==================== ram_bank_demux
Figure 1. Metal 4 (ram_bank_demux).
Scale: 3 px per µm. Supply wires on this layer in grey.
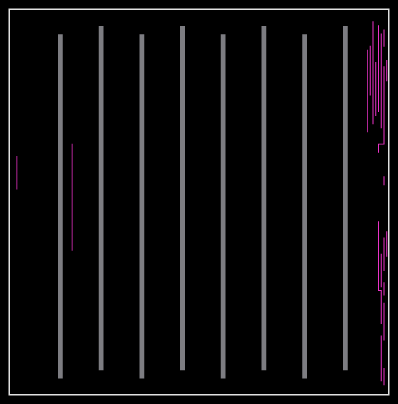
--- src/rtl/ram_bank_demux.sv ---
// OBI bank demultiplexer: routes one master port to two SRAM banks by the top
// in-range address bit and returns responses in order via a bank-ID FIFO.
package ram_bank_demux_pkg;
  typedef struct packed {
    logic        req;
    logic        we;
    logic [3:0]  be;
    logic [31:0] addr;
    logic [31:0] wdata;
  } obi_req_t;

  typedef struct packed {
    logic        gnt;
    logic        rvalid;
    logic [31:0] rdata;
  } obi_resp_t;
endpackage

module ram_bank_demux
  import ram_bank_demux_pkg::*;
#(
  parameter int unsigned NUM_BYTES       = 2**16,
  parameter int unsigned MAX_OUTSTANDING = 2,
  localparam int unsigned AddrWidth      = $clog2(NUM_BYTES),
  localparam int unsigned CntWidth       = $clog2(MAX_OUTSTANDING + 1)
) (
  input  logic                clk_i,
  input  logic                rst_i,
  input  obi_req_t            master_req_i,
  output obi_resp_t           master_resp_o,
  output obi_req_t            ram0_req_o,
  input  obi_resp_t           ram0_resp_i,
  output obi_req_t            ram1_req_o,
  input  obi_resp_t           ram1_resp_i,
  output logic [CntWidth-1:0] outstanding_o,
  output logic                order_err_o
);

  // Pointers keep at least one bit so a depth-1 FIFO still has a legal index.
  localparam int unsigned PtrWidth = (MAX_OUTSTANDING > 1) ? $clog2(MAX_OUTSTANDING) : 1;
  localparam int unsigned Depth    = 2**PtrWidth;

  logic [Depth-1:0]    fifo_q;
  logic [PtrWidth-1:0] wr_ptr_q;
  logic [PtrWidth-1:0] rd_ptr_q;
  logic [CntWidth-1:0] count_q;
  logic                order_err_q;

  logic        sel;
  logic        full;
  logic        empty;
  logic        head;
  logic        sel_gnt;
  logic        head_rvalid;
  logic [31:0] head_rdata;
  logic        push;
  logic        pop;
  logic        stray;

  function automatic logic [PtrWidth-1:0] ptr_inc(input logic [PtrWidth-1:0] p);
    return (p == PtrWidth'(MAX_OUTSTANDING - 1)) ? '0 : p + PtrWidth'(1);
  endfunction

  assign sel         = master_req_i.addr[AddrWidth-1];
  assign full        = (count_q == CntWidth'(MAX_OUTSTANDING));
  assign empty       = (count_q == '0);
  assign head        = fifo_q[rd_ptr_q];
  assign sel_gnt     = sel  ? ram1_resp_i.gnt    : ram0_resp_i.gnt;
  assign head_rvalid = head ? ram1_resp_i.rvalid : ram0_resp_i.rvalid;
  assign head_rdata  = head ? ram1_resp_i.rdata  : ram0_resp_i.rdata;

  // A grant is exactly a bank acceptance: the bank only sees req when not full.
  assign push = master_req_i.req & ~full & sel_gnt;
  assign pop  = ~empty & head_rvalid;

  // Any rvalid that is not the head bank's answer is a protocol violation.
  assign stray = empty ? (ram0_resp_i.rvalid | ram1_resp_i.rvalid)
                       : (head ? ram0_resp_i.rvalid : ram1_resp_i.rvalid);

  // NOTE: every output of this block gets a default first so no path leaves it
  // unassigned, which would otherwise infer a latch.
  always_comb begin
    ram0_req_o     = master_req_i;
    ram1_req_o     = master_req_i;
    ram0_req_o.req = master_req_i.req & ~sel & ~full;
    ram1_req_o.req = master_req_i.req &  sel & ~full;

    master_resp_o        = '0;
    master_resp_o.gnt    = push;
    master_resp_o.rvalid = pop;
    master_resp_o.rdata  = pop ? head_rdata : 32'h0;
  end

  // NOTE: sequential state uses non-blocking assignments so every register
  // samples the pre-edge values regardless of statement order.
  always_ff @(posedge clk_i or posedge rst_i) begin
    if (rst_i) begin
      wr_ptr_q    <= '0;
      rd_ptr_q    <= '0;
      count_q     <= '0;
      order_err_q <= 1'b0;
    end else begin
      if (push) wr_ptr_q <= ptr_inc(wr_ptr_q);
      if (pop)  rd_ptr_q <= ptr_inc(rd_ptr_q);
      case ({push, pop})
        2'b10:   count_q <= count_q + CntWidth'(1);
        2'b01:   count_q <= count_q - CntWidth'(1);
        default: count_q <= count_q;
      endcase
      if (stray) order_err_q <= 1'b1;
    end
  end

  // NOTE: the entry storage is deliberately not reset; an entry is only read
  // after it was written, because the occupancy count gates every read.
  always_ff @(posedge clk_i) begin
    if (push) fifo_q[wr_ptr_q] <= sel;
  end

  assign outstanding_o = count_q;
  assign order_err_o   = order_err_q;

endmodule

--- config.mk ---
export PLATFORM = sky130hd
export DESIGN_NAME = ram_bank_demux
export DESIGN_NICKNAME = d
export VERILOG_FILES = /design/src/rtl/ram_bank_demux.sv
export SDC_FILE = /design/constraint.sdc
export NUM_CORES = 1
export LEC_CHECK = 0
export CORE_AREA = 3 3 123 125
export DETAILED_ROUTE_END_ITERATION = 7
export DIE_AREA = 0 0 126 128
export GPL_ROUTABILITY_DRIVEN = 0
export PLACE_DENSITY = 0.54
export SYNTH_ARGS = -nofsm -noshare
export SYNTH_HDL_FRONTEND = slang
export SYNTH_SLANG_ARGS = --single-unit
--- constraint.sdc ---
create_clock -name clk_i -period 1.57 [get_ports clk_i]
set_input_delay 0.471 -clock clk_i [delete_from_list [all_inputs] [get_ports clk_i]]
set_output_delay 0.471 -clock clk_i [all_outputs]
set_load 0.01 [all_outputs]
==> job_summary.md <==
### Metrics collected by this job

| Metric | Value |
|---|---|
| Cell Chain, Critical Path | `mux2i_2 > buf_4 > nor2_2 > buf_6 > buf_8 > buf_16 > a22o_4 > buf_6` |
| Area of the core | `14000 µm²` |
| Setup bufs post-CTS | `13` |
| Sum Neg Setup Slack | `-20910 ps` |
| CP endpoint | `master_resp_o[1]` |
| Final setup fails | `39` |
| Non-clk buf share | `0.550` |
| Status | `finished, violations left` |
| Async SR Flop Fraction | `0.714` |
| Minimum clock period | `2240 ps` |
| Failing checks | `negative setup slack` |
| Worst setup margin | `-673 ps` |
| Net Sw Power | `1.11 mW` |
| RSZ-0062 raised after global routing | `true` |
| WP buf/inv | `5` |
| Fin. max-slew vios | `0` |
| Layout cells sized above 1 | `0.420` |
| Seq/Total Area, Yosys | `0.104` |
| Crit path DRT | `1100 ps` |
| Total CTS buffers | `3` |
Notes on Figure 1 above:
The longest straight run is 35.4 µm. The layer carries 348 µm of wire.

==> cells by family after synthesis <==
kind of cell / count (synthesis) / share of synthesized area
multiplexers: 4 / 0.0253
XOR/XNOR: 5 / 0.0246
buffers and inverters: 150 / 0.638
flip-flops: 7 / 0.104
AND-OR/OR-AND: 35 / 0.166
AND/OR/NAND/NOR: 12 / 0.0352
adder cells (fa/ha/maj): 1 / 0.00704
==> state kept, by name (all words and copies together) (netlist names) <==
| signal | cells |
|---|---|
| fifo_q | 2 |
| rd_ptr_q | 1 |
| order_err_o | 1 |
| wr_ptr_q | 1 |
| outstanding_o | 2 |

==================== div_exe
[config.mk]
export PLATFORM = sky130hd
export DESIGN_NAME = div_exe
export DESIGN_NICKNAME = d
export VERILOG_FILES = /design/src/rtl/div_exe.sv
export SDC_FILE = /design/constraint.sdc
export NUM_CORES = 1
export LEC_CHECK = 0
export CAP_MARGIN = 20
export CORE_MARGIN = 2
export CORE_UTILIZATION = 30
export CTS_BUF_LIST = sky130_fd_sc_hd__clkbuf_4
export DETAILED_ROUTE_END_ITERATION = 7
export SLEW_MARGIN = 15
export SYNTH_ARGS = -nofsm -noshare
export SYNTH_HDL_FRONTEND = slang
export SYNTH_SLANG_ARGS = --single-unit
[constraint.sdc]
create_clock -name clk -period 5.54 [get_ports clk]
set_input_delay 1.108 -clock clk [delete_from_list [all_inputs] [get_ports clk]]
set_output_delay 1.108 -clock clk [all_outputs]
set_load 0.05 [all_outputs]
[src/rtl/div_exe.sv]
// Iterative radix-2 restoring divider for RV32M DIV/DIVU/REM/REMU.
// Accepts one op from IX, resolves divide-by-zero and signed overflow at
// accept time, otherwise iterates 32 edges, then holds the result for WB.

package defines;
  localparam int REG_WIDTH  = 5;
  localparam int DATA_WIDTH = 32;

  // bit1 selects remainder, bit0 selects unsigned operands
  typedef enum logic [1:0] {
    DIV_OP_DIV  = 2'b00,
    DIV_OP_DIVU = 2'b01,
    DIV_OP_REM  = 2'b10,
    DIV_OP_REMU = 2'b11
  } div_op_e;

  typedef struct packed {
    logic [REG_WIDTH-1:0]  rd;
    logic [DATA_WIDTH-1:0] rs1;
    logic [DATA_WIDTH-1:0] rs2;
    div_op_e               div_control;
  } ix_div_inf_t;

  typedef struct packed {
    logic [REG_WIDTH-1:0]  rd;
    logic [DATA_WIDTH-1:0] result;
  } div_wb_inf_t;
endpackage

module div_exe
  import defines::*;
(
  input  logic        clk,
  input  logic        rst,
  input  logic        ix_div_valid,
  input  ix_div_inf_t ix_div_inf,
  output logic        div_ready,
  output logic        div_wb_valid,
  output div_wb_inf_t div_wb_inf,
  input  logic        wb_div_ready,
  input  logic        flush
);

  typedef enum logic [1:0] {
    IDLE = 2'd0,
    CALC = 2'd1,
    DONE = 2'd2
  } state_e;

  state_e                state_reg, state_next;
  logic [4:0]            count_reg;
  logic [DATA_WIDTH-1:0] rem_reg;
  logic [DATA_WIDTH-1:0] quot_reg;     // dividend shifts out, quotient shifts in
  logic [DATA_WIDTH-1:0] divisor_reg;
  logic [DATA_WIDTH-1:0] result_reg;
  logic [REG_WIDTH-1:0]  rd_reg;
  logic                  is_rem_reg;
  logic                  neg_q_reg;
  logic                  neg_r_reg;

  logic                  accept;
  logic                  is_rem_in;
  logic                  sign1, sign2;
  logic [DATA_WIDTH-1:0] mag1, mag2;
  logic                  special;
  logic [DATA_WIDTH-1:0] special_result;

  logic [DATA_WIDTH:0]   part;
  logic                  take;
  logic [DATA_WIDTH-1:0] rem_new;
  logic [DATA_WIDTH-1:0] quot_new;
  logic [DATA_WIDTH-1:0] final_result;

  // Operand decode at accept: signs, magnitudes and the two special cases
  always_comb begin
    is_rem_in      = ix_div_inf.div_control[1];
    sign1          = !ix_div_inf.div_control[0] && ix_div_inf.rs1[DATA_WIDTH-1];
    sign2          = !ix_div_inf.div_control[0] && ix_div_inf.rs2[DATA_WIDTH-1];
    mag1           = sign1 ? (~ix_div_inf.rs1 + 32'd1) : ix_div_inf.rs1;
    mag2           = sign2 ? (~ix_div_inf.rs2 + 32'd1) : ix_div_inf.rs2;
    special        = 1'b0;
    special_result = '0;
    if (ix_div_inf.rs2 == 32'd0) begin
      special        = 1'b1;
      special_result = is_rem_in ? ix_div_inf.rs1 : 32'hFFFF_FFFF;
    end else if (!ix_div_inf.div_control[0] &&
                 ix_div_inf.rs1 == 32'h8000_0000 &&
                 ix_div_inf.rs2 == 32'hFFFF_FFFF) begin
      special        = 1'b1;
      special_result = is_rem_in ? 32'd0 : 32'h8000_0000;
    end
  end

  // One restoring step plus sign correction for the final iteration
  always_comb begin
    part     = {rem_reg, quot_reg[DATA_WIDTH-1]};
    take     = (part >= {1'b0, divisor_reg});
    // when take is set the difference is below 2^32, so 32-bit subtract is exact
    rem_new  = take ? (part[DATA_WIDTH-1:0] - divisor_reg) : part[DATA_WIDTH-1:0];
    quot_new = {quot_reg[DATA_WIDTH-2:0], take};
    if (is_rem_reg)
      final_result = neg_r_reg ? (~rem_new + 32'd1) : rem_new;
    else
      final_result = neg_q_reg ? (~quot_new + 32'd1) : quot_new;
  end

  // State register
  always_ff @(posedge clk) begin
    if (rst)
      state_reg <= IDLE;
    else
      state_reg <= state_next;
  end

  // Next-state logic; flush overrides accept and the WB handshake
  always_comb begin
    state_next = state_reg;
    accept     = 1'b0;
    case (state_reg)
      IDLE: begin
        if (ix_div_valid && !flush) begin
          accept     = 1'b1;
          state_next = special ? DONE : CALC;
        end
      end
      CALC: begin
        if (count_reg == 5'd0)
          state_next = DONE;
      end
      DONE: begin
        if (wb_div_ready)
          state_next = IDLE;
      end
      default: state_next = IDLE;
    endcase
    if (flush)
      state_next = IDLE;
  end

  // Datapath: latch operands on accept, iterate in CALC, hold in DONE
  always_ff @(posedge clk) begin
    if (rst) begin
      count_reg   <= '0;
      rem_reg     <= '0;
      quot_reg    <= '0;
      divisor_reg <= '0;
      result_reg  <= '0;
      rd_reg      <= '0;
      is_rem_reg  <= 1'b0;
      neg_q_reg   <= 1'b0;
      neg_r_reg   <= 1'b0;
    end else if (accept) begin
      rd_reg      <= ix_div_inf.rd;
      is_rem_reg  <= is_rem_in;
      neg_q_reg   <= sign1 ^ sign2;
      neg_r_reg   <= sign1;
      count_reg   <= 5'd31;
      rem_reg     <= '0;
      quot_reg    <= mag1;
      divisor_reg <= mag2;
      if (special)
        result_reg <= special_result;
    end else if (state_reg == CALC && !flush) begin
      rem_reg  <= rem_new;
      quot_reg <= quot_new;
      if (count_reg == 5'd0)
        result_reg <= final_result;
      else
        count_reg <= count_reg - 5'd1;
    end
  end

  assign div_ready         = (state_reg == IDLE);
  assign div_wb_valid      = (state_reg == DONE);
  assign div_wb_inf.rd     = rd_reg;
  assign div_wb_inf.result = result_reg;

endmodule

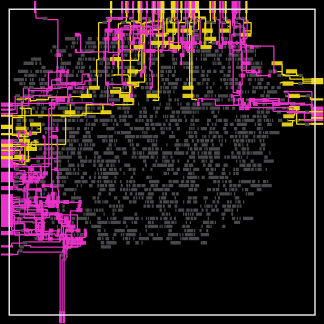
Figure 2: div_exe, wires at chosen ports, followed through buffers.
Scale: 1.5 px per µm.
Key: magenta = ix_div_inf [direction input, edge 40 left, 23 top, 5 right, 3 bottom, end cells 196, buffers 71, wire 3970 µm]; yellow = div_wb_inf [direction output, edge 21 top, 9 left, 7 right, end cells 37, buffers 37, wire 1540 µm]
I/O Buffers: 114
# IOs: 115

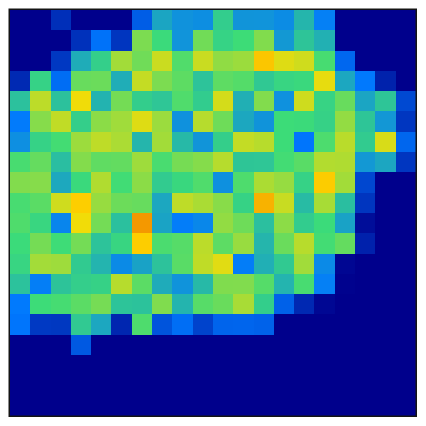
Figure 3: div_exe, cell area per tile.
Scale: 2 px per µm. The die is cut into 20 by 20 equal tiles; dark blue is low, red is high, 0 to 100% covered.
32% of the tiles are nearly empty. The mean over all tiles is 32%. 1.5% of the tiles are over 75% full.

==> job_summary.md <==
### Metrics collected by this job

| Metric | Value |
|---|---|
| Switch share | `0.406` |
| Distinct lib cells | `91` |
| Final non-filler cell total | `2198` |
| Area of the mapped netlist | `11900 µm²` |
| Pint | `1.82 mW` |
| Seq/Total Area, Yosys | `0.242` |
| Highest metal used | `met4` |
| Log Warnings | `28` |
| Top cells by count | `nor2_1, nand2_1, dfxtp_1, o21ai_0, a21oi_1` |
| Top cells excl fill/tap | `nor2_1, nand2_1, dfxtp_1, clkdlybuf4s50_1, o21ai_0` |
| Initial antenna violation count | `1` |
| Crit start category | `flop` |
| Worst Path Arrival | `5540 ps` |
| Sink Count | `143` |
| M1 GR Usage | `0.287` |
| Detailed Route Iter0 Violations | `1253` |
| CP endpoint kind | `flop` |
| First-pass GRT wire length | `65900 µm` |
| Met3 Track Usage GR | `0.0360` |
| Synth top cell by count | `nor2_1` |
| Lkg Pwr | `4.83 nW` |
| RSZ-0062 raised after global routing | `false` |
| Detailed placement HPWL | `31300 µm` |
| Placed cell area | `13400 µm²` |
| Commonest Layout Cell | `nor2_1` |
| Most frequent CP cell | `ha_1` |
| Worst Skew | `46.8 ps` |
| Met3 wire length | `2800 µm` |
| Worst-path clk slew | `160 ps` |
| Status | `completed` |
| Yosys synthesis chip area | `11900 µm²` |
-- final timing paths --
check | from | endpoint | slack [ps] | cells after the start
max reg2reg | rem_reg[21]$_SDFFE_PP0P_ | result_reg[30]$_SDFFE_PP0P_ | 510 | 16
min reg2reg | rd_reg[4]$_SDFFE_PP0P_ | rd_reg[4]$_SDFFE_PP0P_ | 470 | 2
min | rd_reg[4]$_SDFFE_PP0P_ | rd_reg[4]$_SDFFE_PP0P_ | 470 | 2
max | rem_reg[21]$_SDFFE_PP0P_ | result_reg[30]$_SDFFE_PP0P_ | 510 | 16

==================== flex_pts_serializer_flat
Figure 4. Routing congestion map (flex_pts_serializer_flat).
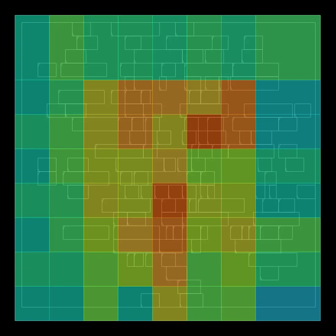
## src/rtl/flex_pts_serializer_if.sv

```systemverilog
// ---------------------------------------------------------------------------
// flex_pts_serializer_if
// Bundles the producer handshake, the bit-time strobe/abort controls and the
// serial-line status signals of flex_pts_serializer.
//   master : drives clear, shift_enable, load_valid, parallel_in;
//            observes load_ready, serial_out, busy, frame_done
//   slave  : the serializer side (mirror of master)
// Parameter NUM_BITS must match the serializer's frame width.
// ---------------------------------------------------------------------------
interface flex_pts_serializer_if #(
  parameter int NUM_BITS = 8
);
  logic                clear;
  logic                shift_enable;
  logic                load_valid;
  logic                load_ready;
  logic [NUM_BITS-1:0] parallel_in;
  logic                serial_out;
  logic                busy;
  logic                frame_done;

  modport master (
    output clear,
    output shift_enable,
    output load_valid,
    output parallel_in,
    input  load_ready,
    input  serial_out,
    input  busy,
    input  frame_done
  );

  modport slave (
    input  clear,
    input  shift_enable,
    input  load_valid,
    input  parallel_in,
    output load_ready,
    output serial_out,
    output busy,
    output frame_done
  );
endinterface

```

## src/rtl/flex_pts_serializer.sv

```systemverilog
// ---------------------------------------------------------------------------
// flex_pts_serializer
// Parallel-to-serial converter with a one-entry hold register so the next
// frame can be queued while the current one shifts out, giving gapless
// back-to-back frames. Bit timing comes from the external shift_enable strobe.
// Ports:
//   clk   : clock, all state changes on the rising edge
//   n_rst : asynchronous active-low reset
//   bus   : flex_pts_serializer_if.slave
//           clear        - synchronous abort of frame and hold register
//           shift_enable - one bit per high cycle while shifting
//           load_valid / load_ready / parallel_in - word handshake
//           serial_out   - registered serial line
//           busy         - frame in progress or word queued
//           frame_done   - one-cycle pulse per completed frame
// Parameters:
//   NUM_BITS   : frame width (>= 2)
//   SHIFT_MSB  : 1 = MSB first, 0 = LSB first
//   IDLE_LEVEL : idle line level and fill bit
// ---------------------------------------------------------------------------
module flex_pts_serializer #(
  parameter int NUM_BITS   = 8,
  parameter bit SHIFT_MSB  = 1'b1,
  parameter bit IDLE_LEVEL = 1'b1
) (
  input logic                  clk,
  input logic                  n_rst,
  flex_pts_serializer_if.slave bus
);

  localparam int                  CNT_W     = (NUM_BITS > 1) ? $clog2(NUM_BITS) : 1;
  localparam logic [CNT_W-1:0]    LAST_CNT  = CNT_W'(NUM_BITS - 1);
  localparam logic [CNT_W-1:0]    ZERO_CNT  = CNT_W'(0);
  localparam logic [CNT_W-1:0]    ONE_CNT   = CNT_W'(1);
  localparam logic [NUM_BITS-1:0] FILL_WORD = {NUM_BITS{IDLE_LEVEL}};
  localparam int                  OUT_IDX   = SHIFT_MSB ? (NUM_BITS - 1) : 0;

  typedef enum logic [0:0] {
    ST_IDLE  = 1'b0,
    ST_SHIFT = 1'b1
  } state_t;

  // Moves the word one position toward the output end, filling the vacated
  // end with the idle level.
  function automatic logic [NUM_BITS-1:0] shift_step(input logic [NUM_BITS-1:0] word);
    logic [NUM_BITS-1:0] res;
    if (SHIFT_MSB) begin
      res = {word[NUM_BITS-2:0], IDLE_LEVEL};
    end else begin
      res = {IDLE_LEVEL, word[NUM_BITS-1:1]};
    end
    return res;
  endfunction

  state_t              state_r;
  state_t              state_s;
  logic [NUM_BITS-1:0] hold_data_r;
  logic [NUM_BITS-1:0] hold_data_s;
  logic                hold_full_r;
  logic                hold_full_s;
  logic [NUM_BITS-1:0] shift_r;
  logic [NUM_BITS-1:0] shift_s;
  logic [CNT_W-1:0]    bit_cnt_r;
  logic [CNT_W-1:0]    bit_cnt_s;
  logic                frame_done_s;
  logic                busy_s;
  logic                accept_s;

  logic                serial_out_r;
  logic                load_ready_r;
  logic                busy_r;
  logic                frame_done_r;

  // load_ready_r is the registered image of !hold_full, so acceptance never
  // depends combinationally on load_valid reaching load_ready.
  assign accept_s = bus.load_valid & load_ready_r & ~bus.clear;

  // FSM state register.
  always_ff @(posedge clk or negedge n_rst) begin
    if (!n_rst) begin
      state_r <= ST_IDLE;
    end else begin
      state_r <= state_s;
    end
  end

  // Next-state and datapath next values; clear overrides everything.
  always_comb begin
    state_s      = state_r;
    hold_data_s  = hold_data_r;
    hold_full_s  = hold_full_r;
    shift_s      = shift_r;
    bit_cnt_s    = bit_cnt_r;
    frame_done_s = 1'b0;

    if (bus.clear) begin
      state_s     = ST_IDLE;
      hold_full_s = 1'b0;
      shift_s     = FILL_WORD;
      bit_cnt_s   = ZERO_CNT;
    end else begin
      // Acceptance only happens with the hold register empty, so it can
      // never collide with the hold register being drained below.
      if (accept_s) begin
        hold_data_s = bus.parallel_in;
        hold_full_s = 1'b1;
      end else begin
        hold_data_s = hold_data_r;
      end

      case (state_r)
        ST_IDLE: begin
          if (hold_full_r) begin
            shift_s     = hold_data_r;
            bit_cnt_s   = ZERO_CNT;
            hold_full_s = 1'b0;
            state_s     = ST_SHIFT;
          end else begin
            state_s = ST_IDLE;
          end
        end
        ST_SHIFT: begin
          if (bus.shift_enable) begin
            if (bit_cnt_r == LAST_CNT) begin
              frame_done_s = 1'b1;
              bit_cnt_s    = ZERO_CNT;
              if (hold_full_r) begin
                // Queued word follows immediately: no idle bit between frames.
                shift_s     = hold_data_r;
                hold_full_s = 1'b0;
                state_s     = ST_SHIFT;
              end else begin
                shift_s = FILL_WORD;
                state_s = ST_IDLE;
              end
            end else begin
              shift_s   = shift_step(shift_r);
              bit_cnt_s = bit_cnt_r + ONE_CNT;
            end
          end else begin
            state_s = ST_SHIFT;
          end
        end
        default: begin
          state_s     = ST_IDLE;
          hold_full_s = 1'b0;
          shift_s     = FILL_WORD;
          bit_cnt_s   = ZERO_CNT;
        end
      endcase
    end

    busy_s = (state_s == ST_SHIFT) | hold_full_s;
  end

  // Datapath registers: hold register, shifter and bit counter.
  always_ff @(posedge clk or negedge n_rst) begin
    if (!n_rst) begin
      hold_data_r <= {NUM_BITS{1'b0}};
      hold_full_r <= 1'b0;
      shift_r     <= FILL_WORD;
      bit_cnt_r   <= ZERO_CNT;
    end else begin
      hold_data_r <= hold_data_s;
      hold_full_r <= hold_full_s;
      shift_r     <= shift_s;
      bit_cnt_r   <= bit_cnt_s;
    end
  end

  // Output registers. serial_out follows the shifter output bit one clock
  // later, except that clear drives the line idle on the aborting edge.
  always_ff @(posedge clk or negedge n_rst) begin
    if (!n_rst) begin
      serial_out_r <= IDLE_LEVEL;
      load_ready_r <= 1'b1;
      busy_r       <= 1'b0;
      frame_done_r <= 1'b0;
    end else begin
      if (bus.clear) begin
        serial_out_r <= IDLE_LEVEL;
      end else begin
        serial_out_r <= shift_r[OUT_IDX];
      end
      load_ready_r <= ~hold_full_s;
      busy_r       <= busy_s;
      frame_done_r <= frame_done_s;
    end
  end

  assign bus.serial_out = serial_out_r;
  assign bus.load_ready = load_ready_r;
  assign bus.busy       = busy_r;
  assign bus.frame_done = frame_done_r;

endmodule

```

## src/flat_wrapper.sv

```systemverilog
// flat-port wrapper written by rule: the top's interface ports become plain ports
module flex_pts_serializer_flat 
#(
  parameter int NUM_BITS   = 8,
  parameter bit SHIFT_MSB  = 1'b1,
  parameter bit IDLE_LEVEL = 1'b1
)
  (clk, n_rst, bus_clear, bus_shift_enable, bus_load_valid, bus_parallel_in, bus_load_ready, bus_serial_out, bus_busy, bus_frame_done);
  flex_pts_serializer_if #(.NUM_BITS(NUM_BITS)) bus_i ();
  input logic clk;
  input logic n_rst;
  input wire logic [$bits(bus_i.clear)-1:0] bus_clear;
  input wire logic [$bits(bus_i.shift_enable)-1:0] bus_shift_enable;
  input wire logic [$bits(bus_i.load_valid)-1:0] bus_load_valid;
  input wire logic [$bits(bus_i.parallel_in)-1:0] bus_parallel_in;
  output wire logic [$bits(bus_i.load_ready)-1:0] bus_load_ready;
  output wire logic [$bits(bus_i.serial_out)-1:0] bus_serial_out;
  output wire logic [$bits(bus_i.busy)-1:0] bus_busy;
  output wire logic [$bits(bus_i.frame_done)-1:0] bus_frame_done;
  assign bus_i.clear = bus_clear;
  assign bus_i.shift_enable = bus_shift_enable;
  assign bus_i.load_valid = bus_load_valid;
  assign bus_i.parallel_in = bus_parallel_in;
  assign bus_load_ready = bus_i.load_ready;
  assign bus_serial_out = bus_i.serial_out;
  assign bus_busy = bus_i.busy;
  assign bus_frame_done = bus_i.frame_done;
  flex_pts_serializer #(.NUM_BITS(NUM_BITS), .SHIFT_MSB(SHIFT_MSB), .IDLE_LEVEL(IDLE_LEVEL)) u_core (.clk(clk), .n_rst(n_rst), .bus(bus_i));
endmodule
```

## config.mk

```make
export PLATFORM = sky130hd
export DESIGN_NAME = flex_pts_serializer_flat
export DESIGN_NICKNAME = d
export VERILOG_FILES = /design/src/rtl/flex_pts_serializer_if.sv /design/src/rtl/flex_pts_serializer.sv /design/src/flat_wrapper.sv
export SDC_FILE = /design/constraint.sdc
export NUM_CORES = 1
export LEC_CHECK = 0
export CAP_MARGIN = 20
export CORE_UTILIZATION = 35
export DETAILED_ROUTE_END_ITERATION = 7
export GPL_TIMING_DRIVEN = 1
export HOLD_SLACK_MARGIN = 0.1
export PLACE_DENSITY = 0.63
export SYNTH_ARGS = -nofsm -noshare
export SYNTH_HDL_FRONTEND = slang
export SYNTH_SLANG_ARGS = --single-unit
```

## constraint.sdc

```tcl
create_clock -name clk -period 1.65 [get_ports clk]
set_input_delay 0.33 -clock clk [delete_from_list [all_inputs] [get_ports clk]]
set_output_delay 0.33 -clock clk [all_outputs]
set_load 0.02 [all_outputs]
```

==> job_summary.md <==
### Metrics collected by this job

| Metric | Value |
|---|---|
| Status | `completed` |
| Worst path top cell family by delay | `buffers and inverters` |
| Distinct lib cells | `29` |
| Largest net degree at the start of global routing | `26` |
| Worst r2r src | `u_core.bit_cnt_r[0]$_DFFE_PN0P_` |
| Detailed placement HPWL | `1800 µm` |
| TAP cells | `46` |
| CP endpoint | `bus_frame_done` |
| PwrDens | `838 nW/µm²` |
| Log Warnings | `27` |
| Net Sw Power | `324 µW` |
| RSZ-0062 raised after global routing | `false` |
| Vias/cell | `5.36` |
| Worst-Skew Late Latency | `310 ps` |
| Yosys adder share | `0.0305` |
| Syn. warnings | `0` |
| Yosys synthesis chip area | `1230 µm²` |
| Flop area | `638 µm²` |
| Worst setup margin | `76.6 ps` |
| Detailed Route Iter0 Violations | `44` |
| Routability congestion estimate from global placement | `0.714` |
| Placed cell area | `1460 µm²` |
| Met2 Routed Length | `1270 µm` |
| Switch share | `0.261` |
| Lkg Pwr | `0.597 nW` |
| Critical path's largest stage delay | `590 ps` |
| Rel. slew slack | `0.746` |
| Die Ht | `61.3 µm` |
| Comb area | `544 µm²` |
| Yosys Instances | `104` |
| Die Span X | `61.3 µm` |
| R2R setup slack | `90 ps` |
| Number of diodes | `0` |
| Logic pwr share | `0.174` |
| FFs & Latches | `25` |
| ClkCell Share | `0.0178` |
| Main logic family | `AND-OR/OR-AND gates` |
| Drt first pass iters | `4` |
Notes on Figure 4 above:
M1 GR Usage: 0.181
Total GRT Usage: 0.150
met2 GRT Util: 0.256

## power groups by stage
stage	Combinational, mW	Sequential [mW]	Clock, mW
floorplan	0.138	0.752	0
global placement	0.212	0.764	0
detailed placement	0.221	0.770	0
CTS	0.219	0.758	0.277
global route	0.238	0.768	0.290
finish	0.216	0.759	0.265
## registers in the layout, summed over array words and instances, names as in the netlist
signal,cells
u_core.bit_cnt_r,3
u_core.bus.busy,1
u_core.bus.frame_done,1
u_core.bus.load_ready,1
u_core.bus.serial_out,1
u_core.hold_data_r,8
u_core.hold_full_r,1
u_core.shift_r,8
u_core.state_r,1

==================== mux_rr_arbiter
Figure 5. Cell area per tile (mux_rr_arbiter).
Scale: 8 px per µm. The die is cut into 10 by 10 equal tiles; dark blue is low, red is high, 0 to 100% covered.
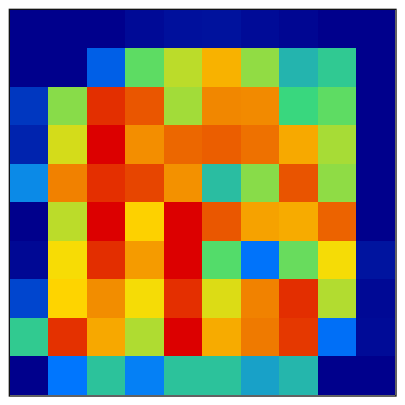
Figure 6. M3 wires (mux_rr_arbiter).
Scale: 10 px per µm. Cells faint in the background.
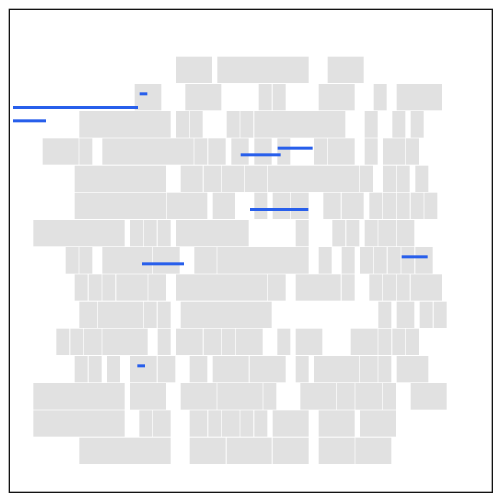
<file path="src/rtl/mux_rr_arbiter_pkg.sv">
// Shared definitions for mux select controllers: FSM state encodings and clog2.
// No logic, no latency.
// No flow control; types and helpers only.
package mux_rr_arbiter_pkg;

    typedef enum logic [1:0] {
        ST_IDLE = 2'd0,
        ST_BUSY = 2'd1,
        ST_GAP  = 2'd2
    } state_e;

    // Smallest r such that 2**r >= value (0 for value <= 1).
    function automatic int clog2(input int value);
        int r;
        r = 0;
        for (int i = 0; i < 31; i++) begin
            if ((1 << i) < value) begin
                r = i + 1;
            end
        end
        return r;
    endfunction

endpackage

</file>
<file path="src/rtl/mux_rr_arbiter_rr_pick.sv">
// Rotating-priority search: first requester at or after ptr, wrapping modulo N.
// Purely combinational, zero latency.
// No flow control; found_o=0 when nobody requests.
module rr_pick
    import mux_rr_arbiter_pkg::*;
#(
    parameter int N    = 4,
    parameter int SELW = 2
) (
    input  logic [N-1:0]    req_i,
    input  logic [SELW-1:0] ptr_i,
    output logic            found_o,
    output logic [SELW-1:0] idx_o
);

    localparam int IW = clog2(2 * N);

    // Doubling the request vector turns the wrap-around search into a linear one.
    logic [2*N-1:0] dbl;
    logic [IW-1:0]  pos;
    logic [IW-1:0]  wrap;

    assign dbl = {req_i, req_i};

    // Scan from the far end down so the closest hit to ptr wins.
    always_comb begin
        found_o = 1'b0;
        idx_o   = '0;
        pos     = '0;
        wrap    = '0;
        for (int k = N - 1; k >= 0; k--) begin
            pos = IW'(ptr_i) + IW'(k);
            if (dbl[pos]) begin
                found_o = 1'b1;
                wrap    = (pos >= IW'(N)) ? (pos - IW'(N)) : pos;
                idx_o   = wrap[SELW-1:0];
            end
        end
    end

endmodule

</file>
<file path="src/rtl/mux_rr_arbiter.sv">
// Round-robin arbiter driving the select of a shared N:1 mux, with bounded tenure.
// Request to grant is 1 cycle; each release is followed by one dead GAP cycle.
// Requesters wait by holding req; a grant ends on done, req drop or MAX_HOLD cycles.
module mux_rr_arbiter
    import mux_rr_arbiter_pkg::*;
#(
    parameter int N        = 4,
    parameter int SELW     = 2,
    parameter int DW       = 1,
    parameter int MAX_HOLD = 8
) (
    input  logic            clk,
    input  logic            reset,
    input  logic [N-1:0]    req,
    input  logic [N-1:0]    done,
    input  logic [N*DW-1:0] din,
    output logic [DW-1:0]   dout,
    output logic [N-1:0]    grant,
    output logic [SELW-1:0] sel,
    output logic            valid
);

    localparam int HW = (MAX_HOLD > 1) ? clog2(MAX_HOLD) : 1;

    state_e          state_q;
    logic [SELW-1:0] ptr_q;
    logic [SELW-1:0] sel_q;
    logic [N-1:0]    grant_q;
    logic            valid_q;
    logic [HW-1:0]   hold_q;

    logic            pick_found;
    logic [SELW-1:0] pick_idx;
    logic            release_hit;
    logic [SELW-1:0] ptr_d;
    logic [N-1:0]    grant_d;
    logic [DW-1:0]   lanes [N];

    rr_pick #(
        .N    (N),
        .SELW (SELW)
    ) u_pick (
        .req_i   (req),
        .ptr_i   (ptr_q),
        .found_o (pick_found),
        .idx_o   (pick_idx)
    );

    // Only the current holder's done/req matter; other lanes are ignored while busy.
    assign release_hit = done[sel_q] | ~req[sel_q] | (hold_q == HW'(MAX_HOLD - 1));

    // After a release the lane just served drops to lowest priority.
    assign ptr_d   = (sel_q == SELW'(N - 1)) ? '0 : (sel_q + 1'b1);
    assign grant_d = {{(N-1){1'b0}}, 1'b1} << pick_idx;

    for (genvar i = 0; i < N; i++) begin : g_lane
        assign lanes[i] = din[i*DW +: DW];
    end

    // Arbitration FSM with registered grant/sel/valid; reset drops a live grant at once.
    always_ff @(posedge clk or posedge reset) begin
        if (reset) begin
            state_q <= ST_IDLE;
            ptr_q   <= '0;
            sel_q   <= '0;
            grant_q <= '0;
            valid_q <= 1'b0;
            hold_q  <= '0;
        end else begin
            case (state_q)
                ST_IDLE: begin
                    if (pick_found) begin
                        grant_q <= grant_d;
                        sel_q   <= pick_idx;
                        valid_q <= 1'b1;
                        hold_q  <= '0;
                        state_q <= ST_BUSY;
                    end
                end
                ST_BUSY: begin
                    if (release_hit) begin
                        grant_q <= '0;
                        valid_q <= 1'b0;
                        ptr_q   <= ptr_d;
                        state_q <= ST_GAP;
                    end else begin
                        hold_q <= hold_q + 1'b1;
                    end
                end
                ST_GAP: begin
                    state_q <= ST_IDLE;
                end
                default: begin
                    state_q <= ST_IDLE;
                end
            endcase
        end
    end

    // Data path: selected lane while a grant is live, zero otherwise (sel may be stale).
    always_comb begin
        dout = '0;
        if (valid_q) begin
            dout = lanes[sel_q];
        end
    end

    assign grant = grant_q;
    assign sel   = sel_q;
    assign valid = valid_q;

endmodule

</file>
<file path="config.mk">
export PLATFORM = sky130hd
export DESIGN_NAME = mux_rr_arbiter
export DESIGN_NICKNAME = d
export VERILOG_FILES = /design/src/rtl/mux_rr_arbiter_pkg.sv /design/src/rtl/mux_rr_arbiter_rr_pick.sv /design/src/rtl/mux_rr_arbiter.sv
export SDC_FILE = /design/constraint.sdc
export NUM_CORES = 1
export LEC_CHECK = 0
export ABC_AREA = 1
export CAP_MARGIN = 20
export CORE_MARGIN = 2
export CORE_UTILIZATION = 48
export CTS_CLUSTER_DIAMETER = 200
export CTS_CLUSTER_SIZE = 40
export DETAILED_ROUTE_END_ITERATION = 10
export PLACE_DENSITY = 0.78
export SLEW_MARGIN = 20
export SYNTH_ARGS = -nofsm -noshare
export SYNTH_HDL_FRONTEND = slang
export SYNTH_SLANG_ARGS = --single-unit
</file>
<file path="constraint.sdc">
create_clock -name clk -period 1.9 [get_ports clk]
set_input_delay 0.475 -clock clk [delete_from_list [all_inputs] [get_ports clk]]
set_output_delay 0.475 -clock clk [all_outputs]
set_load 0.005 [all_outputs]
</file>
==> job_summary.md <==
### Metrics collected by this job

| Metric | Value |
|---|---|
| Die Span X | `48.2 µm` |
| Yosys adder share | `0.0535` |
| Hold Crit Start | `grant[1]$_DFFE_PP0P_` |
| Seq/Total Area, Yosys | `0.374` |
| Overall power | `1.97 mW` |
| Crit start category | `flop` |
| Mux frac, synth | `0` |
| Area leader, netlist | `dfrtp_1` |
| Sum Neg Setup Slack | `0 ps` |
| Synth top cell by count | `nand2_1` |
| Area Growth Syn to Fin | `30.1%` |
| Status | `completed` |
| Worst-Skew Late Latency | `280 ps` |
| Routability congestion estimate from global placement | `0.745` |
| Syn_area_per_cell | `7.20 µm²` |
| Final non-filler cell total | `181` |
| Placed cell count | `177` |
| Yosys aoi share | `0.103` |
| Seq. pwr | `532 µW` |
| Type of the worst setup path | `flop to primary output` |
| Final hold slack | `476 ps` |
| CTS tree | `built` |
| Yosys synthesis chip area | `936 µm²` |
| Met3 Track Usage GR | `0.0333` |
| Logic pwr share | `0.623` |
| Async SR Flop Fraction | `1.00` |
| Beginning of the critical path | `sel[1]$_DFFE_PP0P_` |
| DRC viols | `0` |
| Detailed placement HPWL | `1600 µm` |
| Gates resized, CTS repair | `4` |
| WP buf/inv | `1` |
About Figure 5:
The densest ninth of the die: middle. The mean over all tiles is 51%. 37% of the tiles are over 75% full. 19% of the tiles are nearly empty. The fullest tile reaches 100%.

About Figure 6:
7 nets have wire on it. The layer holds 1.8% of the routed length. The layer carries 34.3 µm of wire. The longest straight run is 12.2 µm. The wires run mostly horizontal.

[cell type report]
cell class                 count  area [µm²]
tap                           25        31.3
sequential                    14         350
multi-input combinational     94         493
clock buffer                   4        36.3
fill                         151         566
inverter                      21        81.3
timing repair buffer          23         225
[per-layer routing]
layer | vias up | wire, µm
met4 | 0 | 27
met5 | - | 0
li1 | 461 | -
met2 | 13 | 964
met1 | 409 | 878
met3 | 3 | 34
[flip-flops by register name, summed over array words and instances (netlist names)]
| signal | count |
|---|---|
| ptr_q | 2 |
| grant | 4 |
| valid | 1 |
| sel | 2 |
| state_q | 2 |
| hold_q | 3 |

==================== expr_lane_pipe
--- src/rtl/expr_lane_pipe_pkg.sv ---
// expr_lane_pipe_pkg: operator encoding and saturation helper shared by the lane ALU and top.
// Optional feature macro: EXPR_LANE_PIPE_SAT_EN (saturating ADD/SUB in expr_lane).

package expr_lane_pipe_pkg;

    // 4-bit operator codes; 12..15 are reserved and evaluate to zero.
    typedef enum logic [3:0] {
        OpAdd    = 4'd0,
        OpSub    = 4'd1,
        OpAnd    = 4'd2,
        OpXnor   = 4'd3,
        OpShl    = 4'd4,
        OpShr    = 4'd5,
        OpLt     = 4'd6,
        OpCeq    = 4'd7,
        OpMul    = 4'd8,
        OpMod    = 4'd9,
        OpRedand = 4'd10,
        OpRedxor = 4'd11
    } op_t;

    localparam int unsigned OP_COUNT = 12;

    // Width of the exact intermediate fed to sat_clamp; lanes must be narrower than this.
    localparam int unsigned SAT_VAL_W = 64;

    // Clamp an exact (non-overflowed) result into the w-bit signed or unsigned range.
    function automatic logic signed [SAT_VAL_W-1:0] sat_clamp(
        input logic signed [SAT_VAL_W-1:0] val,
        input int unsigned                 w,
        input logic                        is_signed
    );
        logic signed [SAT_VAL_W-1:0] hi;
        logic signed [SAT_VAL_W-1:0] lo;
        if (is_signed) begin
            hi = (64'sd1 <<< (w - 1)) - 64'sd1;
            lo = -(64'sd1 <<< (w - 1));
        end else begin
            hi = (64'sd1 <<< w) - 64'sd1;
            lo = 64'sd0;
        end
        if (val > hi) begin
            return hi;
        end else if (val < lo) begin
            return lo;
        end
        return val;
    endfunction

endpackage

--- src/rtl/expr_lane_pipe_lane.sv ---
// expr_lane: purely combinational single-lane ALU evaluating one mixed signed/unsigned operator.
// Optional feature macro: EXPR_LANE_PIPE_SAT_EN (ADD/SUB clamp instead of wrapping).

module expr_lane
    import expr_lane_pipe_pkg::*;
#(
    parameter int unsigned W = 6
) (
    input  logic [3:0]   op_i,
    input  logic         signed_i,
    input  logic [W-1:0] a_i,
    input  logic [W-1:0] b_i,
    output logic [W-1:0] y_o
);

    // W always fits in W bits because 2^W > W, so shift amounts compare without widening.
    localparam logic [W-1:0] W_CODE = W[W-1:0];

`ifdef EXPR_LANE_PIPE_SAT_EN
    logic signed [SAT_VAL_W-1:0] a_x;
    logic signed [SAT_VAL_W-1:0] b_x;
    logic signed [SAT_VAL_W-1:0] wide;
    logic signed [SAT_VAL_W-1:0] clamped;
`endif

    // Operator decode; each branch is kept signed-only or unsigned-only so that mixed
    // signedness never silently turns a signed operation into an unsigned one.
    always_comb begin
        y_o = '0;
`ifdef EXPR_LANE_PIPE_SAT_EN
        a_x     = signed_i ? 64'($signed(a_i)) : 64'(a_i);
        b_x     = signed_i ? 64'($signed(b_i)) : 64'(b_i);
        wide    = '0;
        clamped = '0;
`endif
        case (op_i)
            OpAdd: begin
`ifdef EXPR_LANE_PIPE_SAT_EN
                wide    = a_x + b_x;
                clamped = sat_clamp(wide, W, signed_i);
                y_o     = clamped[W-1:0];
`else
                y_o = a_i + b_i;
`endif
            end
            OpSub: begin
`ifdef EXPR_LANE_PIPE_SAT_EN
                wide    = a_x - b_x;
                clamped = sat_clamp(wide, W, signed_i);
                y_o     = clamped[W-1:0];
`else
                y_o = a_i - b_i;
`endif
            end
            OpAnd:  y_o = a_i & b_i;
            OpXnor: y_o = ~(a_i ^ b_i);
            // Shift amount is always unsigned.
            OpShl:  y_o = (b_i >= W_CODE) ? '0 : (a_i << b_i);
            OpShr: begin
                if (signed_i) begin
                    if (b_i >= W_CODE) begin
                        y_o = {W{a_i[W-1]}};
                    end else begin
                        y_o = $signed(a_i) >>> b_i;
                    end
                end else begin
                    y_o = (b_i >= W_CODE) ? '0 : (a_i >> b_i);
                end
            end
            OpLt: begin
                if (signed_i) begin
                    y_o = {{(W-1){1'b0}}, ($signed(a_i) < $signed(b_i))};
                end else begin
                    y_o = {{(W-1){1'b0}}, (a_i < b_i)};
                end
            end
            OpCeq:  y_o = {{(W-1){1'b0}}, (a_i === b_i)};
            // Low W bits of the product do not depend on signedness.
            OpMul:  y_o = a_i * b_i;
            OpMod: begin
                if (b_i == '0) begin
                    y_o = '0;
                end else if (signed_i) begin
                    y_o = $signed(a_i) % $signed(b_i);
                end else begin
                    y_o = a_i % b_i;
                end
            end
            OpRedand: y_o = {{(W-1){1'b0}}, &a_i};
            OpRedxor: y_o = {{(W-1){1'b0}}, ^a_i};
            default:  y_o = '0;
        endcase
    end

endmodule

--- src/rtl/expr_lane_pipe.sv ---
// expr_lane_pipe: LANES-wide expression ALU feeding a STAGES-deep valid/ready register pipeline.
// Optional feature macro: EXPR_LANE_PIPE_SAT_EN (saturating ADD/SUB, handled in expr_lane).

module expr_lane_pipe
    import expr_lane_pipe_pkg::*;
#(
    parameter int unsigned W      = 6,
    parameter int unsigned LANES  = 4,
    parameter int unsigned STAGES = 2
) (
    input  logic               clk,
    input  logic               reset,
    input  logic               in_valid,
    output logic               in_ready,
    input  logic [3:0]         in_op,
    input  logic               in_signed,
    input  logic [LANES*W-1:0] in_a,
    input  logic [LANES*W-1:0] in_b,
    output logic               out_valid,
    input  logic               out_ready,
    output logic [LANES*W-1:0] out_y,
    output logic [LANES-1:0]   out_zero
);

    logic [LANES*W-1:0] lane_y;
    logic [LANES-1:0]   lane_zero;

    logic [STAGES-1:0]  valid_q;
    logic [STAGES-1:0]  valid_d;
    logic [LANES*W-1:0] y_q    [STAGES];
    logic [LANES*W-1:0] y_d    [STAGES];
    logic [LANES-1:0]   zero_q [STAGES];
    logic [LANES-1:0]   zero_d [STAGES];
    logic [STAGES-1:0]  adv;

    // Lane ALUs evaluate straight off the input bus; only stage 0 captures their results.
    for (genvar i = 0; i < LANES; i++) begin : g_lane
        expr_lane #(
            .W(W)
        ) u_lane (
            .op_i     (in_op),
            .signed_i (in_signed),
            .a_i      (in_a[i*W +: W]),
            .b_i      (in_b[i*W +: W]),
            .y_o      (lane_y[i*W +: W])
        );
        assign lane_zero[i] = (lane_y[i*W +: W] == '0);
    end

    // Advance enables ripple back from the output so a draining stage frees the one behind it.
    always_comb begin
        logic nxt;
        adv = '0;
        nxt = out_ready;
        for (int k = int'(STAGES) - 1; k >= 0; k--) begin
            nxt    = ~valid_q[k] | nxt;
            adv[k] = nxt;
        end
    end

    // Next-state: advancing stages take the previous stage's beat; data only moves with a valid
    // beat so a stalled or empty output never changes its payload.
    always_comb begin
        valid_d = valid_q;
        y_d     = y_q;
        zero_d  = zero_q;
        if (adv[0]) begin
            valid_d[0] = in_valid;
            if (in_valid) begin
                y_d[0]    = lane_y;
                zero_d[0] = lane_zero;
            end
        end
        for (int k = 1; k < int'(STAGES); k++) begin
            if (adv[k]) begin
                valid_d[k] = valid_q[k-1];
                if (valid_q[k-1]) begin
                    y_d[k]    = y_q[k-1];
                    zero_d[k] = zero_q[k-1];
                end
            end
        end
    end

    // Stage registers; synchronous reset drops every in-flight beat and zeroes the payload.
    always_ff @(posedge clk) begin
        if (reset) begin
            valid_q <= '0;
            for (int k = 0; k < int'(STAGES); k++) begin
                y_q[k]    <= '0;
                zero_q[k] <= '0;
            end
        end else begin
            valid_q <= valid_d;
            y_q     <= y_d;
            zero_q  <= zero_d;
        end
    end

    assign in_ready  = adv[0];
    assign out_valid = valid_q[STAGES-1];
    assign out_y     = y_q[STAGES-1];
    assign out_zero  = zero_q[STAGES-1];

endmodule

--- config.mk ---
export PLATFORM = sky130hd
export DESIGN_NAME = expr_lane_pipe
export DESIGN_NICKNAME = d
export VERILOG_FILES = /design/src/rtl/expr_lane_pipe_pkg.sv /design/src/rtl/expr_lane_pipe_lane.sv /design/src/rtl/expr_lane_pipe.sv
export SDC_FILE = /design/constraint.sdc
export NUM_CORES = 1
export LEC_CHECK = 0
export CAP_MARGIN = 20
export CELL_PAD_IN_SITES_DETAIL_PLACEMENT = 1
export CELL_PAD_IN_SITES_GLOBAL_PLACEMENT = 1
export CORE_MARGIN = 2
export CORE_UTILIZATION = 51
export CTS_CLUSTER_SIZE = 25
export DETAILED_ROUTE_END_ITERATION = 10
export HOLD_SLACK_MARGIN = 0.08
export PLACE_DENSITY_LB_ADDON = 0.1
export SYNTH_ARGS = -nofsm -noshare
export SYNTH_HDL_FRONTEND = slang
export SYNTH_SLANG_ARGS = --single-unit
export TNS_END_PERCENT = 10
--- constraint.sdc ---
create_clock -name clk -period 37.4 [get_ports clk]
set_clock_uncertainty 0.05 [all_clocks]
set_input_delay 9.35 -clock clk [delete_from_list [all_inputs] [get_ports clk]]
set_output_delay 9.35 -clock clk [all_outputs]
set_load 0.01 [all_outputs]
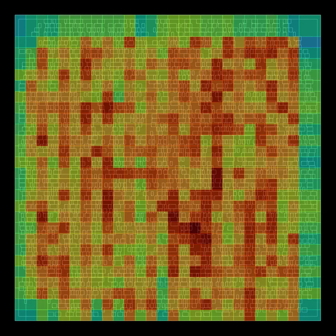
Figure 7: expr_lane_pipe, routing congestion map.
final core occ: 0.551
met3 Track Usage GR: 0.0337
Total GRT Usage: 0.349
wire length per cell: 22.1 µm
met2 GRT Util: 0.588

==> job_summary.md <==
### Metrics collected by this job

| Metric | Value |
|---|---|
| Area of the mapped netlist | `18200 µm²` |
| Hold Crit Start | `out_y[9]$_SDFFE_PP0P_` |
| Vias/cell | `6.55` |
| CP max FO | `22` |
| Crit path DRT | `37590 ps` |
| Initial antenna violation count | `1` |
| Routability congestion estimate from global placement | `0.966` |
| DRC viols | `0` |
| R2R setup slack | `34690 ps` |
| Most frequent CP cell | `ha_1` |
| Overall power | `810 µW` |
| Final setup fails | `0` |
| Drt first pass iters | `6` |
| Comb area | `15900 µm²` |
| RSZ-0062 raised after global routing | `false` |
| Type of the worst setup path | `primary input to flop` |
| VDD IR-drop max | `37.6 µV` |
| Area leader, netlist | `ha_1` |
| Die Span X | `193 µm` |
| ClkCell Share | `0.0144` |
| Highest metal used | `met4` |
| Post-route cell area | `19500 µm²` |
| Drt total wl | `65800 µm` |
| Synth top cell by count | `ha_1` |
| Buffer depth of the longest clock path | `2` |
| Placed cell area | `19200 µm²` |
| Fin. max-slew vios | `0` |
| Lkg Pwr | `8.23 nW` |
| CP endpoint | `zero_q[6]$_SDFFE_PP0P_` |
| Top cells by count | `ha_1, nand2_1, nor2_1, a21oi_1, o21ai_0` |
| Max-area cell share | `0.197` |
| Yosys adder share | `0.237` |
| Chip footprint | `37300 µm²` |
| Yosys Instances | `2534` |
| TAP cells | `461` |
| Fin. Hold Viols | `0` |
| Seq. pwr | `69.2 µW` |
| Sink Count | `58` |
| Worst r2r src | `valid_q[1]$_SDFFE_PP0P_` |
| Status | `completed` |
| Area of the core | `35400 µm²` |
| Minimum clock period | `21480 ps` |
| Log Warnings | `89` |
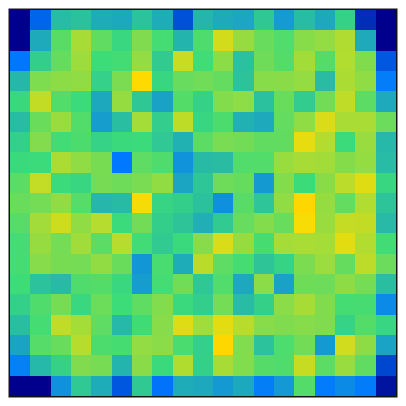
Figure 8: expr_lane_pipe, cell area per tile.
Scale: 2 px per µm. The die is cut into 19 by 19 equal tiles; dark blue is low, red is high, 0 to 100% covered.
0.80% of the tiles are over 75% full. 1.7% of the tiles are nearly empty. The fullest tile reaches 76%. The mean over all tiles is 51%.

[through the flow]
| stage | worst slack, ps | hold WS [ps] | cells |
|---|---|---|---|
| CTS | 15780 | 406 | 2979 |
| global placement | 16240 | 391 | 2963 |
| finish | 15920 | 406 | 2982 |
| floorplan | 17910 | 375 | 2534 |
| global route | 15140 | 424 | 2981 |
| detailed placement | 15490 | 398 | 2963 |
[worst max-delay path: cells and delay by family]
| family | cells | cell delay, ps |
|---|---|---|
| compound gates | 20 | 4580 |
| buf+inv | 4 | 2210 |
| simple gates | 8 | 2100 |
| fa+ha+maj | 6 | 2070 |
| mux | 3 | 1330 |

==================== pipelined_crc_alu
===== config.mk =====
export PLATFORM = sky130hd
export DESIGN_NAME = pipelined_crc_alu
export DESIGN_NICKNAME = d
export VERILOG_FILES = /design/src/rtl/alu_pkg.sv /design/src/rtl/iter_muldiv.sv /design/src/rtl/pipelined_crc_alu.sv
export SDC_FILE = /design/constraint.sdc
export NUM_CORES = 1
export LEC_CHECK = 0
export CELL_PAD_IN_SITES_DETAIL_PLACEMENT = 1
export CELL_PAD_IN_SITES_GLOBAL_PLACEMENT = 1
export CORE_MARGIN = 2
export CORE_UTILIZATION = 25
export DETAILED_ROUTE_END_ITERATION = 10
export GPL_TIMING_DRIVEN = 0
export PLACE_DENSITY_LB_ADDON = 0.1
export SYNTH_ARGS = -nofsm -noshare
export SYNTH_HDL_FRONTEND = slang
export SYNTH_SLANG_ARGS = --single-unit

===== constraint.sdc =====
create_clock -name clk -period 21.8 [get_ports clk]
set_input_delay 2.18 -clock clk [delete_from_list [all_inputs] [get_ports clk]]
set_output_delay 2.18 -clock clk [all_outputs]
set_load 0.02 [all_outputs]

===== src/rtl/alu_pkg.sv =====
// Shared opcodes, FSM state type and the CRC tag function for pipelined_crc_alu.
package alu_pkg;

  localparam logic [3:0] OP_ADD = 4'b0000;
  localparam logic [3:0] OP_SUB = 4'b0001;
  localparam logic [3:0] OP_MUL = 4'b0010;
  localparam logic [3:0] OP_DIV = 4'b0011;

  typedef enum logic [1:0] {ST_IDLE, ST_EXEC, ST_DONE} state_e;

  // Widest datapath the CRC function supports; callers zero-extend into this.
  localparam int unsigned CrcMaxW = 64;

  // (data * x^width) mod (x^width + poly), data shifted MSB-first, zero init.
  function automatic logic [CrcMaxW-1:0] crc_word(input logic [CrcMaxW-1:0] data,
                                                  input logic [CrcMaxW-1:0] poly,
                                                  input int unsigned        width);
    logic [CrcMaxW-1:0] crc;
    logic [CrcMaxW-1:0] mask;
    logic [CrcMaxW-1:0] dat;
    logic [CrcMaxW-1:0] top;
    logic               fb;
    crc  = '0;
    mask = (width >= CrcMaxW) ? '1 : ((CrcMaxW'(1) << width) - CrcMaxW'(1));
    dat  = data << (CrcMaxW - width);
    for (int unsigned i = 0; i < CrcMaxW; i++) begin
      if (i < width) begin
        top = crc << (CrcMaxW - width);
        fb  = dat[CrcMaxW-1] ^ top[CrcMaxW-1];
        crc = ((crc << 1) ^ (fb ? poly : '0)) & mask;
        dat = dat << 1;
      end
    end
    return crc;
  endfunction

endpackage


===== src/rtl/iter_muldiv.sv =====
// Bit-serial unsigned shift-add multiplier and restoring divider, one bit per cycle.
module iter_muldiv #(
  parameter int unsigned WIDTH = 32
) (
  input  logic             clk,
  input  logic             rst,
  input  logic             start_i,
  input  logic             run_i,
  input  logic             is_div_i,
  input  logic [WIDTH-1:0] a_i,
  input  logic [WIDTH-1:0] b_i,
  output logic             done_o,
  output logic [WIDTH-1:0] result_o
);

  localparam int unsigned CntW = $clog2(WIDTH) + 1;

  // x: multiplicand / dividend-then-quotient, y: multiplier / divisor,
  // acc: product accumulator / partial remainder.
  logic [WIDTH-1:0] x_q, x_d;
  logic [WIDTH-1:0] y_q, y_d;
  logic [WIDTH-1:0] acc_q, acc_d;
  logic [CntW-1:0]  cnt_q;
  logic [WIDTH:0]   rem_sh;
  logic [WIDTH:0]   diff;

  always_comb begin
    rem_sh = {acc_q, x_q[WIDTH-1]};
    diff   = rem_sh - {1'b0, y_q};
    if (is_div_i) begin
      y_d = y_q;
      if (!diff[WIDTH]) begin
        acc_d = diff[WIDTH-1:0];
        x_d   = {x_q[WIDTH-2:0], 1'b1};
      end else begin
        acc_d = rem_sh[WIDTH-1:0];
        x_d   = {x_q[WIDTH-2:0], 1'b0};
      end
      result_o = x_d;
    end else begin
      acc_d    = y_q[0] ? acc_q + x_q : acc_q;
      x_d      = x_q << 1;
      y_d      = y_q >> 1;
      result_o = acc_d;
    end
  end

  assign done_o = run_i && (cnt_q == CntW'(WIDTH - 1));

  always_ff @(posedge clk or posedge rst) begin
    if (rst) begin
      x_q   <= '0;
      y_q   <= '0;
      acc_q <= '0;
      cnt_q <= '0;
    end else if (start_i) begin
      x_q   <= a_i;
      y_q   <= b_i;
      acc_q <= '0;
      cnt_q <= '0;
    end else if (run_i) begin
      x_q   <= x_d;
      y_q   <= y_d;
      acc_q <= acc_d;
      cnt_q <= cnt_q + CntW'(1);
    end
  end

endmodule


===== src/rtl/pipelined_crc_alu.sv =====
// Handshaked ALU (ADD/SUB/MUL/DIV) with a registered CRC tag and error flag on the result.
module pipelined_crc_alu
  import alu_pkg::*;
#(
  parameter int unsigned      WIDTH    = 32,
  parameter logic [WIDTH-1:0] CRC_POLY = WIDTH'(32'h04C11DB7)
) (
  input  logic             clk,
  input  logic             rst,
  input  logic             in_valid,
  output logic             in_ready,
  input  logic [WIDTH-1:0] a,
  input  logic [WIDTH-1:0] b,
  input  logic [3:0]       opcode,
  output logic             out_valid,
  input  logic             out_ready,
  output logic [WIDTH-1:0] result,
  output logic [WIDTH-1:0] crc_out,
  output logic             err
);

  state_e           state_q;
  logic [3:0]       op_q;
  logic [WIDTH-1:0] a_q, b_q;
  logic [WIDTH-1:0] result_q, result_d;
  logic [WIDTH-1:0] crc_q, crc_d;
  logic             err_q, err_d;
  logic             fin;
  logic             accept;
  logic             div0;
  logic             iter_run;
  logic             iter_done;
  logic [WIDTH-1:0] iter_result;

  assign accept   = in_valid && (state_q == ST_IDLE);
  assign div0     = (op_q == OP_DIV) && (b_q == '0);
  assign iter_run = (state_q == ST_EXEC) && ((op_q == OP_MUL) || ((op_q == OP_DIV) && !div0));

  iter_muldiv #(
    .WIDTH(WIDTH)
  ) u_iter (
    .clk     (clk),
    .rst     (rst),
    .start_i (accept),
    .run_i   (iter_run),
    .is_div_i(op_q == OP_DIV),
    .a_i     (a),
    .b_i     (b),
    .done_o  (iter_done),
    .result_o(iter_result)
  );

  always_comb begin
    result_d = '0;
    err_d    = 1'b0;
    fin      = 1'b1;
    case (op_q)
      OP_ADD: result_d = a_q + b_q;
      OP_SUB: result_d = a_q - b_q;
      OP_MUL: begin
        result_d = iter_result;
        fin      = iter_done;
      end
      OP_DIV: begin
        if (div0) begin
          result_d = '1;
          err_d    = 1'b1;
        end else begin
          result_d = iter_result;
          fin      = iter_done;
        end
      end
      default: err_d = 1'b1;
    endcase
    crc_d = WIDTH'(crc_word(CrcMaxW'(result_d), CrcMaxW'(CRC_POLY), WIDTH));
  end

  always_ff @(posedge clk or posedge rst) begin
    if (rst) begin
      state_q  <= ST_IDLE;
      op_q     <= '0;
      a_q      <= '0;
      b_q      <= '0;
      result_q <= '0;
      crc_q    <= '0;
      err_q    <= 1'b0;
    end else begin
      case (state_q)
        ST_IDLE: begin
          if (in_valid) begin
            a_q     <= a;
            b_q     <= b;
            op_q    <= opcode;
            state_q <= ST_EXEC;
          end
        end
        ST_EXEC: begin
          if (fin) begin
            result_q <= result_d;
            crc_q    <= crc_d;
            err_q    <= err_d;
            state_q  <= ST_DONE;
          end
        end
        ST_DONE: begin
          if (out_ready) state_q <= ST_IDLE;
        end
        default: state_q <= ST_IDLE;
      endcase
    end
  end

  assign in_ready  = (state_q == ST_IDLE);
  assign out_valid = (state_q == ST_DONE);
  assign result    = result_q;
  assign crc_out   = crc_q;
  assign err       = err_q;

endmodule


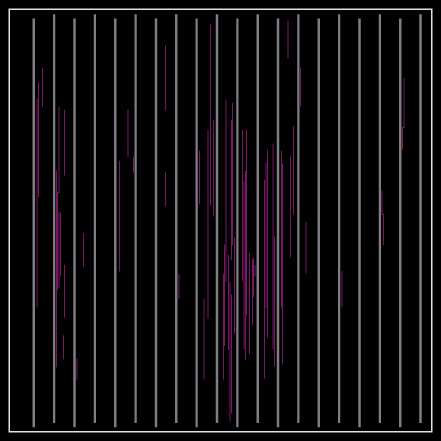
Figure 9: pipelined_crc_alu, metal 4.
Scale: 1.5 px per µm. Supply wires on this layer in grey.
The layer holds 4.3% of the routed length. The wires run mostly vertical. The layer carries 3790 µm of wire. 39 nets have wire on it. The longest straight run is 139 µm.
number of vias in the routed layout: 17600
drt total wl: 88200 µm

==> job_summary.md <==
### Metrics collected by this job

| Metric | Value |
|---|---|
| Status | `finished, violations left` |
| Failing checks | `max-capacitance violations, max-slew violations` |
| Distinct lib cells | `95` |
| Type of the worst setup path | `flop to flop` |
| Crit path DRT | `22210 ps` |
| Max cap viols | `1` |
| Max-area cell share | `0.310` |
| CP endpoint | `crc_out[10]$_DFFE_PP0P_` |
| Drt first pass iters | `5` |
| Commonest Layout Cell | `nand2_1` |
| First-pass GRT wire length | `129000 µm` |
| CLK BUF | `48` |
| Tcrit/Tclk final | `0.431` |
| Synth top cell by count | `nand2_1` |
| Fin. max-slew vios | `2` |
| Placed cell count | `3381` |
logic make-up (layout without fill, tap and decap cells):
logic type / after synthesis / count (layout) / synth area share
AOI/OAI and AO/OA: 594 / 594 / 0.202
xor gates and xnor gates: 336 / 336 / 0.183
adders and majority gates: 99 / 99 / 0.0659
buffers and inverters: 169 / 368 / 0.0334
DFF: 237 / 237 / 0.310
muxes: 55 / 55 / 0.0294
and+or+nand+nor: 773 / 773 / 0.176

==================== muldiv_sequencer
Figure 10. Wires at chosen ports, followed through buffers (muldiv_sequencer).
Scale: 1.5 px per µm.
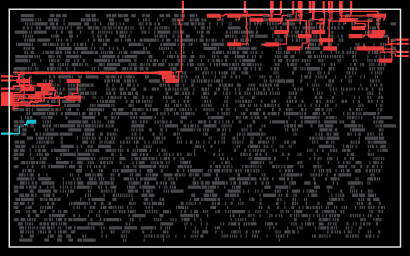
Figure 11. Routing congestion map (muldiv_sequencer).
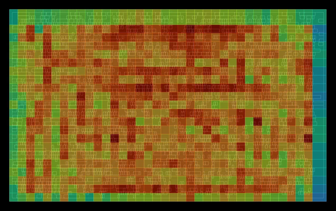
==> src/rtl/muldiv_pkg.sv <==
// Shared M-extension definitions for the iterative multiply/divide sequencer.
// Build option MULDIV_FAST_MUL_EN (see muldiv_sequencer) selects a single-cycle multiplier.
package muldiv_pkg;
  localparam logic [6:0] OPCODE_R      = 7'b0110011;
  localparam logic [6:0] FUNCT7_MULDIV = 7'h01;

  localparam logic [2:0] F3_MUL    = 3'd0;
  localparam logic [2:0] F3_MULH   = 3'd1;
  localparam logic [2:0] F3_MULHSU = 3'd2;
  localparam logic [2:0] F3_MULHU  = 3'd3;
  localparam logic [2:0] F3_DIV    = 3'd4;
  localparam logic [2:0] F3_DIVU   = 3'd5;
  localparam logic [2:0] F3_REM    = 3'd6;
  localparam logic [2:0] F3_REMU   = 3'd7;

  typedef enum logic [1:0] {IDLE = 2'd0, CALC = 2'd1, DONE = 2'd2} state_t;

  // neg_q: negate product/quotient; neg_r: negate remainder
  typedef struct packed {
    logic [2:0] funct3;
    logic       neg_q;
    logic       neg_r;
  } op_t;

  function automatic logic rs1_signed(input logic [2:0] f3);
    return (f3 == F3_MULH) || (f3 == F3_MULHSU) || (f3 == F3_DIV) || (f3 == F3_REM);
  endfunction

  function automatic logic rs2_signed(input logic [2:0] f3);
    return (f3 == F3_MULH) || (f3 == F3_DIV) || (f3 == F3_REM);
  endfunction
endpackage

==> src/rtl/muldiv_step.sv <==
// One radix-2 iteration: shift-add multiply or restoring shift-subtract divide.
// acc holds {hi, lo}: product/multiplier for multiply, remainder/quotient for divide.
module muldiv_step
  import muldiv_pkg::*;
#(
  parameter int XLEN = 32
) (
  input  logic              is_div,
  input  logic [2*XLEN-1:0] acc,
  input  logic [XLEN-1:0]   operand,
  output logic [2*XLEN-1:0] acc_nxt
);
  logic [XLEN:0] add_sum, rem_sh, sub_diff;

  always_comb begin
    add_sum  = {1'b0, acc[2*XLEN-1:XLEN]} + (acc[0] ? {1'b0, operand} : '0);
    // partial remainder shifted left with the next dividend bit; needs XLEN+1 bits
    rem_sh   = acc[2*XLEN-1:XLEN-1];
    sub_diff = rem_sh - {1'b0, operand};
    if (!is_div)
      acc_nxt = {add_sum, acc[XLEN-1:1]};
    else if (!sub_diff[XLEN])
      acc_nxt = {sub_diff[XLEN-1:0], acc[XLEN-2:0], 1'b1};
    else
      acc_nxt = {rem_sh[XLEN-1:0], acc[XLEN-2:0], 1'b0};
  end
endmodule

==> src/rtl/muldiv_sequencer.sv <==
// RV M-extension multiply/divide sequencer: IDLE -> CALC (XLEN steps) -> DONE.
// Define MULDIV_FAST_MUL_EN for a single-cycle combinational multiply path.
module muldiv_sequencer
  import muldiv_pkg::*;
#(
  parameter int XLEN  = 32,
  parameter int CNT_W = 6
) (
  input  logic            i_clk,
  input  logic            i_rst_n,
  input  logic            i_valid,
  input  logic [2:0]      i_funct3,
  input  logic [XLEN-1:0] i_rs1,
  input  logic [XLEN-1:0] i_rs2,
  input  logic            i_flush,
  output logic            o_ready,
  output logic            o_valid,
  input  logic            i_res_ready,
  output logic [XLEN-1:0] o_result,
  output logic            o_busy
);
  localparam logic [XLEN-1:0]  INT_MIN = {1'b1, {(XLEN-1){1'b0}}};
  localparam logic [CNT_W-1:0] LAST    = CNT_W'(XLEN - 1);

  state_t            state, state_nxt;
  op_t               op_q, op_in;
  logic [CNT_W-1:0]  cnt;
  logic [2*XLEN-1:0] acc, step_out, mul_full;
  logic [XLEN-1:0]   opb, result_q, rs1_abs, rs2_abs, fast_res;
  logic              rs1_neg, rs2_neg, accept, div0, ovf, fast_mul, fast;

  function automatic logic [XLEN-1:0] fixup(input op_t op, input logic [2*XLEN-1:0] a);
    logic [2*XLEN-1:0] p;
    logic [XLEN-1:0]   q, r;
    p = op.neg_q ? -a : a;
    q = op.neg_q ? -a[XLEN-1:0] : a[XLEN-1:0];
    r = op.neg_r ? -a[2*XLEN-1:XLEN] : a[2*XLEN-1:XLEN];
    if (!op.funct3[2]) return (op.funct3 == F3_MUL) ? p[XLEN-1:0] : p[2*XLEN-1:XLEN];
    return op.funct3[1] ? r : q;
  endfunction

  muldiv_step #(.XLEN(XLEN)) u_step (
    .is_div  (op_q.funct3[2]),
    .acc     (acc),
    .operand (opb),
    .acc_nxt (step_out)
  );

`ifdef MULDIV_FAST_MUL_EN
  assign fast_mul = !i_funct3[2];
  assign mul_full = {{XLEN{1'b0}}, rs1_abs} * {{XLEN{1'b0}}, rs2_abs};
`else
  assign fast_mul = 1'b0;
  assign mul_full = '0;
`endif

  always_comb begin
    rs1_neg = rs1_signed(i_funct3) & i_rs1[XLEN-1];
    rs2_neg = rs2_signed(i_funct3) & i_rs2[XLEN-1];
    rs1_abs = rs1_neg ? -i_rs1 : i_rs1;
    rs2_abs = rs2_neg ? -i_rs2 : i_rs2;
    op_in   = '{funct3: i_funct3, neg_q: rs1_neg ^ rs2_neg, neg_r: rs1_neg};
    accept  = (state == IDLE) && i_valid && !i_flush;
    div0    = i_funct3[2] && (i_rs2 == '0);
    ovf     = ((i_funct3 == F3_DIV) || (i_funct3 == F3_REM)) &&
              (i_rs1 == INT_MIN) && (i_rs2 == '1);
    fast    = div0 || ovf || fast_mul;
    if (div0)     fast_res = i_funct3[1] ? i_rs1 : '1;
    else if (ovf) fast_res = i_funct3[1] ? '0 : INT_MIN;
    else          fast_res = fixup(op_in, mul_full);
  end

  always_comb begin
    state_nxt = state;
    case (state)
      IDLE:    if (accept) state_nxt = fast ? DONE : CALC;
      CALC:    if (i_flush) state_nxt = IDLE;
               else if (cnt == LAST) state_nxt = DONE;
      DONE:    if (i_flush || i_res_ready) state_nxt = IDLE;
      default: state_nxt = IDLE;
    endcase
  end

  always_ff @(posedge i_clk or negedge i_rst_n) begin
    if (!i_rst_n) begin
      state    <= IDLE;
      op_q     <= '0;
      cnt      <= '0;
      acc      <= '0;
      opb      <= '0;
      result_q <= '0;
    end else begin
      state <= state_nxt;
      case (state)
        IDLE: if (accept) begin
          op_q <= op_in;
          cnt  <= '0;
          acc  <= {{XLEN{1'b0}}, rs1_abs};
          opb  <= rs2_abs;
          if (fast) result_q <= fast_res;
        end
        CALC: begin
          acc <= step_out;
          cnt <= cnt + CNT_W'(1);
          // sign fixup folded into the final step so DONE presents a stable result
          if (cnt == LAST) result_q <= fixup(op_q, step_out);
        end
        default: ;
      endcase
    end
  end

  assign o_ready  = (state == IDLE);
  assign o_valid  = (state == DONE);
  assign o_busy   = (state != IDLE);
  assign o_result = result_q;
endmodule

==> config.mk <==
export PLATFORM = sky130hd
export DESIGN_NAME = muldiv_sequencer
export DESIGN_NICKNAME = d
export VERILOG_FILES = /design/src/rtl/muldiv_pkg.sv /design/src/rtl/muldiv_step.sv /design/src/rtl/muldiv_sequencer.sv
export SDC_FILE = /design/constraint.sdc
export NUM_CORES = 1
export LEC_CHECK = 0
export ABC_AREA = 1
export ABC_CLOCK_PERIOD_IN_PS = 8390
export CAP_MARGIN = 20
export CORE_ASPECT_RATIO = 0.6
export CORE_MARGIN = 2
export CORE_UTILIZATION = 45
export DETAILED_ROUTE_END_ITERATION = 12
export SETUP_SLACK_MARGIN = 0.4
export SLEW_MARGIN = 5
export SYNTH_ARGS = -nofsm -noshare
export SYNTH_HDL_FRONTEND = slang
export SYNTH_SLANG_ARGS = --single-unit
==> constraint.sdc <==
create_clock -name i_clk -period 8.39 [get_ports i_clk]
set_clock_uncertainty 0.15 [all_clocks]
set_input_delay 0.839 -clock i_clk [delete_from_list [all_inputs] [get_ports i_clk]]
set_output_delay 0.839 -clock i_clk [all_outputs]
set_load 0.02 [all_outputs]
==> job_summary.md <==
### Metrics collected by this job

| Metric | Value |
|---|---|
| Status | `completed` |
| CTS tree | `built` |
| Crit start category | `flop` |
| Setup Slack @ Placement | `2920 ps` |
| Number of non-clock inverters in the layout | `412` |
| Syn_area_per_cell | `5.85 µm²` |
| Final non-filler cell total | `3594` |
| Vias in the first global route | `18400` |
| CTS root buf | `clkbuf_16` |
| Type of the worst setup path | `flop to flop` |
| Most frequent CP cell | `nand2_1` |
| Critical path's largest stage delay | `450 ps` |
| Synth top cell by count | `nand2_1` |
| Minimum clock period | `5740 ps` |
| Largest net degree at the start of global routing | `103` |
| First-pass GRT wire length | `116000 µm` |
| Worst-Skew Late Latency | `480 ps` |
| Mux frac, synth | `0` |
| Synth Area in Simple Gates | `0.419` |
| CLK BUF | `17` |
| Detailed placement HPWL | `62800 µm` |
| Flop area | `3530 µm²` |
| Final nets | `3203` |
| RSZ-0062 raised after global routing | `false` |
| Cell count along the critical path | `28` |
| Post-synthesis cell count | `3020` |
| TAP cells | `522` |
| ClkCell Share | `0.0312` |
| Chip footprint | `40900 µm²` |
Notes on Figure 10 above:
Key: red = o_result [direction output, edge 18 top, 10 left, 4 right, end cells 32, buffers 32, wire 1310 µm]; cyan = i_valid [direction input, edge left, end cells 1, buffers 1, wire 14.6 µm]
I/O Buffers: 106
# IOs: 107

Notes on Figure 11 above:
met2 GRT Util: 0.463
M1 GR Usage: 0.602
wire length per cell: 21.9 µm
Total GRT Usage: 0.383

## flip-flops by register name, indices dropped and copies added (netlist names)
name,flops
acc,64
cnt,6
o_result,32
op_q,5
opb,32
state,2

==================== mdio_responder
Figure 12. Clock distribution (mdio_responder).
Scale: 1.5 px per µm.
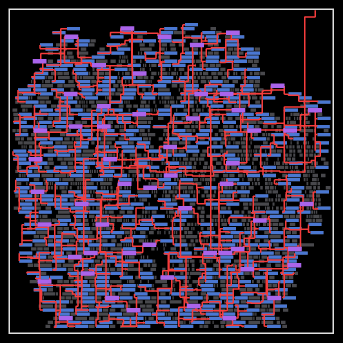
`src/rtl/mdio_pkg.sv`:
```
// Shared definitions for the Clause-22 MDIO responder: FSM states, opcodes,
// register indices and reset values.
package mdio_pkg;

  // Frame-decoding states, in the order a frame walks through them.
  typedef enum logic [2:0] {
    StIdle,
    StStart,
    StOp,
    StPhyad,
    StRegad,
    StTa,
    StRdData,
    StWrData
  } mdio_state_e;

  // Clause-22 opcodes as received MSB first.
  localparam logic [1:0] OpRead  = 2'b10;
  localparam logic [1:0] OpWrite = 2'b01;

  // Register indices with special behaviour.
  localparam logic [4:0] RegCtrl   = 5'd0;
  localparam logic [4:0] RegStatus = 5'd1;
  localparam logic [4:0] RegPhyId1 = 5'd2;
  localparam logic [4:0] RegPhyId2 = 5'd3;

  // Number of consecutive preamble ones needed before a start bit is accepted.
  localparam logic [5:0] PreambleLen = 6'd32;

  // Control register value after reset.
  localparam logic [15:0] CtrlResetVal = 16'h1140;

  // Status and PHY ID registers are synthesised from inputs/parameters.
  function automatic logic is_read_only(input logic [4:0] addr);
    return (addr == RegStatus) || (addr == RegPhyId1) || (addr == RegPhyId2);
  endfunction

endpackage

```
`src/rtl/mdio_sync_edge.sv`:
```
// Brings MDC and MDIO into the system clock domain and flags MDC rising edges.
// Both lines go through identical 2-flop chains so sampled data stays aligned
// with the detected edge.
module mdio_sync_edge (
  input  logic i_clock,
  input  logic i_reset,
  input  logic i_mdc,
  input  logic i_mdio,
  output logic o_mdc_rise,
  output logic o_mdio
);

  logic [1:0] r_mdc_sync;
  logic [1:0] r_mdio_sync;
  logic       r_mdc_prev;

  // Two-stage synchronizers plus a delayed MDC copy for edge detection.
  always_ff @(posedge i_clock or posedge i_reset) begin
    if (i_reset) begin
      r_mdc_sync  <= 2'b00;
      r_mdio_sync <= 2'b00;
      r_mdc_prev  <= 1'b0;
    end else begin
      r_mdc_sync  <= {r_mdc_sync[0], i_mdc};
      r_mdio_sync <= {r_mdio_sync[0], i_mdio};
      r_mdc_prev  <= r_mdc_sync[1];
    end
  end

  assign o_mdc_rise = r_mdc_sync[1] & ~r_mdc_prev;
  assign o_mdio     = r_mdio_sync[1];

endmodule

```
`src/rtl/mdio_responder.sv`:
```
// Clause-22 MDIO responder: decodes management frames addressed to PHY_ADDR
// and serves a 32 x 16 register file. Reg 0 is the control register, reg 1
// reflects link_up, regs 2/3 return PHY_ID; everything else is plain storage.
module mdio_responder
  import mdio_pkg::*;
#(
  parameter logic [4:0]  PHY_ADDR = 5'd1,
  parameter logic [31:0] PHY_ID   = 32'h0141_0CC0
) (
  input  logic        clock,
  input  logic        reset,
  input  logic        mdc,
  input  logic        mdio_i,
  output logic        mdio_o,
  output logic        mdio_oe,
  input  logic        link_up,
  output logic [15:0] ctrl_reg,
  output logic        soft_reset
);

  logic        w_mdc_rise;
  logic        w_mdio_s;

  mdio_state_e r_state;
  logic [5:0]  r_pre_cnt;
  logic [4:0]  r_bit_cnt;
  logic [15:0] r_shift;
  logic        r_is_read;
  logic [4:0]  r_regad;
  logic [15:0] r_rd_data;
  logic        r_mdio_o;
  logic        r_mdio_oe;
  logic        r_wr_pend;
  logic        r_soft_reset;
  logic [15:0] r_regs [32];

  mdio_state_e w_state_next;
  logic [5:0]  w_pre_cnt_next;
  logic [4:0]  w_bit_cnt_next;
  logic [15:0] w_shift_next;
  logic        w_is_read_next;
  logic [4:0]  w_regad_next;
  logic [15:0] w_rd_data_next;
  logic        w_mdio_o_next;
  logic        w_mdio_oe_next;
  logic        w_wr_pend_next;
  logic [15:0] w_shift_in;
  logic [15:0] w_rd_mux;

  mdio_sync_edge u_sync_edge (
    .i_clock    (clock),
    .i_reset    (reset),
    .i_mdc      (mdc),
    .i_mdio     (mdio_i),
    .o_mdc_rise (w_mdc_rise),
    .o_mdio     (w_mdio_s)
  );

  assign w_shift_in = {r_shift[14:0], w_mdio_s};

  // Read value for the latched register address.
  always_comb begin
    w_rd_mux = r_regs[r_regad];
    case (r_regad)
      RegStatus: w_rd_mux = {13'h0, link_up, 2'b00};
      RegPhyId1: w_rd_mux = PHY_ID[31:16];
      RegPhyId2: w_rd_mux = PHY_ID[15:0];
      default:   ;
    endcase
  end

  // Frame decoder next state; everything advances only on a detected MDC rise.
  always_comb begin
    w_state_next   = r_state;
    w_pre_cnt_next = r_pre_cnt;
    w_bit_cnt_next = r_bit_cnt;
    w_shift_next   = r_shift;
    w_is_read_next = r_is_read;
    w_regad_next   = r_regad;
    w_rd_data_next = r_rd_data;
    w_mdio_o_next  = r_mdio_o;
    w_mdio_oe_next = r_mdio_oe;
    w_wr_pend_next = 1'b0;

    if (w_mdc_rise) begin
      unique case (r_state)
        StIdle: begin
          if (w_mdio_s) begin
            if (r_pre_cnt != PreambleLen) w_pre_cnt_next = r_pre_cnt + 6'd1;
          end else if (r_pre_cnt == PreambleLen) begin
            // This zero is the first start bit.
            w_state_next   = StStart;
            w_pre_cnt_next = 6'd0;
          end else begin
            w_pre_cnt_next = 6'd0;
          end
        end

        StStart: begin
          w_bit_cnt_next = 5'd0;
          w_state_next   = w_mdio_s ? StOp : StIdle;
        end

        StOp: begin
          w_shift_next = w_shift_in;
          if (r_bit_cnt == 5'd1) begin
            w_bit_cnt_next = 5'd0;
            if (w_shift_in[1:0] == OpRead) begin
              w_is_read_next = 1'b1;
              w_state_next   = StPhyad;
            end else if (w_shift_in[1:0] == OpWrite) begin
              w_is_read_next = 1'b0;
              w_state_next   = StPhyad;
            end else begin
              w_state_next = StIdle;
            end
          end else begin
            w_bit_cnt_next = r_bit_cnt + 5'd1;
          end
        end

        StPhyad: begin
          w_shift_next = w_shift_in;
          if (r_bit_cnt == 5'd4) begin
            w_bit_cnt_next = 5'd0;
            w_state_next   = (w_shift_in[4:0] == PHY_ADDR) ? StRegad : StIdle;
          end else begin
            w_bit_cnt_next = r_bit_cnt + 5'd1;
          end
        end

        StRegad: begin
          w_shift_next = w_shift_in;
          if (r_bit_cnt == 5'd4) begin
            w_bit_cnt_next = 5'd0;
            w_regad_next   = w_shift_in[4:0];
            w_state_next   = StTa;
          end else begin
            w_bit_cnt_next = r_bit_cnt + 5'd1;
          end
        end

        StTa: begin
          if (r_is_read) begin
            // First TA edge: take the bus low and snapshot the read data so a
            // later write cannot disturb this transfer.
            w_mdio_oe_next = 1'b1;
            w_mdio_o_next  = 1'b0;
            w_rd_data_next = w_rd_mux;
            w_bit_cnt_next = 5'd0;
            w_state_next   = StRdData;
          end else if (r_bit_cnt == 5'd1) begin
            w_bit_cnt_next = 5'd0;
            w_state_next   = StWrData;
          end else begin
            w_bit_cnt_next = r_bit_cnt + 5'd1;
          end
        end

        StRdData: begin
          if (r_bit_cnt == 5'd16) begin
            w_mdio_oe_next = 1'b0;
            w_mdio_o_next  = 1'b1;
            w_state_next   = StIdle;
          end else begin
            w_mdio_o_next  = r_rd_data[15];
            w_rd_data_next = {r_rd_data[14:0], 1'b0};
            w_bit_cnt_next = r_bit_cnt + 5'd1;
          end
        end

        StWrData: begin
          w_shift_next = w_shift_in;
          if (r_bit_cnt == 5'd15) begin
            w_wr_pend_next = 1'b1;
            w_state_next   = StIdle;
          end else begin
            w_bit_cnt_next = r_bit_cnt + 5'd1;
          end
        end

        default: w_state_next = StIdle;
      endcase
    end
  end

  // Decoder state and MDIO drive; reset releases the bus immediately.
  always_ff @(posedge clock or posedge reset) begin
    if (reset) begin
      r_state   <= StIdle;
      r_pre_cnt <= 6'd0;
      r_bit_cnt <= 5'd0;
      r_shift   <= 16'h0;
      r_is_read <= 1'b0;
      r_regad   <= 5'd0;
      r_rd_data <= 16'h0;
      r_mdio_o  <= 1'b1;
      r_mdio_oe <= 1'b0;
      r_wr_pend <= 1'b0;
    end else begin
      r_state   <= w_state_next;
      r_pre_cnt <= w_pre_cnt_next;
      r_bit_cnt <= w_bit_cnt_next;
      r_shift   <= w_shift_next;
      r_is_read <= w_is_read_next;
      r_regad   <= w_regad_next;
      r_rd_data <= w_rd_data_next;
      r_mdio_o  <= w_mdio_o_next;
      r_mdio_oe <= w_mdio_oe_next;
      r_wr_pend <= w_wr_pend_next;
    end
  end

  // Register file commit, one clock after the last write data bit.
  always_ff @(posedge clock or posedge reset) begin
    if (reset) begin
      for (int i = 0; i < 32; i++) begin
        r_regs[i] <= (i == 0) ? CtrlResetVal : 16'h0;
      end
      r_soft_reset <= 1'b0;
    end else begin
      r_soft_reset <= r_wr_pend && (r_regad == RegCtrl) && r_shift[15];
      if (r_wr_pend && !is_read_only(r_regad)) begin
        // Reset bit is self-clearing, so it is never stored.
        r_regs[r_regad] <= (r_regad == RegCtrl) ? {1'b0, r_shift[14:0]} : r_shift;
      end
    end
  end

  assign mdio_o     = r_mdio_o;
  assign mdio_oe    = r_mdio_oe;
  assign ctrl_reg   = r_regs[RegCtrl];
  assign soft_reset = r_soft_reset;

endmodule

```
`config.mk`:
```
export PLATFORM = sky130hd
export DESIGN_NAME = mdio_responder
export DESIGN_NICKNAME = d
export VERILOG_FILES = /design/src/rtl/mdio_pkg.sv /design/src/rtl/mdio_sync_edge.sv /design/src/rtl/mdio_responder.sv
export SDC_FILE = /design/constraint.sdc
export NUM_CORES = 1
export LEC_CHECK = 0
export ABC_CLOCK_PERIOD_IN_PS = 18100
export CAP_MARGIN = 20
export CORE_UTILIZATION = 57
export DETAILED_ROUTE_END_ITERATION = 16
export GPL_TIMING_DRIVEN = 0
export PLACE_DENSITY = 0.86
export SLEW_MARGIN = 20
export SYNTH_ARGS = -nofsm -noshare
export SYNTH_HDL_FRONTEND = slang
export SYNTH_SLANG_ARGS = --single-unit
export TNS_END_PERCENT = 20
```
`constraint.sdc`:
```
create_clock -name clock -period 18.1 [get_ports clock]
set_input_delay 1.81 -clock clock [delete_from_list [all_inputs] [get_ports clock]]
set_output_delay 1.81 -clock clock [all_outputs]
set_load 0.005 [all_outputs]
```
==> job_summary.md <==
### Metrics collected by this job

| Metric | Value |
|---|---|
| Status | `completed` |
| Reg2reg path depth | `8` |
| Log Warnings | `42` |
| Yosys adder share | `0.00387` |
| H-tree depth | `2` |
| Routed metal-1 wire length | `30300 µm` |
| Setup Slack @ Placement | `13840 ps` |
| Sink Count | `569` |
| Top cells excl fill/tap | `dfrtp_1, mux2_2, nand2_1, clkbuf_1, mux2i_1` |
| Highest metal used | `met4` |
| Detailed Route Iter0 Violations | `2476` |
| # IOs | `24` |
| Hold Path Depth | `0` |
| Chip footprint | `46200 µm²` |
| CP max FO | `3` |
| Hold Crit Start | `u_sync_edge.r_mdc_sync[0]$_DFF_PP0_` |
| Max FFs per register | `492` |
| Post-route cell area | `29000 µm²` |
| R2R setup slack | `14700 ps` |
| Worst r2r src | `r_regad[1]$_DFFE_PP0P_` |
| Fmax | `277 MHz` |
| Flop share of the area | `0.492` |
| Slew @ Worst Pin | `1010 ps` |
| Buffer depth of the longest clock path | `3` |
| Biggest register | `r_regs` |
| Crit path DRT | `16290 ps` |
| Worst path top cell family by delay | `buffers and inverters` |
| Worst setup margin | `14490 ps` |
| Met3 wire length | `9530 µm` |
| Rel. slew slack | `0.326` |
| Total GRT Usage | `0.352` |
| Final core occ | `0.651` |
| Number of non-clock buffers in the layout | `237` |
| Yosys Instances | `1988` |
## Picture notes: Figure 12
Key: purple = cells driving clock nets [count 56]; blue = flip-flops [count 569]; red = clock wires [length 6800 µm]
There are 57 routed clock nets.
Worst Skew: 38.4 ps
clock power share: 0.488
P_clk: 1.25 mW
Worst-Skew Late Latency: 650 ps

power breakdown:
group	internal (mW)	switching [mW]
sequential	1.27	0.00181
clock	0.727	0.522
combinational	0.00582	0.0276
total	2.01	0.551
metal layers:
metal | GRT usage | vias to the layer above
li1 | - | 7257
met1 | 0.466 | 9372
met5 | 0 | -
met3 | 0.115 | 284
met4 | 0.191 | 0
met2 | 0.515 | 1270
logic make-up after synthesis:
family,after synthesis
compound gates,200
xor+xnor,5
fa+ha+maj,8
buf+inv,229
flops,569
mux,563
simple gates,414

==================== dft_unload_datapath
Figure 13. Wires at chosen ports, followed through buffers (dft_unload_datapath).
Scale: 1 px per µm.
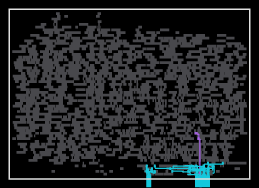
Figure 14. Routing congestion map (dft_unload_datapath).
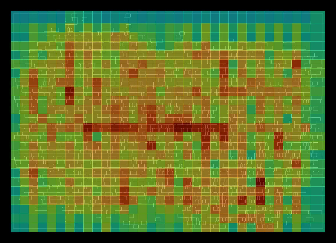
File: src/rtl/dft_unload_datapath.sv
// Scan-unload datapath: samples NCH chains per shift, packs LSB-first into WORD_W words, queues them.
// Latency: word completed at edge E is on out_data/out_valid in cycle E+1; done 2 cycles after the last shift.
// Backpressure: scan_en drops while the FIFO is full and reasserts the cycle after a pop frees an entry.

// Generic FIFO: first-word-fall-through, head read straight from the storage registers.
// Latency: a push at edge E is visible on out_data in cycle E+1.
// Backpressure: pushes are dropped when full (callers must check full); clr wins over push and pop.
module dft_unload_fifo #(
  parameter int W     = 32,
  parameter int DEPTH = 8
) (
  input  logic         clk,
  input  logic         reset_n,
  input  logic         clr,
  input  logic         push,
  input  logic [W-1:0] push_data,
  input  logic         pop,
  output logic [W-1:0] out_data,
  output logic         out_valid,
  output logic         full
);
  localparam int AW = (DEPTH > 1) ? $clog2(DEPTH) : 1;
  localparam int CW = AW + 1;

  logic [W-1:0]  mem [DEPTH];
  logic [AW-1:0] wr_ptr;
  logic [AW-1:0] rd_ptr;
  logic [CW-1:0] count;
  logic          do_push;
  logic          do_pop;

  assign full      = (count == CW'(DEPTH));
  assign out_valid = (count != '0);
  assign do_push   = push && !full && !clr;
  assign do_pop    = pop && out_valid && !clr;
  // An empty FIFO presents zero so stale storage never shows on the bus.
  assign out_data  = out_valid ? mem[rd_ptr] : '0;

  // Pointer and occupancy tracking; clear empties the queue without touching storage.
  always_ff @(posedge clk or negedge reset_n) begin
    if (!reset_n) begin
      wr_ptr <= '0;
      rd_ptr <= '0;
      count  <= '0;
    end else if (clr) begin
      wr_ptr <= '0;
      rd_ptr <= '0;
      count  <= '0;
    end else begin
      if (do_push) wr_ptr <= wr_ptr + AW'(1);
      if (do_pop)  rd_ptr <= rd_ptr + AW'(1);
      if (do_push && !do_pop)      count <= count + CW'(1);
      else if (do_pop && !do_push) count <= count - CW'(1);
    end
  end

  // Storage write port.
  always_ff @(posedge clk or negedge reset_n) begin
    if (!reset_n) begin
      for (int i = 0; i < DEPTH; i++) mem[i] <= '0;
    end else if (do_push) begin
      mem[wr_ptr] <= push_data;
    end
  end
endmodule

module dft_unload_datapath #(
  parameter int NCH    = 4,
  parameter int WORD_W = 32,
  parameter int DEPTH  = 8,
  parameter int LEN_W  = 16
) (
  input  logic              clk,
  input  logic              reset_n,
  input  logic              start,
  input  logic              abort,
  input  logic [LEN_W-1:0]  chain_len,
  input  logic [NCH-1:0]    ch_mask,
  input  logic [NCH-1:0]    scan_in,
  output logic              scan_en,
  output logic              busy,
  output logic              done,
  output logic [LEN_W-1:0]  word_cnt,
  output logic [WORD_W-1:0] out_data,
  output logic              out_valid,
  input  logic              out_ready
);
  localparam int WPW = WORD_W / NCH;
  localparam int BW  = (WPW > 1) ? $clog2(WPW) : 1;

  typedef enum logic [1:0] {
    S_IDLE  = 2'd0,
    S_SHIFT = 2'd1,
    S_FLUSH = 2'd2,
    S_DONE  = 2'd3
  } state_t;

  state_t            state;
  state_t            state_nxt;
  logic [LEN_W-1:0]  len_q;
  logic [NCH-1:0]    mask_q;
  logic [LEN_W-1:0]  shift_cnt;
  logic [BW-1:0]     bit_cnt;
  logic [WORD_W-1:0] acc;
  logic [WORD_W-1:0] word_nxt;
  logic [WORD_W-1:0] push_dat;
  logic              push_vld;
  logic              fifo_full;
  logic              last_bit;
  logic              last_shift;

  assign last_bit   = (bit_cnt == BW'(WPW - 1));
  assign last_shift = ((shift_cnt + LEN_W'(1)) == len_q);
  // Stall is combinational from the registered occupancy, so a shift never outruns the FIFO.
  assign scan_en    = (state == S_SHIFT) && !fifo_full;
  assign busy       = (state != S_IDLE);
  assign done       = (state == S_DONE);

  // Merge the current sample into the accumulator and decide whether a word leaves this cycle.
  always_comb begin
    word_nxt = acc;
    word_nxt[bit_cnt*NCH +: NCH] = scan_in & mask_q;
    push_vld = 1'b0;
    push_dat = word_nxt;
    if (!abort) begin
      if (state == S_SHIFT && scan_en && last_bit) begin
        push_vld = 1'b1;
        push_dat = word_nxt;
      end else if (state == S_FLUSH && bit_cnt != '0 && !fifo_full) begin
        // Upper bits of a partial word are already zero because acc is cleared per word.
        push_vld = 1'b1;
        push_dat = acc;
      end
    end
  end

  // Next-state logic; abort overrides everything.
  always_comb begin
    state_nxt = state;
    case (state)
      S_IDLE: begin
        if (start) state_nxt = (chain_len != '0) ? S_SHIFT : S_DONE;
      end
      S_SHIFT: begin
        if (scan_en && last_shift) state_nxt = S_FLUSH;
      end
      S_FLUSH: begin
        if (bit_cnt == '0 || !fifo_full) state_nxt = S_DONE;
      end
      S_DONE: begin
        state_nxt = S_IDLE;
      end
      default: state_nxt = S_IDLE;
    endcase
    if (abort) state_nxt = S_IDLE;
  end

  // State register.
  always_ff @(posedge clk or negedge reset_n) begin
    if (!reset_n) state <= S_IDLE;
    else          state <= state_nxt;
  end

  // Shift/pack counters, accumulator and word count; abort freezes them so word_cnt holds.
  always_ff @(posedge clk or negedge reset_n) begin
    if (!reset_n) begin
      len_q     <= '0;
      mask_q    <= '0;
      shift_cnt <= '0;
      bit_cnt   <= '0;
      acc       <= '0;
      word_cnt  <= '0;
    end else if (!abort) begin
      if (state == S_IDLE && start) begin
        len_q     <= chain_len;
        mask_q    <= ch_mask;
        shift_cnt <= '0;
        bit_cnt   <= '0;
        acc       <= '0;
        word_cnt  <= '0;
      end else if (state == S_SHIFT && scan_en) begin
        shift_cnt <= shift_cnt + LEN_W'(1);
        if (last_bit) begin
          bit_cnt <= '0;
          acc     <= '0;
        end else begin
          bit_cnt <= bit_cnt + BW'(1);
          acc     <= word_nxt;
        end
      end else if (state == S_FLUSH && push_vld) begin
        bit_cnt <= '0;
        acc     <= '0;
      end
      if (push_vld) word_cnt <= word_cnt + LEN_W'(1);
    end
  end

  dft_unload_fifo #(
    .W     (WORD_W),
    .DEPTH (DEPTH)
  ) u_fifo (
    .clk       (clk),
    .reset_n   (reset_n),
    .clr       (abort),
    .push      (push_vld),
    .push_data (push_dat),
    .pop       (out_ready),
    .out_data  (out_data),
    .out_valid (out_valid),
    .full      (fifo_full)
  );
endmodule

File: config.mk
export PLATFORM = sky130hd
export DESIGN_NAME = dft_unload_datapath
export DESIGN_NICKNAME = d
export VERILOG_FILES = /design/src/rtl/dft_unload_datapath.sv
export SDC_FILE = /design/constraint.sdc
export NUM_CORES = 1
export LEC_CHECK = 0
export CORE_ASPECT_RATIO = 0.7
export CORE_MARGIN = 1.5
export CORE_UTILIZATION = 45
export CTS_CLUSTER_DIAMETER = 60
export CTS_CLUSTER_SIZE = 10
export DETAILED_ROUTE_END_ITERATION = 10
export GPL_TIMING_DRIVEN = 0
export PLACE_DENSITY = 0.65
export SYNTH_ARGS = -nofsm -noshare
export SYNTH_HDL_FRONTEND = slang
export SYNTH_HIERARCHICAL = 1
export SYNTH_SLANG_ARGS = --single-unit
File: constraint.sdc
create_clock -name clk -period 10.3 [get_ports clk]
set_input_delay 2.575 -clock clk [delete_from_list [all_inputs] [get_ports clk]]
set_output_delay 2.575 -clock clk [all_outputs]
set_load 0.02 [all_outputs]
==> job_summary.md <==
### Metrics collected by this job

| Metric | Value |
|---|---|
| Syn. warnings | `6` |
| Lkg Pwr | `9.33 nW` |
| Detailed placement HPWL | `28500 µm` |
| Fin. max-slew vios | `0` |
| CLK BUF | `41` |
| Slew @ Worst Pin | `1260 ps` |
| Worst-Skew Late Latency | `550 ps` |
| Post-synthesis cell count | `1334` |
| Seq/Total Area, Yosys | `0.507` |
| CP endpoint kind | `primary output` |
| Die Ht | `168 µm` |
| RSZ-0062 raised after global routing | `false` |
| Logic pwr share | `0.209` |
| Area of the mapped netlist | `17500 µm²` |
| Final hold slack | `479 ps` |
| Largest class | `sequential cells` |
| Total GRT Usage | `0.216` |
| Yosys adder share | `0.0140` |
| Final core occ | `0.524` |
| CP endpoint | `out_data[7]` |
| CP max FO | `10` |
| Nets at Floorplan | `1382` |
| WP buf/inv | `3` |
| Syn_area_per_cell | `13.1 µm²` |
| Chip footprint | `40200 µm²` |
| Yosys aoi share | `0.0500` |
| Rel. slew slack | `0.150` |
| Switch share | `0.310` |
| CTS tree | `built` |
| Die Span X | `239 µm` |
| Status | `completed` |
| Overall power | `3.51 mW` |
| Critical path's largest stage delay | `690 ps` |
| Dominant flop cell | `dfrtp_1` |
| Commonest Layout Cell | `dfrtp_1` |
| Type of the worst setup path | `flop to primary output` |
| Comb area | `8140 µm²` |
| Yosys synthesis chip area | `17500 µm²` |
Notes on Figure 13 above:
Key: purple = start [direction input, edge bottom, end cells 2, buffers 1, wire 49.6 µm]; cyan = chain_len [direction input, edge bottom, end cells 20, buffers 16, wire 444 µm]
I/O Buffers: 79
# IOs: 81

Notes on Figure 14 above:
GRT busiest layer: met1
M1 GR Usage: 0.336
met2 GRT Util: 0.313

flip-flops by register name, indices dropped and copies added, names as in the netlist, 4 cells and up:
register	flops
u_fifo/mem	256
acc	32
len_q	16
shift_cnt	16
word_cnt	16
mask_q	4
u_fifo/count	4
routing by layer:
layer	share of wire	wire length, µm	track usage	up-vias
li1	-	-	-	5084
met1	0.49	20800	0.336	5761
met2	0.43	18400	0.313	286
met3	0.056	2380	0.0392	67
met4	0.018	773	0.0512	0
met5	0	0	0	-

==================== access_ctrl_multi
`src/rtl/access_ctrl_multi_pkg.sv`:
```
// Shared types and helpers for the access_ctrl_multi password gate.
package access_pkg;

    typedef enum logic [1:0] {
        IDLE,
        COLLECT,
        GRANTED,
        LOCKOUT
    } state_t;

    localparam logic RST_PASS_RED   = 1'b1;
    localparam logic RST_PASS_GREEN = 1'b0;

    // Widest packed password the digit extractor accepts.
    localparam int unsigned PW_MAX = 256;

    function automatic logic [31:0] pw_digit(input logic [PW_MAX-1:0] pw,
                                             input int unsigned n,
                                             input int unsigned w);
        logic [PW_MAX-1:0] sh;
        sh = pw >> (n * w);
        return sh[31:0] & ((32'd1 << w) - 32'd1);
    endfunction

endpackage

```
`src/rtl/access_ctrl_multi_timer.sv`:
```
// Saturating down-counter with load/clear; expired is high while the count is zero.
module access_timer #(
    parameter int unsigned W = 8
) (
    input  logic         clk,
    input  logic         rst,
    input  logic         load,
    input  logic         clear,
    input  logic         en,
    input  logic [W-1:0] load_val,
    output logic         expired
);

    logic [W-1:0] count;

    always_ff @(posedge clk) begin
        if (rst) begin
            count <= '0;
        end else if (load) begin
            count <= load_val;
        end else if (clear) begin
            count <= '0;
        end else if (en && count != '0) begin
            count <= count - W'(1);
        end
    end

    assign expired = (count == '0);

endmodule

```
`src/rtl/access_ctrl_multi.sv`:
```
// Parametrised password gate for the player load strobes.
// Optional lockout after repeated failures is built when ACCESS_LOCKOUT_EN is defined.
module access_ctrl_multi
    import access_pkg::*;
#(
    parameter int unsigned                  DIGIT_W     = 4,
    parameter int unsigned                  PASS_LEN    = 3,
    parameter int unsigned                  NUM_CH      = 2,
    parameter logic [PASS_LEN*DIGIT_W-1:0]  PASSWORD    = 12'h351,
    parameter int unsigned                  TIMEOUT     = 64,
    parameter int unsigned                  MAX_FAIL    = 3,
    parameter int unsigned                  LOCK_CYCLES = 200
) (
    input  logic               clk,
    input  logic               rst,
    input  logic [NUM_CH-1:0]  load_in,
    input  logic [DIGIT_W-1:0] digit,
    input  logic               digit_enter,
    input  logic               logout,
    output logic [NUM_CH-1:0]  load_out,
    output logic               pass_red,
    output logic               pass_green,
    output logic               fail_pulse,
    output logic               locked_out
);

    localparam int unsigned IW = $clog2(PASS_LEN + 1);
    localparam int unsigned TW = $clog2(TIMEOUT + 2);
    localparam logic [TW-1:0] TO_LOAD = (TIMEOUT > 0) ? TW'(TIMEOUT - 1) : '0;

    state_t             state;
    logic [IW-1:0]      idx;
    logic               mismatch;
    logic [DIGIT_W-1:0] exp_digit;
    logic               cur_mis, total_mis, is_final, accept, to_expired, lock_trig;

    always_comb begin
        exp_digit = DIGIT_W'(pw_digit(PW_MAX'(PASSWORD),
                                      (state == COLLECT) ? 32'(idx) : 32'd0, DIGIT_W));
        cur_mis   = (digit != exp_digit);
        total_mis = cur_mis | ((state == COLLECT) & mismatch);
        is_final  = (state == COLLECT) ? (idx == IW'(PASS_LEN - 1)) : (PASS_LEN == 1);
        accept    = digit_enter & ((state == IDLE) | (state == COLLECT));
    end

    // Loaded with TIMEOUT-1 on each digit, so the TIMEOUT-th idle edge finds it expired.
    access_timer #(.W(TW)) u_entry_timer (
        .clk      (clk),
        .rst      (rst),
        .load     (accept),
        .clear    (state != COLLECT),
        .en       (state == COLLECT),
        .load_val (TO_LOAD),
        .expired  (to_expired)
    );

`ifdef ACCESS_LOCKOUT_EN
    localparam int unsigned FW = $clog2(MAX_FAIL + 1);
    localparam int unsigned LW = $clog2(LOCK_CYCLES + 1);

    logic [FW-1:0] fail_cnt;
    logic          lk_expired;

    assign lock_trig = accept & is_final & total_mis & (fail_cnt == FW'(MAX_FAIL - 1));

    access_timer #(.W(LW)) u_lock_timer (
        .clk      (clk),
        .rst      (rst),
        .load     (lock_trig),
        .clear    (state != LOCKOUT),
        .en       (state == LOCKOUT),
        .load_val (LW'(LOCK_CYCLES - 1)),
        .expired  (lk_expired)
    );
`else
    logic unused_lock_cfg;

    assign lock_trig       = 1'b0;
    assign locked_out      = 1'b0;
    assign unused_lock_cfg = ^{MAX_FAIL, LOCK_CYCLES, lock_trig};
`endif

    always_ff @(posedge clk) begin
        if (rst) begin
            state      <= IDLE;
            idx        <= '0;
            mismatch   <= 1'b0;
            pass_red   <= RST_PASS_RED;
            pass_green <= RST_PASS_GREEN;
            fail_pulse <= 1'b0;
`ifdef ACCESS_LOCKOUT_EN
            locked_out <= 1'b0;
            fail_cnt   <= '0;
`endif
        end else begin
            fail_pulse <= 1'b0;
            unique case (state)
                IDLE, COLLECT: begin
                    if (accept && is_final) begin
                        idx      <= '0;
                        mismatch <= 1'b0;
                        if (!total_mis) begin
                            state      <= GRANTED;
                            pass_green <= 1'b1;
                            pass_red   <= 1'b0;
`ifdef ACCESS_LOCKOUT_EN
                            fail_cnt   <= '0;
`endif
                        end else begin
                            fail_pulse <= 1'b1;
                            state      <= IDLE;
`ifdef ACCESS_LOCKOUT_EN
                            fail_cnt   <= fail_cnt + FW'(1);
                            if (lock_trig) begin
                                state      <= LOCKOUT;
                                locked_out <= 1'b1;
                            end
`endif
                        end
                    end else if (accept) begin
                        state    <= COLLECT;
                        idx      <= (state == IDLE) ? IW'(1) : idx + IW'(1);
                        mismatch <= total_mis;
                    end else if (state == COLLECT && TIMEOUT != 0 && to_expired) begin
                        state    <= IDLE;
                        idx      <= '0;
                        mismatch <= 1'b0;
                    end
                end
                GRANTED: begin
                    if (logout) begin
                        state      <= IDLE;
                        pass_green <= 1'b0;
                        pass_red   <= 1'b1;
                    end
                end
                LOCKOUT: begin
`ifdef ACCESS_LOCKOUT_EN
                    if (lk_expired) begin
                        state      <= IDLE;
                        locked_out <= 1'b0;
                        fail_cnt   <= '0;
                    end
`else
                    state <= IDLE;
`endif
                end
                default: state <= IDLE;
            endcase
        end
    end

    assign load_out = load_in & {NUM_CH{pass_green}};

endmodule

```
`config.mk`:
```
export PLATFORM = sky130hd
export DESIGN_NAME = access_ctrl_multi
export DESIGN_NICKNAME = d
export VERILOG_FILES = /design/src/rtl/access_ctrl_multi_pkg.sv /design/src/rtl/access_ctrl_multi_timer.sv /design/src/rtl/access_ctrl_multi.sv
export SDC_FILE = /design/constraint.sdc
export NUM_CORES = 1
export LEC_CHECK = 0
export ABC_AREA = 1
export CAP_MARGIN = 0
export CORE_ASPECT_RATIO = 1.75
export CORE_MARGIN = 3
export CORE_UTILIZATION = 35
export DETAILED_ROUTE_END_ITERATION = 8
export GPL_TIMING_DRIVEN = 0
export PLACE_DENSITY = 0.57
export SYNTH_ARGS = -nofsm -noshare
export SYNTH_HDL_FRONTEND = slang
export SYNTH_SLANG_ARGS = --single-unit
```
`constraint.sdc`:
```
create_clock -name clk -period 1.4 [get_ports clk]
set_input_delay 0.28 -clock clk [delete_from_list [all_inputs] [get_ports clk]]
set_output_delay 0.28 -clock clk [all_outputs]
set_load 0.1 [all_outputs]
```
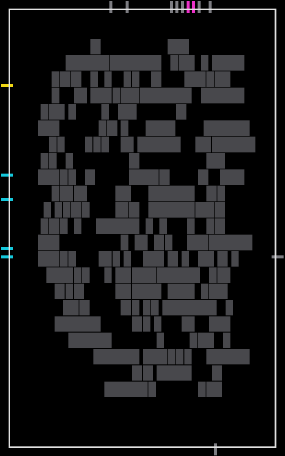
Figure 15: access_ctrl_multi, pin placement.
Scale: 6 px per µm. Pins as bars across the die edge, other pins in grey.
Key: cyan = digit [pins 4, direction input, edge left]; yellow = clk [pins 1, direction input, edge left]; magenta = load_out [pins 2, direction output, edge top]
All pins by edge: 9 top, 5 left, 1 right, 1 bottom.

==> job_summary.md <==
### Metrics collected by this job

| Metric | Value |
|---|---|
| Cell count along the critical path | `6` |
| Non-clk buf share | `0.165` |
| Largest net degree at the start of global routing | `11` |
| Cell Chain, Critical Path | `clkdlybuf4s50_1 > inv_1 > nor2_2 > o211ai_1 > buf_4 > o22ai_1` |
| Status | `completed` |
| Synth Area in Simple Gates | `0.340` |
| TAP cells | `25` |
| Max FFs per register | `7` |
| FFs & Latches | `15` |
| Routed metal-1 wire length | `731 µm` |
| Distinct lib cells | `28` |
| Sum Neg Setup Slack | `0 ps` |
| I/O Buffers | `13` |
| Met3 wire length | `60 µm` |
| Setup bufs post-CTS | `0` |
| Layout cells sized above 1 | `0.321` |
| Detailed Route Iter0 Violations | `17` |
| Lkg Pwr | `0.539 nW` |
| Total gr overflow | `0` |
| Drt total wl | `2000 µm` |
| Sink Count | `15` |
| Die Span X | `44.1 µm` |
| Type of the worst setup path | `primary input to flop` |
| Initial antenna violation count | `0` |
| Total GRT Usage | `0.128` |
| Tcrit/Tclk final | `1.00` |
| Synth flops | `15` |
| Met2 Routed Length | `1160 µm` |
| Final nets | `170` |
| Fin. max-slew vios | `0` |
| HP Class | `primary input to flop` |
| ClkCell Share | `0.0383` |
| Critical path's largest stage delay | `530 ps` |
| Log Warnings | `28` |
| Placed cell count | `171` |
| Flop area | `314 µm²` |
| Total CTS buffers | `3` |
routing by layer:
layer,global-route usage,vias to the layer above
met5,0,-
met4,0.0604,0
met3,0.0247,6
met2,0.240,11
met1,0.127,384
li1,-,459
power groups by stage:
stage	Combinational [mW]	Clock, mW	Sequential [mW]
finish	0.225	0.346	0.469
global route	0.251	0.373	0.472
CTS	0.191	0.362	0.468
detailed placement	0.187	0	0.476
global placement	0.184	0	0.475
floorplan	0.137	0	0.471
worst register-to-register path: stages (launching register included):
cell and delay [ps]:
dfxtp_1 420, ha_1 180, inv_1 50, o211ai_1 330, buf_4 170, o22ai_1 60

==================== stdp_update_sequencer
**src/rtl/stdp_pkg.sv**
```systemverilog
// Shared types for the STDP update sequencer: FSM states and per-synapse actions.
package stdp_pkg;

    typedef enum logic [1:0] {
        ST_IDLE = 2'd0,
        ST_SCAN = 2'd1,
        ST_DONE = 2'd2
    } state_t;

    typedef enum logic [1:0] {
        ACT_NONE = 2'd0,
        ACT_INC  = 2'd1,
        ACT_DEC  = 2'd2
    } stdp_act_t;

endpackage

```
**src/rtl/stdp_rule_decode.sv**
```systemverilog
// Combinational STDP rule decode for one synapse: capture, minus and backoff rules.
module stdp_rule_decode
    import stdp_pkg::*;
(
    input  logic      in_bit,
    input  logic      out_bit,
    input  logic      cap_en,
    input  logic      min_en,
    input  logic      bkf_en,
    output stdp_act_t act
);

    // The three rules are mutually exclusive on (in_bit, out_bit), so the order is only for clarity.
    always_comb begin
        act = ACT_NONE;
        if (in_bit && out_bit && cap_en) begin
            act = ACT_INC;
        end else if (in_bit && !out_bit && min_en) begin
            act = ACT_DEC;
        end else if (!in_bit && out_bit && bkf_en) begin
            act = ACT_DEC;
        end else begin
            act = ACT_NONE;
        end
    end

endmodule

```
**src/rtl/stdp_update_sequencer.sv**
```systemverilog
// Walks one column's synapses one per cycle after a start strobe and emits registered
// inc/dec pulses to the weight counters from a snapshot of the spike state.
module stdp_update_sequencer
    import stdp_pkg::*;
#(
    parameter int N = 8
) (
    input  logic         clk,
    input  logic         rst,
    input  logic         start,
    input  logic [N-1:0] in_spk,
    input  logic         out_spk,
    input  logic         cap_en,
    input  logic         min_en,
    input  logic         bkf_en,
    output logic [N-1:0] inc,
    output logic [N-1:0] dec,
    output logic         busy,
    output logic         done
);

    localparam int IDX_W = $clog2(N);
    localparam logic [IDX_W-1:0] IDX_LAST = IDX_W'(N - 1);
    localparam logic [IDX_W-1:0] IDX_ONE  = IDX_W'(1);

    state_t           state_r;
    state_t           state_s;
    logic [IDX_W-1:0] idx_r;
    logic [IDX_W-1:0] idx_s;
    logic             capture_s;

    logic [N-1:0]     in_spk_r;
    logic             out_spk_r;
    logic             cap_r;
    logic             min_r;
    logic             bkf_r;

    stdp_act_t        act_s;
    logic [N-1:0]     inc_s;
    logic [N-1:0]     dec_s;

    logic [N-1:0]     inc_r;
    logic [N-1:0]     dec_r;
    logic             busy_r;
    logic             done_r;

    // One shared decoder looks at whichever synapse the index currently points to.
    stdp_rule_decode u_decode (
        .in_bit  (in_spk_r[idx_r]),
        .out_bit (out_spk_r),
        .cap_en  (cap_r),
        .min_en  (min_r),
        .bkf_en  (bkf_r),
        .act     (act_s)
    );

    // Next-state and index logic; start is only looked at while idle.
    always_comb begin
        state_s   = state_r;
        idx_s     = idx_r;
        capture_s = 1'b0;
        case (state_r)
            ST_IDLE: begin
                if (start) begin
                    state_s   = ST_SCAN;
                    idx_s     = '0;
                    capture_s = 1'b1;
                end else begin
                    state_s   = ST_IDLE;
                end
            end
            ST_SCAN: begin
                if (idx_r == IDX_LAST) begin
                    state_s = ST_DONE;
                end else begin
                    idx_s   = idx_r + IDX_ONE;
                end
            end
            ST_DONE: begin
                state_s = ST_IDLE;
                idx_s   = '0;
            end
            default: begin
                state_s = ST_IDLE;
                idx_s   = '0;
            end
        endcase
    end

    // One-hot pulse for the synapse under scan; nothing outside SCAN.
    always_comb begin
        inc_s = '0;
        dec_s = '0;
        if (state_r == ST_SCAN) begin
            case (act_s)
                ACT_INC: inc_s[idx_r] = 1'b1;
                ACT_DEC: dec_s[idx_r] = 1'b1;
                default: begin
                    inc_s = '0;
                    dec_s = '0;
                end
            endcase
        end else begin
            inc_s = '0;
            dec_s = '0;
        end
    end

    // State, index, snapshot and output registers; reset aborts any pass in flight.
    always_ff @(posedge clk or posedge rst) begin
        if (rst) begin
            state_r   <= ST_IDLE;
            idx_r     <= '0;
            in_spk_r  <= '0;
            out_spk_r <= 1'b0;
            cap_r     <= 1'b0;
            min_r     <= 1'b0;
            bkf_r     <= 1'b0;
            inc_r     <= '0;
            dec_r     <= '0;
            busy_r    <= 1'b0;
            done_r    <= 1'b0;
        end else begin
            state_r <= state_s;
            idx_r   <= idx_s;
            if (capture_s) begin
                in_spk_r  <= in_spk;
                out_spk_r <= out_spk;
                cap_r     <= cap_en;
                min_r     <= min_en;
                bkf_r     <= bkf_en;
            end
            inc_r  <= inc_s;
            dec_r  <= dec_s;
            busy_r <= (state_s != ST_IDLE);
            done_r <= (state_s == ST_DONE);
        end
    end

    assign inc  = inc_r;
    assign dec  = dec_r;
    assign busy = busy_r;
    assign done = done_r;

endmodule
```
**config.mk**
```make
export PLATFORM = sky130hd
export DESIGN_NAME = stdp_update_sequencer
export DESIGN_NICKNAME = d
export VERILOG_FILES = /design/src/rtl/stdp_pkg.sv /design/src/rtl/stdp_rule_decode.sv /design/src/rtl/stdp_update_sequencer.sv
export SDC_FILE = /design/constraint.sdc
export NUM_CORES = 1
export LEC_CHECK = 0
export CAP_MARGIN = 30
export CORE_ASPECT_RATIO = 1.2
export CORE_MARGIN = 4
export CORE_UTILIZATION = 45
export CTS_CLUSTER_DIAMETER = 50
export DETAILED_ROUTE_END_ITERATION = 10
export MAX_ROUTING_LAYER = met4
export PLACE_DENSITY = 0.73
export SYNTH_ARGS = -nofsm -noshare
export SYNTH_HDL_FRONTEND = slang
export SYNTH_HIERARCHICAL = 1
export SYNTH_SLANG_ARGS = --single-unit
```
**constraint.sdc**
```tcl
create_clock -name clk -period 2.7 [get_ports clk]
set_clock_uncertainty 0.1 [all_clocks]
set_input_delay 0.54 -clock clk [delete_from_list [all_inputs] [get_ports clk]]
set_output_delay 0.54 -clock clk [all_outputs]
set_load 0.01 [all_outputs]
```
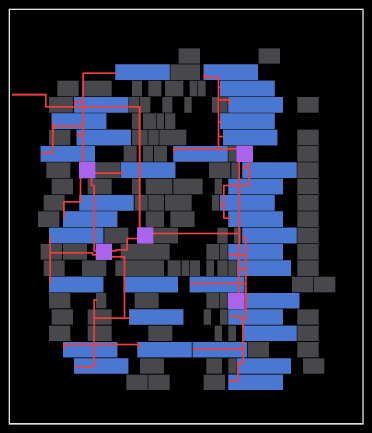
Figure 16: stdp_update_sequencer, clock distribution.
Scale: 6 px per µm.
Key: red = clock wires [length 334 µm]; purple = cells driving clock nets [count 5]; blue = flip-flops [count 35]
There are 6 routed clock nets.
clock power share: 0.163
P_clk: 269 µW
Worst-Skew Late Latency: 320 ps

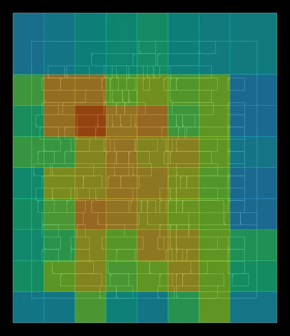
Figure 17: stdp_update_sequencer, routing congestion map.
Total GRT Usage: 0.135
met3 Track Usage GR: 0.0577

==> Yosys cell counts (2+ instances only) <==
| master | number | area share |
|---|---|---|
| dfrtp_1 | 35 | 0.63 |
| nor2_1 | 16 | 0.043 |
| mux2_1 | 10 | 0.081 |
| nand2_1 | 5 | 0.014 |
| nand2b_1 | 5 | 0.023 |
| a21oi_1 | 4 | 0.014 |
| mux2_2 | 3 | 0.024 |
| nand3_1 | 3 | 0.011 |
| nor3_1 | 3 | 0.011 |
| ha_1 | 2 | 0.018 |
| inv_1 | 2 | 0.0054 |
| mux4_2 | 2 | 0.032 |
==> job_summary.md <==
### Metrics collected by this job

| Metric | Value |
|---|---|
| Status | `completed` |
| XOR/XNOR Area Share | `0` |
| Fin. max-slew vios | `0` |
| Met2 GRT Util | `0.226` |
| R2R setup slack | `340 ps` |
| H-tree depth | `2` |
| HP Class | `flop to flop` |
| Area of the mapped netlist | `1390 µm²` |
| Routed metal-1 wire length | `874 µm` |
| Placed cell area | `1740 µm²` |
| Flop area | `876 µm²` |
| Final core occ | `0.628` |
| Sum Neg Setup Slack | `0 ps` |
| Row count | `21` |
| Logic pwr share | `0.342` |
| Async SR Flop Fraction | `1.00` |
| Worst path top cell family by delay | `multiplexers` |
| Number of routed nets with antenna violations | `0` |
| Flop share of the area | `0.487` |
| Hold buffers post-CTS | `0` |
| Tcrit/Tclk final | `0.875` |
| Worst path slowest cell | `mux4_2` |
| Die Ht | `68.9 µm` |
| Commonest Layout Cell | `dfrtp_1` |
| Main logic family | `simple AND/OR/NAND/NOR gates` |
| Routability congestion estimate from global placement | `0.791` |
| EDFF count, synth | `0` |
| Switch share | `0.317` |
| CP endpoint kind | `flop` |
| Crit path DRT | `2840 ps` |
| Mux frac, synth | `0.138` |
| Syn_area_per_cell | `13.2 µm²` |
| Lkg Pwr | `0.786 nW` |
| CTS tree | `built` |
| Sink Count | `35` |
| Yosys synthesis chip area | `1390 µm²` |
| Setup Slack @ Placement | `337 ps` |
| Nets at Floorplan | `122` |
| WP buf/inv | `0` |
| RR Endpoint | `dec[0]$_DFF_PP0_` |
| Hold Crit Start | `in_spk_r[2]$_DFFE_PP0P_` |
| TAP cells | `34` |
| # IOs | `33` |
| Setup bufs post-CTS | `0` |

==================== if_fetch_ctrl
<file path="src/rtl/kgp_pipe_pkg.sv">
// Shared definitions for the KGP-RISC pipeline front end.
// Holds default widths, the reset PC, the bubble instruction word and the
// fetch FSM state encoding used by if_fetch_ctrl.
package kgp_pipe_pkg;

    localparam int          KGP_XLEN      = 32;
    localparam int          ILEN          = 32;      // instruction word width
    localparam logic [31:0] KGP_RESET_PC  = 32'h0000_0000;
    localparam logic [31:0] KGP_NOP_INSTR = 32'h0000_0000;

    typedef enum logic [1:0] {
        S_REQ  = 2'd0,   // issue a request for pc
        S_WAIT = 2'd1,   // one request outstanding
        S_HOLD = 2'd2    // word parked in the skid buffer, IF/ID not writable
    } fetch_state_e;

endpackage

</file>
<file path="src/rtl/if_id_reg.sv">
// IF/ID pipeline register.
// Ports:
//   clk, rst          clock, asynchronous active-high reset
//   flush_i           load a bubble {0, NOP_INSTR, 0}; wins over load_i
//   load_i            load {pc_i, instr_i, valid_i}
//   pc_i/instr_i/valid_i   next contents when load_i=1
//   pc_o/instr_o/valid_o   registered contents
module if_id_reg
    import kgp_pipe_pkg::*;
#(
    parameter int               XLEN      = KGP_XLEN,
    parameter logic [ILEN-1:0]  NOP_INSTR = KGP_NOP_INSTR
) (
    input  logic            clk,
    input  logic            rst,
    input  logic            flush_i,
    input  logic            load_i,
    input  logic [XLEN-1:0] pc_i,
    input  logic [ILEN-1:0] instr_i,
    input  logic            valid_i,
    output logic [XLEN-1:0] pc_o,
    output logic [ILEN-1:0] instr_o,
    output logic            valid_o
);

    logic [XLEN-1:0] pc_q;
    logic [ILEN-1:0] instr_q;
    logic            valid_q;

    always_ff @(posedge clk or posedge rst) begin
        if (rst) begin
            pc_q    <= '0;
            instr_q <= NOP_INSTR;
            valid_q <= 1'b0;
        end else if (flush_i) begin
            pc_q    <= '0;
            instr_q <= NOP_INSTR;
            valid_q <= 1'b0;
        end else if (load_i) begin
            pc_q    <= pc_i;
            instr_q <= instr_i;
            valid_q <= valid_i;
        end
    end

    assign pc_o    = pc_q;
    assign instr_o = instr_q;
    assign valid_o = valid_q;

endmodule

</file>
<file path="src/rtl/if_fetch_ctrl.sv">
// Fetch controller for the KGP-RISC pipeline.
// Owns the PC, issues single-outstanding requests to a variable-latency
// instruction memory, parks a returned word in a skid buffer while IF/ID is
// frozen, and redirects/flushes on a taken branch from EX.
// Ports:
//   clk, rst                      clock, asynchronous active-high reset
//   stall, pc_write, if_id_write  load-use hazard controls
//   branch_taken, branch_target   redirect from EX
//   imem_req, imem_addr           fetch request (one cycle per request)
//   imem_ready, imem_rdata        fetch response
//   pc                            current fetch PC
//   if_id_pc/instr/valid          IF/ID register contents
//   id_ex_bubble                  select NOP controls into ID/EX
module if_fetch_ctrl
    import kgp_pipe_pkg::*;
#(
    parameter int               XLEN      = KGP_XLEN,
    parameter logic [XLEN-1:0]  RESET_PC  = XLEN'(KGP_RESET_PC),
    parameter logic [ILEN-1:0]  NOP_INSTR = KGP_NOP_INSTR
) (
    input  logic            clk,
    input  logic            rst,
    input  logic            stall,
    input  logic            pc_write,
    input  logic            if_id_write,
    input  logic            branch_taken,
    input  logic [XLEN-1:0] branch_target,
    output logic            imem_req,
    output logic [XLEN-1:0] imem_addr,
    input  logic            imem_ready,
    input  logic [ILEN-1:0] imem_rdata,
    output logic [XLEN-1:0] pc,
    output logic [XLEN-1:0] if_id_pc,
    output logic [ILEN-1:0] if_id_instr,
    output logic            if_id_valid,
    output logic            id_ex_bubble
);

    fetch_state_e    state_q, state_d;
    logic [XLEN-1:0] pc_q, pc_d;
    logic            flush_q, flush_d;   // outstanding response must be dropped
    logic [ILEN-1:0] skid_q, skid_d;

    logic            xfer;               // a word moves into IF/ID this cycle
    logic [ILEN-1:0] xfer_word;
    logic [XLEN-1:0] br_tgt;

    assign br_tgt = branch_target & ~XLEN'(3);

    always_ff @(posedge clk or posedge rst) begin
        if (rst) begin
            state_q <= S_REQ;
            pc_q    <= RESET_PC;
            flush_q <= 1'b0;
            skid_q  <= NOP_INSTR;
        end else begin
            state_q <= state_d;
            pc_q    <= pc_d;
            flush_q <= flush_d;
            skid_q  <= skid_d;
        end
    end

    always_comb begin
        state_d   = state_q;
        pc_d      = pc_q;
        flush_d   = flush_q;
        skid_d    = skid_q;
        xfer      = 1'b0;
        xfer_word = skid_q;

        if (branch_taken) begin
            pc_d = br_tgt;
            case (state_q)
                S_REQ: begin
                    // The request going out this cycle is for the old path.
                    flush_d = 1'b1;
                    state_d = S_WAIT;
                end
                S_WAIT: begin
                    if (imem_ready) begin
                        flush_d = 1'b0;
                        state_d = S_REQ;
                    end else begin
                        flush_d = 1'b1;
                    end
                end
                default: begin
                    skid_d  = NOP_INSTR;
                    state_d = S_REQ;
                end
            endcase
        end else begin
            case (state_q)
                S_REQ: begin
                    // Any imem_ready here is a leftover from before reset.
                    state_d = S_WAIT;
                end
                S_WAIT: begin
                    if (imem_ready) begin
                        if (flush_q) begin
                            flush_d = 1'b0;
                            state_d = S_REQ;
                        end else if (if_id_write) begin
                            xfer      = 1'b1;
                            xfer_word = imem_rdata;
                            state_d   = S_REQ;
                        end else begin
                            skid_d  = imem_rdata;
                            state_d = S_HOLD;
                        end
                    end
                end
                S_HOLD: begin
                    if (if_id_write) begin
                        xfer      = 1'b1;
                        xfer_word = skid_q;
                        state_d   = S_REQ;
                    end
                end
                default: state_d = S_REQ;
            endcase
            // pc_write=0 on a transfer refetches the same address.
            if (xfer && pc_write) begin
                pc_d = pc_q + XLEN'(4);
            end
        end
    end

    // Gated by rst so the strobe reads 0 while reset is held.
    assign imem_req     = (state_q == S_REQ) && !rst;
    assign imem_addr    = pc_q;
    assign pc           = pc_q;
    assign id_ex_bubble = stall | branch_taken;

    // Starvation (if_id_write=1, no transfer) loads {pc, NOP, 0}.
    if_id_reg #(
        .XLEN      (XLEN),
        .NOP_INSTR (NOP_INSTR)
    ) u_if_id_reg (
        .clk     (clk),
        .rst     (rst),
        .flush_i (branch_taken),
        .load_i  (if_id_write),
        .pc_i    (pc_q),
        .instr_i (xfer ? xfer_word : NOP_INSTR),
        .valid_i (xfer),
        .pc_o    (if_id_pc),
        .instr_o (if_id_instr),
        .valid_o (if_id_valid)
    );

endmodule

</file>
<file path="config.mk">
export PLATFORM = sky130hd
export DESIGN_NAME = if_fetch_ctrl
export DESIGN_NICKNAME = d
export VERILOG_FILES = /design/src/rtl/kgp_pipe_pkg.sv /design/src/rtl/if_id_reg.sv /design/src/rtl/if_fetch_ctrl.sv
export SDC_FILE = /design/constraint.sdc
export NUM_CORES = 1
export LEC_CHECK = 0
export CAP_MARGIN = 20
export CORE_MARGIN = 8
export CORE_UTILIZATION = 35
export CTS_CLUSTER_SIZE = 16
export DETAILED_ROUTE_END_ITERATION = 7
export PLACE_DENSITY = 0.69
export SYNTH_ARGS = -nofsm -noshare
export SYNTH_HDL_FRONTEND = slang
export SYNTH_SLANG_ARGS = --single-unit
</file>
<file path="constraint.sdc">
create_clock -name clk -period 4.37 [get_ports clk]
set_input_delay 0.6555 -clock clk [delete_from_list [all_inputs] [get_ports clk]]
set_output_delay 0.6555 -clock clk [all_outputs]
set_load 0.02 [all_outputs]
</file>
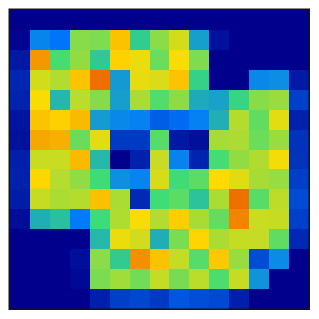
Figure 18: if_fetch_ctrl, cell area per tile.
Scale: 2 px per µm. The die is cut into 15 by 15 equal tiles; dark blue is low, red is high, 0 to 100% covered.
The mean over all tiles is 38%. The emptiest ninth of the die: top right. 9.8% of the tiles are over 75% full. 22% of the tiles are nearly empty.
fp util: 0.358
final core occ: 0.502
area of the core: 17400 µm²

==> job_summary.md <==
### Metrics collected by this job

| Metric | Value |
|---|---|
| Buffer depth of the longest clock path | `2` |
| Worst r2r src | `state_q[1]$_DFFE_PP0P_` |
| Dominant flop cell | `dfrtp_1` |
| RR Endpoint | `imem_addr[24]$_DFFE_PP0P_` |
| DRC viols | `2` |
| Cell Chain, Critical Path | `clkdlybuf4s50_1 > and3b_1 > o211ai_1 > or4_1 > a31oi_1` |
| Register share of total power | `0.401` |
| Sink Count | `129` |
| Flop area | `3230 µm²` |
| Total GRT Usage | `0.168` |
| Failing checks | `design-rule violations` |
| Commonest Layout Cell | `clkdlybuf4s50_1` |
| Rel. slew slack | `0.326` |
| Die Ht | `149 µm` |
| Crit path DRT | `4710 ps` |
| Non-clk buf share | `0.232` |
| Fmax | `381 MHz` |
| PwrDens | `427 nW/µm²` |
| Critical path's largest stage delay | `640 ps` |
| Synth Area in Simple Gates | `0.143` |
| Seq/Total Area, Yosys | `0.519` |
| Yosys Instances | `599` |
| Status | `finished, violations left` |
| Cell count along the critical path | `5` |
| Number of non-clock buffers in the layout | `206` |
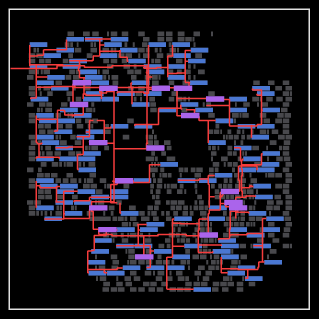
Figure 19: if_fetch_ctrl, clock distribution.
Scale: 2 px per µm.
Key: red = clock wires [length 1750 µm]; purple = cells driving clock nets [count 17]; blue = flip-flops [count 129]
There are 18 routed clock nets.
Worst Skew: 12.8 ps
clock power share: 0.368
P_clk: 1.37 mW
Worst-Skew Late Latency: 420 ps

## layer usage
metal  part of all wire  GRT usage  up-vias  routed length (µm)
met2               0.47      0.270      182                8710
li1                   -          -     2462                   -
met3              0.096     0.0722       18                1790
met1               0.42      0.201     2556                7860
met5            0.00092          0        -                  17
met4              0.011     0.0454        2                 204
## stage by stage
stage	setup slack (ps)	area, µm²	utilization	std cells	hold slack [ps]
after global placement	1370	8140	0.469	960	459
final	1750	8710	0.502	992	478
after CTS	1740	8710	0.502	992	483
after floorplan	274	6230	-	602	465
after detailed placement	1340	8140	0.469	960	469
after global routing	1620	8710	0.502	992	498


==> layout pictures side by side <==
Cell area per tile.
Plate I
Scale: 1.5 px per µm. The die is cut into 24 by 17 equal tiles; dark blue is low, red is high, 0 to 100% covered.
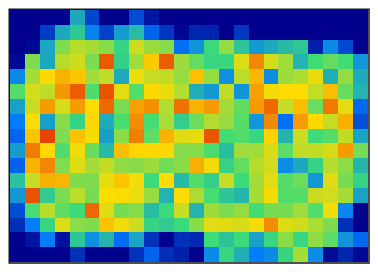
Plate II
Scale: 1.5 px per µm. The die is cut into 22 by 22 equal tiles; dark blue is low, red is high, 0 to 100% covered.
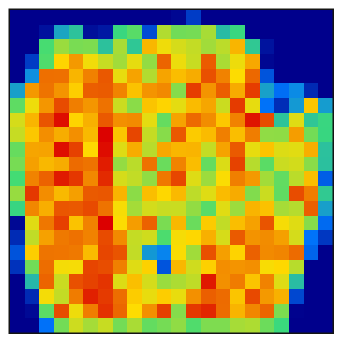
Plate III
Scale: 1.5 px per µm. The die is cut into 28 by 28 equal tiles; dark blue is low, red is high, 0 to 100% covered.
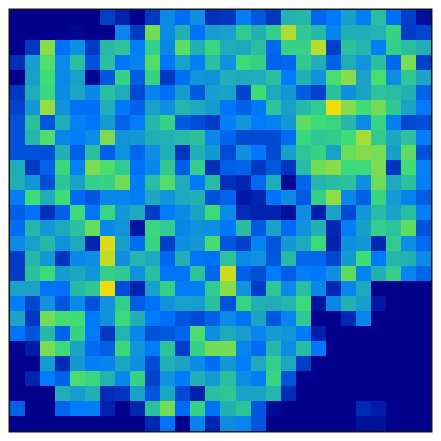
Plate IV
Scale: 6 px per µm. The die is cut into 6 by 6 equal tiles; dark blue is low, red is high, 0 to 100% covered.
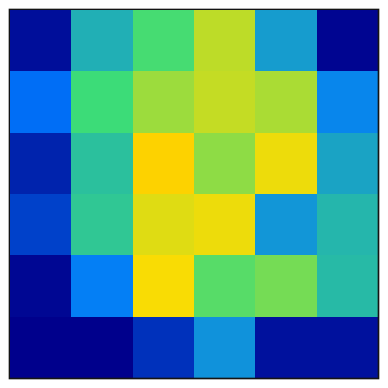
Plate V
Scale: 3 px per µm. The die is cut into 13 by 13 equal tiles; dark blue is low, red is high, 0 to 100% covered.
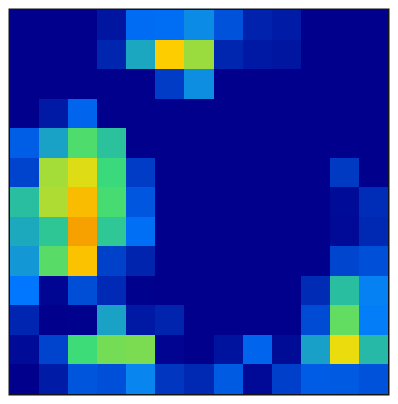
Plate VI
Scale: 6 px per µm. The die is cut into 6 by 7 equal tiles; dark blue is low, red is high, 0 to 100% covered.
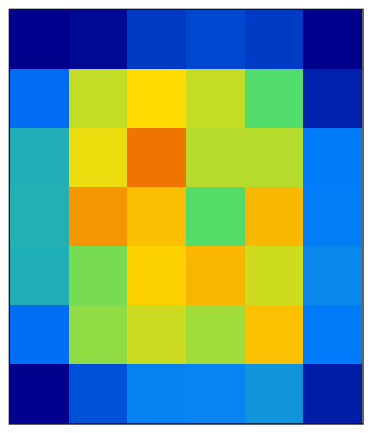
- flex_pts_serializer_flat = Plate IV
- dft_unload_datapath = Plate I
- mdio_responder = Plate II
- pipelined_crc_alu = Plate III
- stdp_update_sequencer = Plate VI
- ram_bank_demux = Plate V
Of these, lowest utilization: Plate V
Of these, largest die: Plate III

Key to Plate V:
The emptiest ninth of the die: top right. 50% of the tiles are nearly empty. 2.4% of the tiles are over 75% full. The fullest tile reaches 82%. The densest ninth of the die: left middle.


==> layout pictures side by side <==
Metal 4.
image #1
Scale: 2 px per µm. Supply wires on this layer in grey.
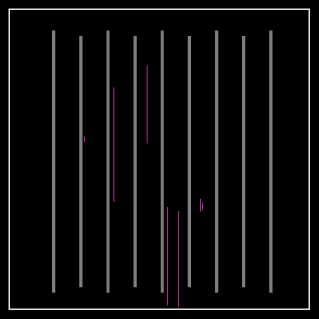
image #2
Scale: 2 px per µm. Supply wires on this layer in grey.
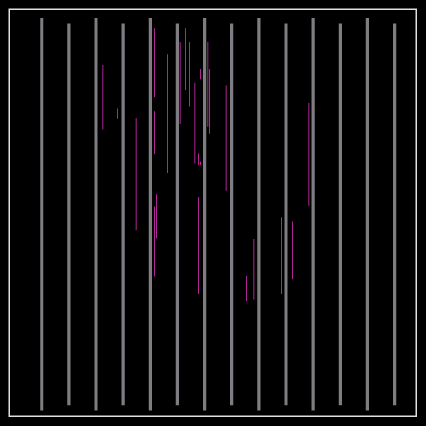
image #3
Scale: 1.5 px per µm. Supply wires on this layer in grey.
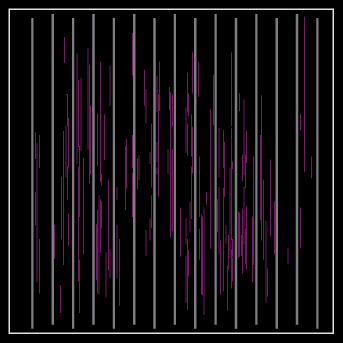
image #4
Scale: 2 px per µm. Supply wires on this layer in grey.
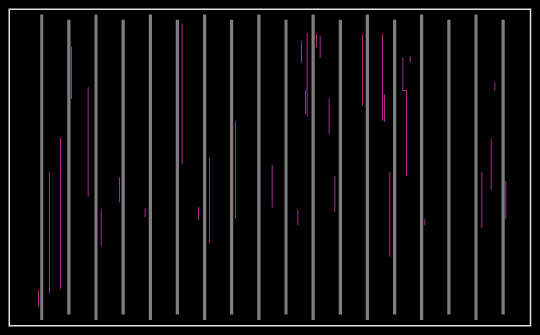
image #5
Scale: 2 px per µm. Supply wires on this layer in grey.
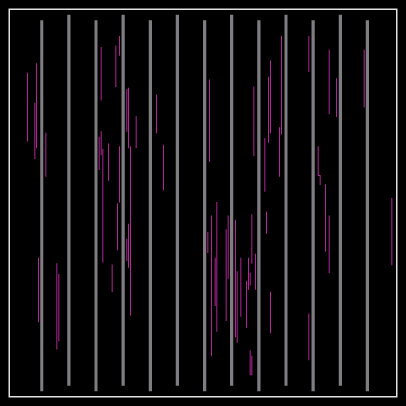
image #6
Scale: 1.5 px per µm. Supply wires on this layer in grey.
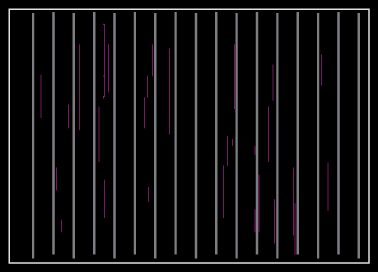
image #3: mdio_responder
image #1: if_fetch_ctrl
image #6: dft_unload_datapath
image #5: expr_lane_pipe
image #4: muldiv_sequencer
image #2: div_exe

Power and IR drop assume default switching activity.
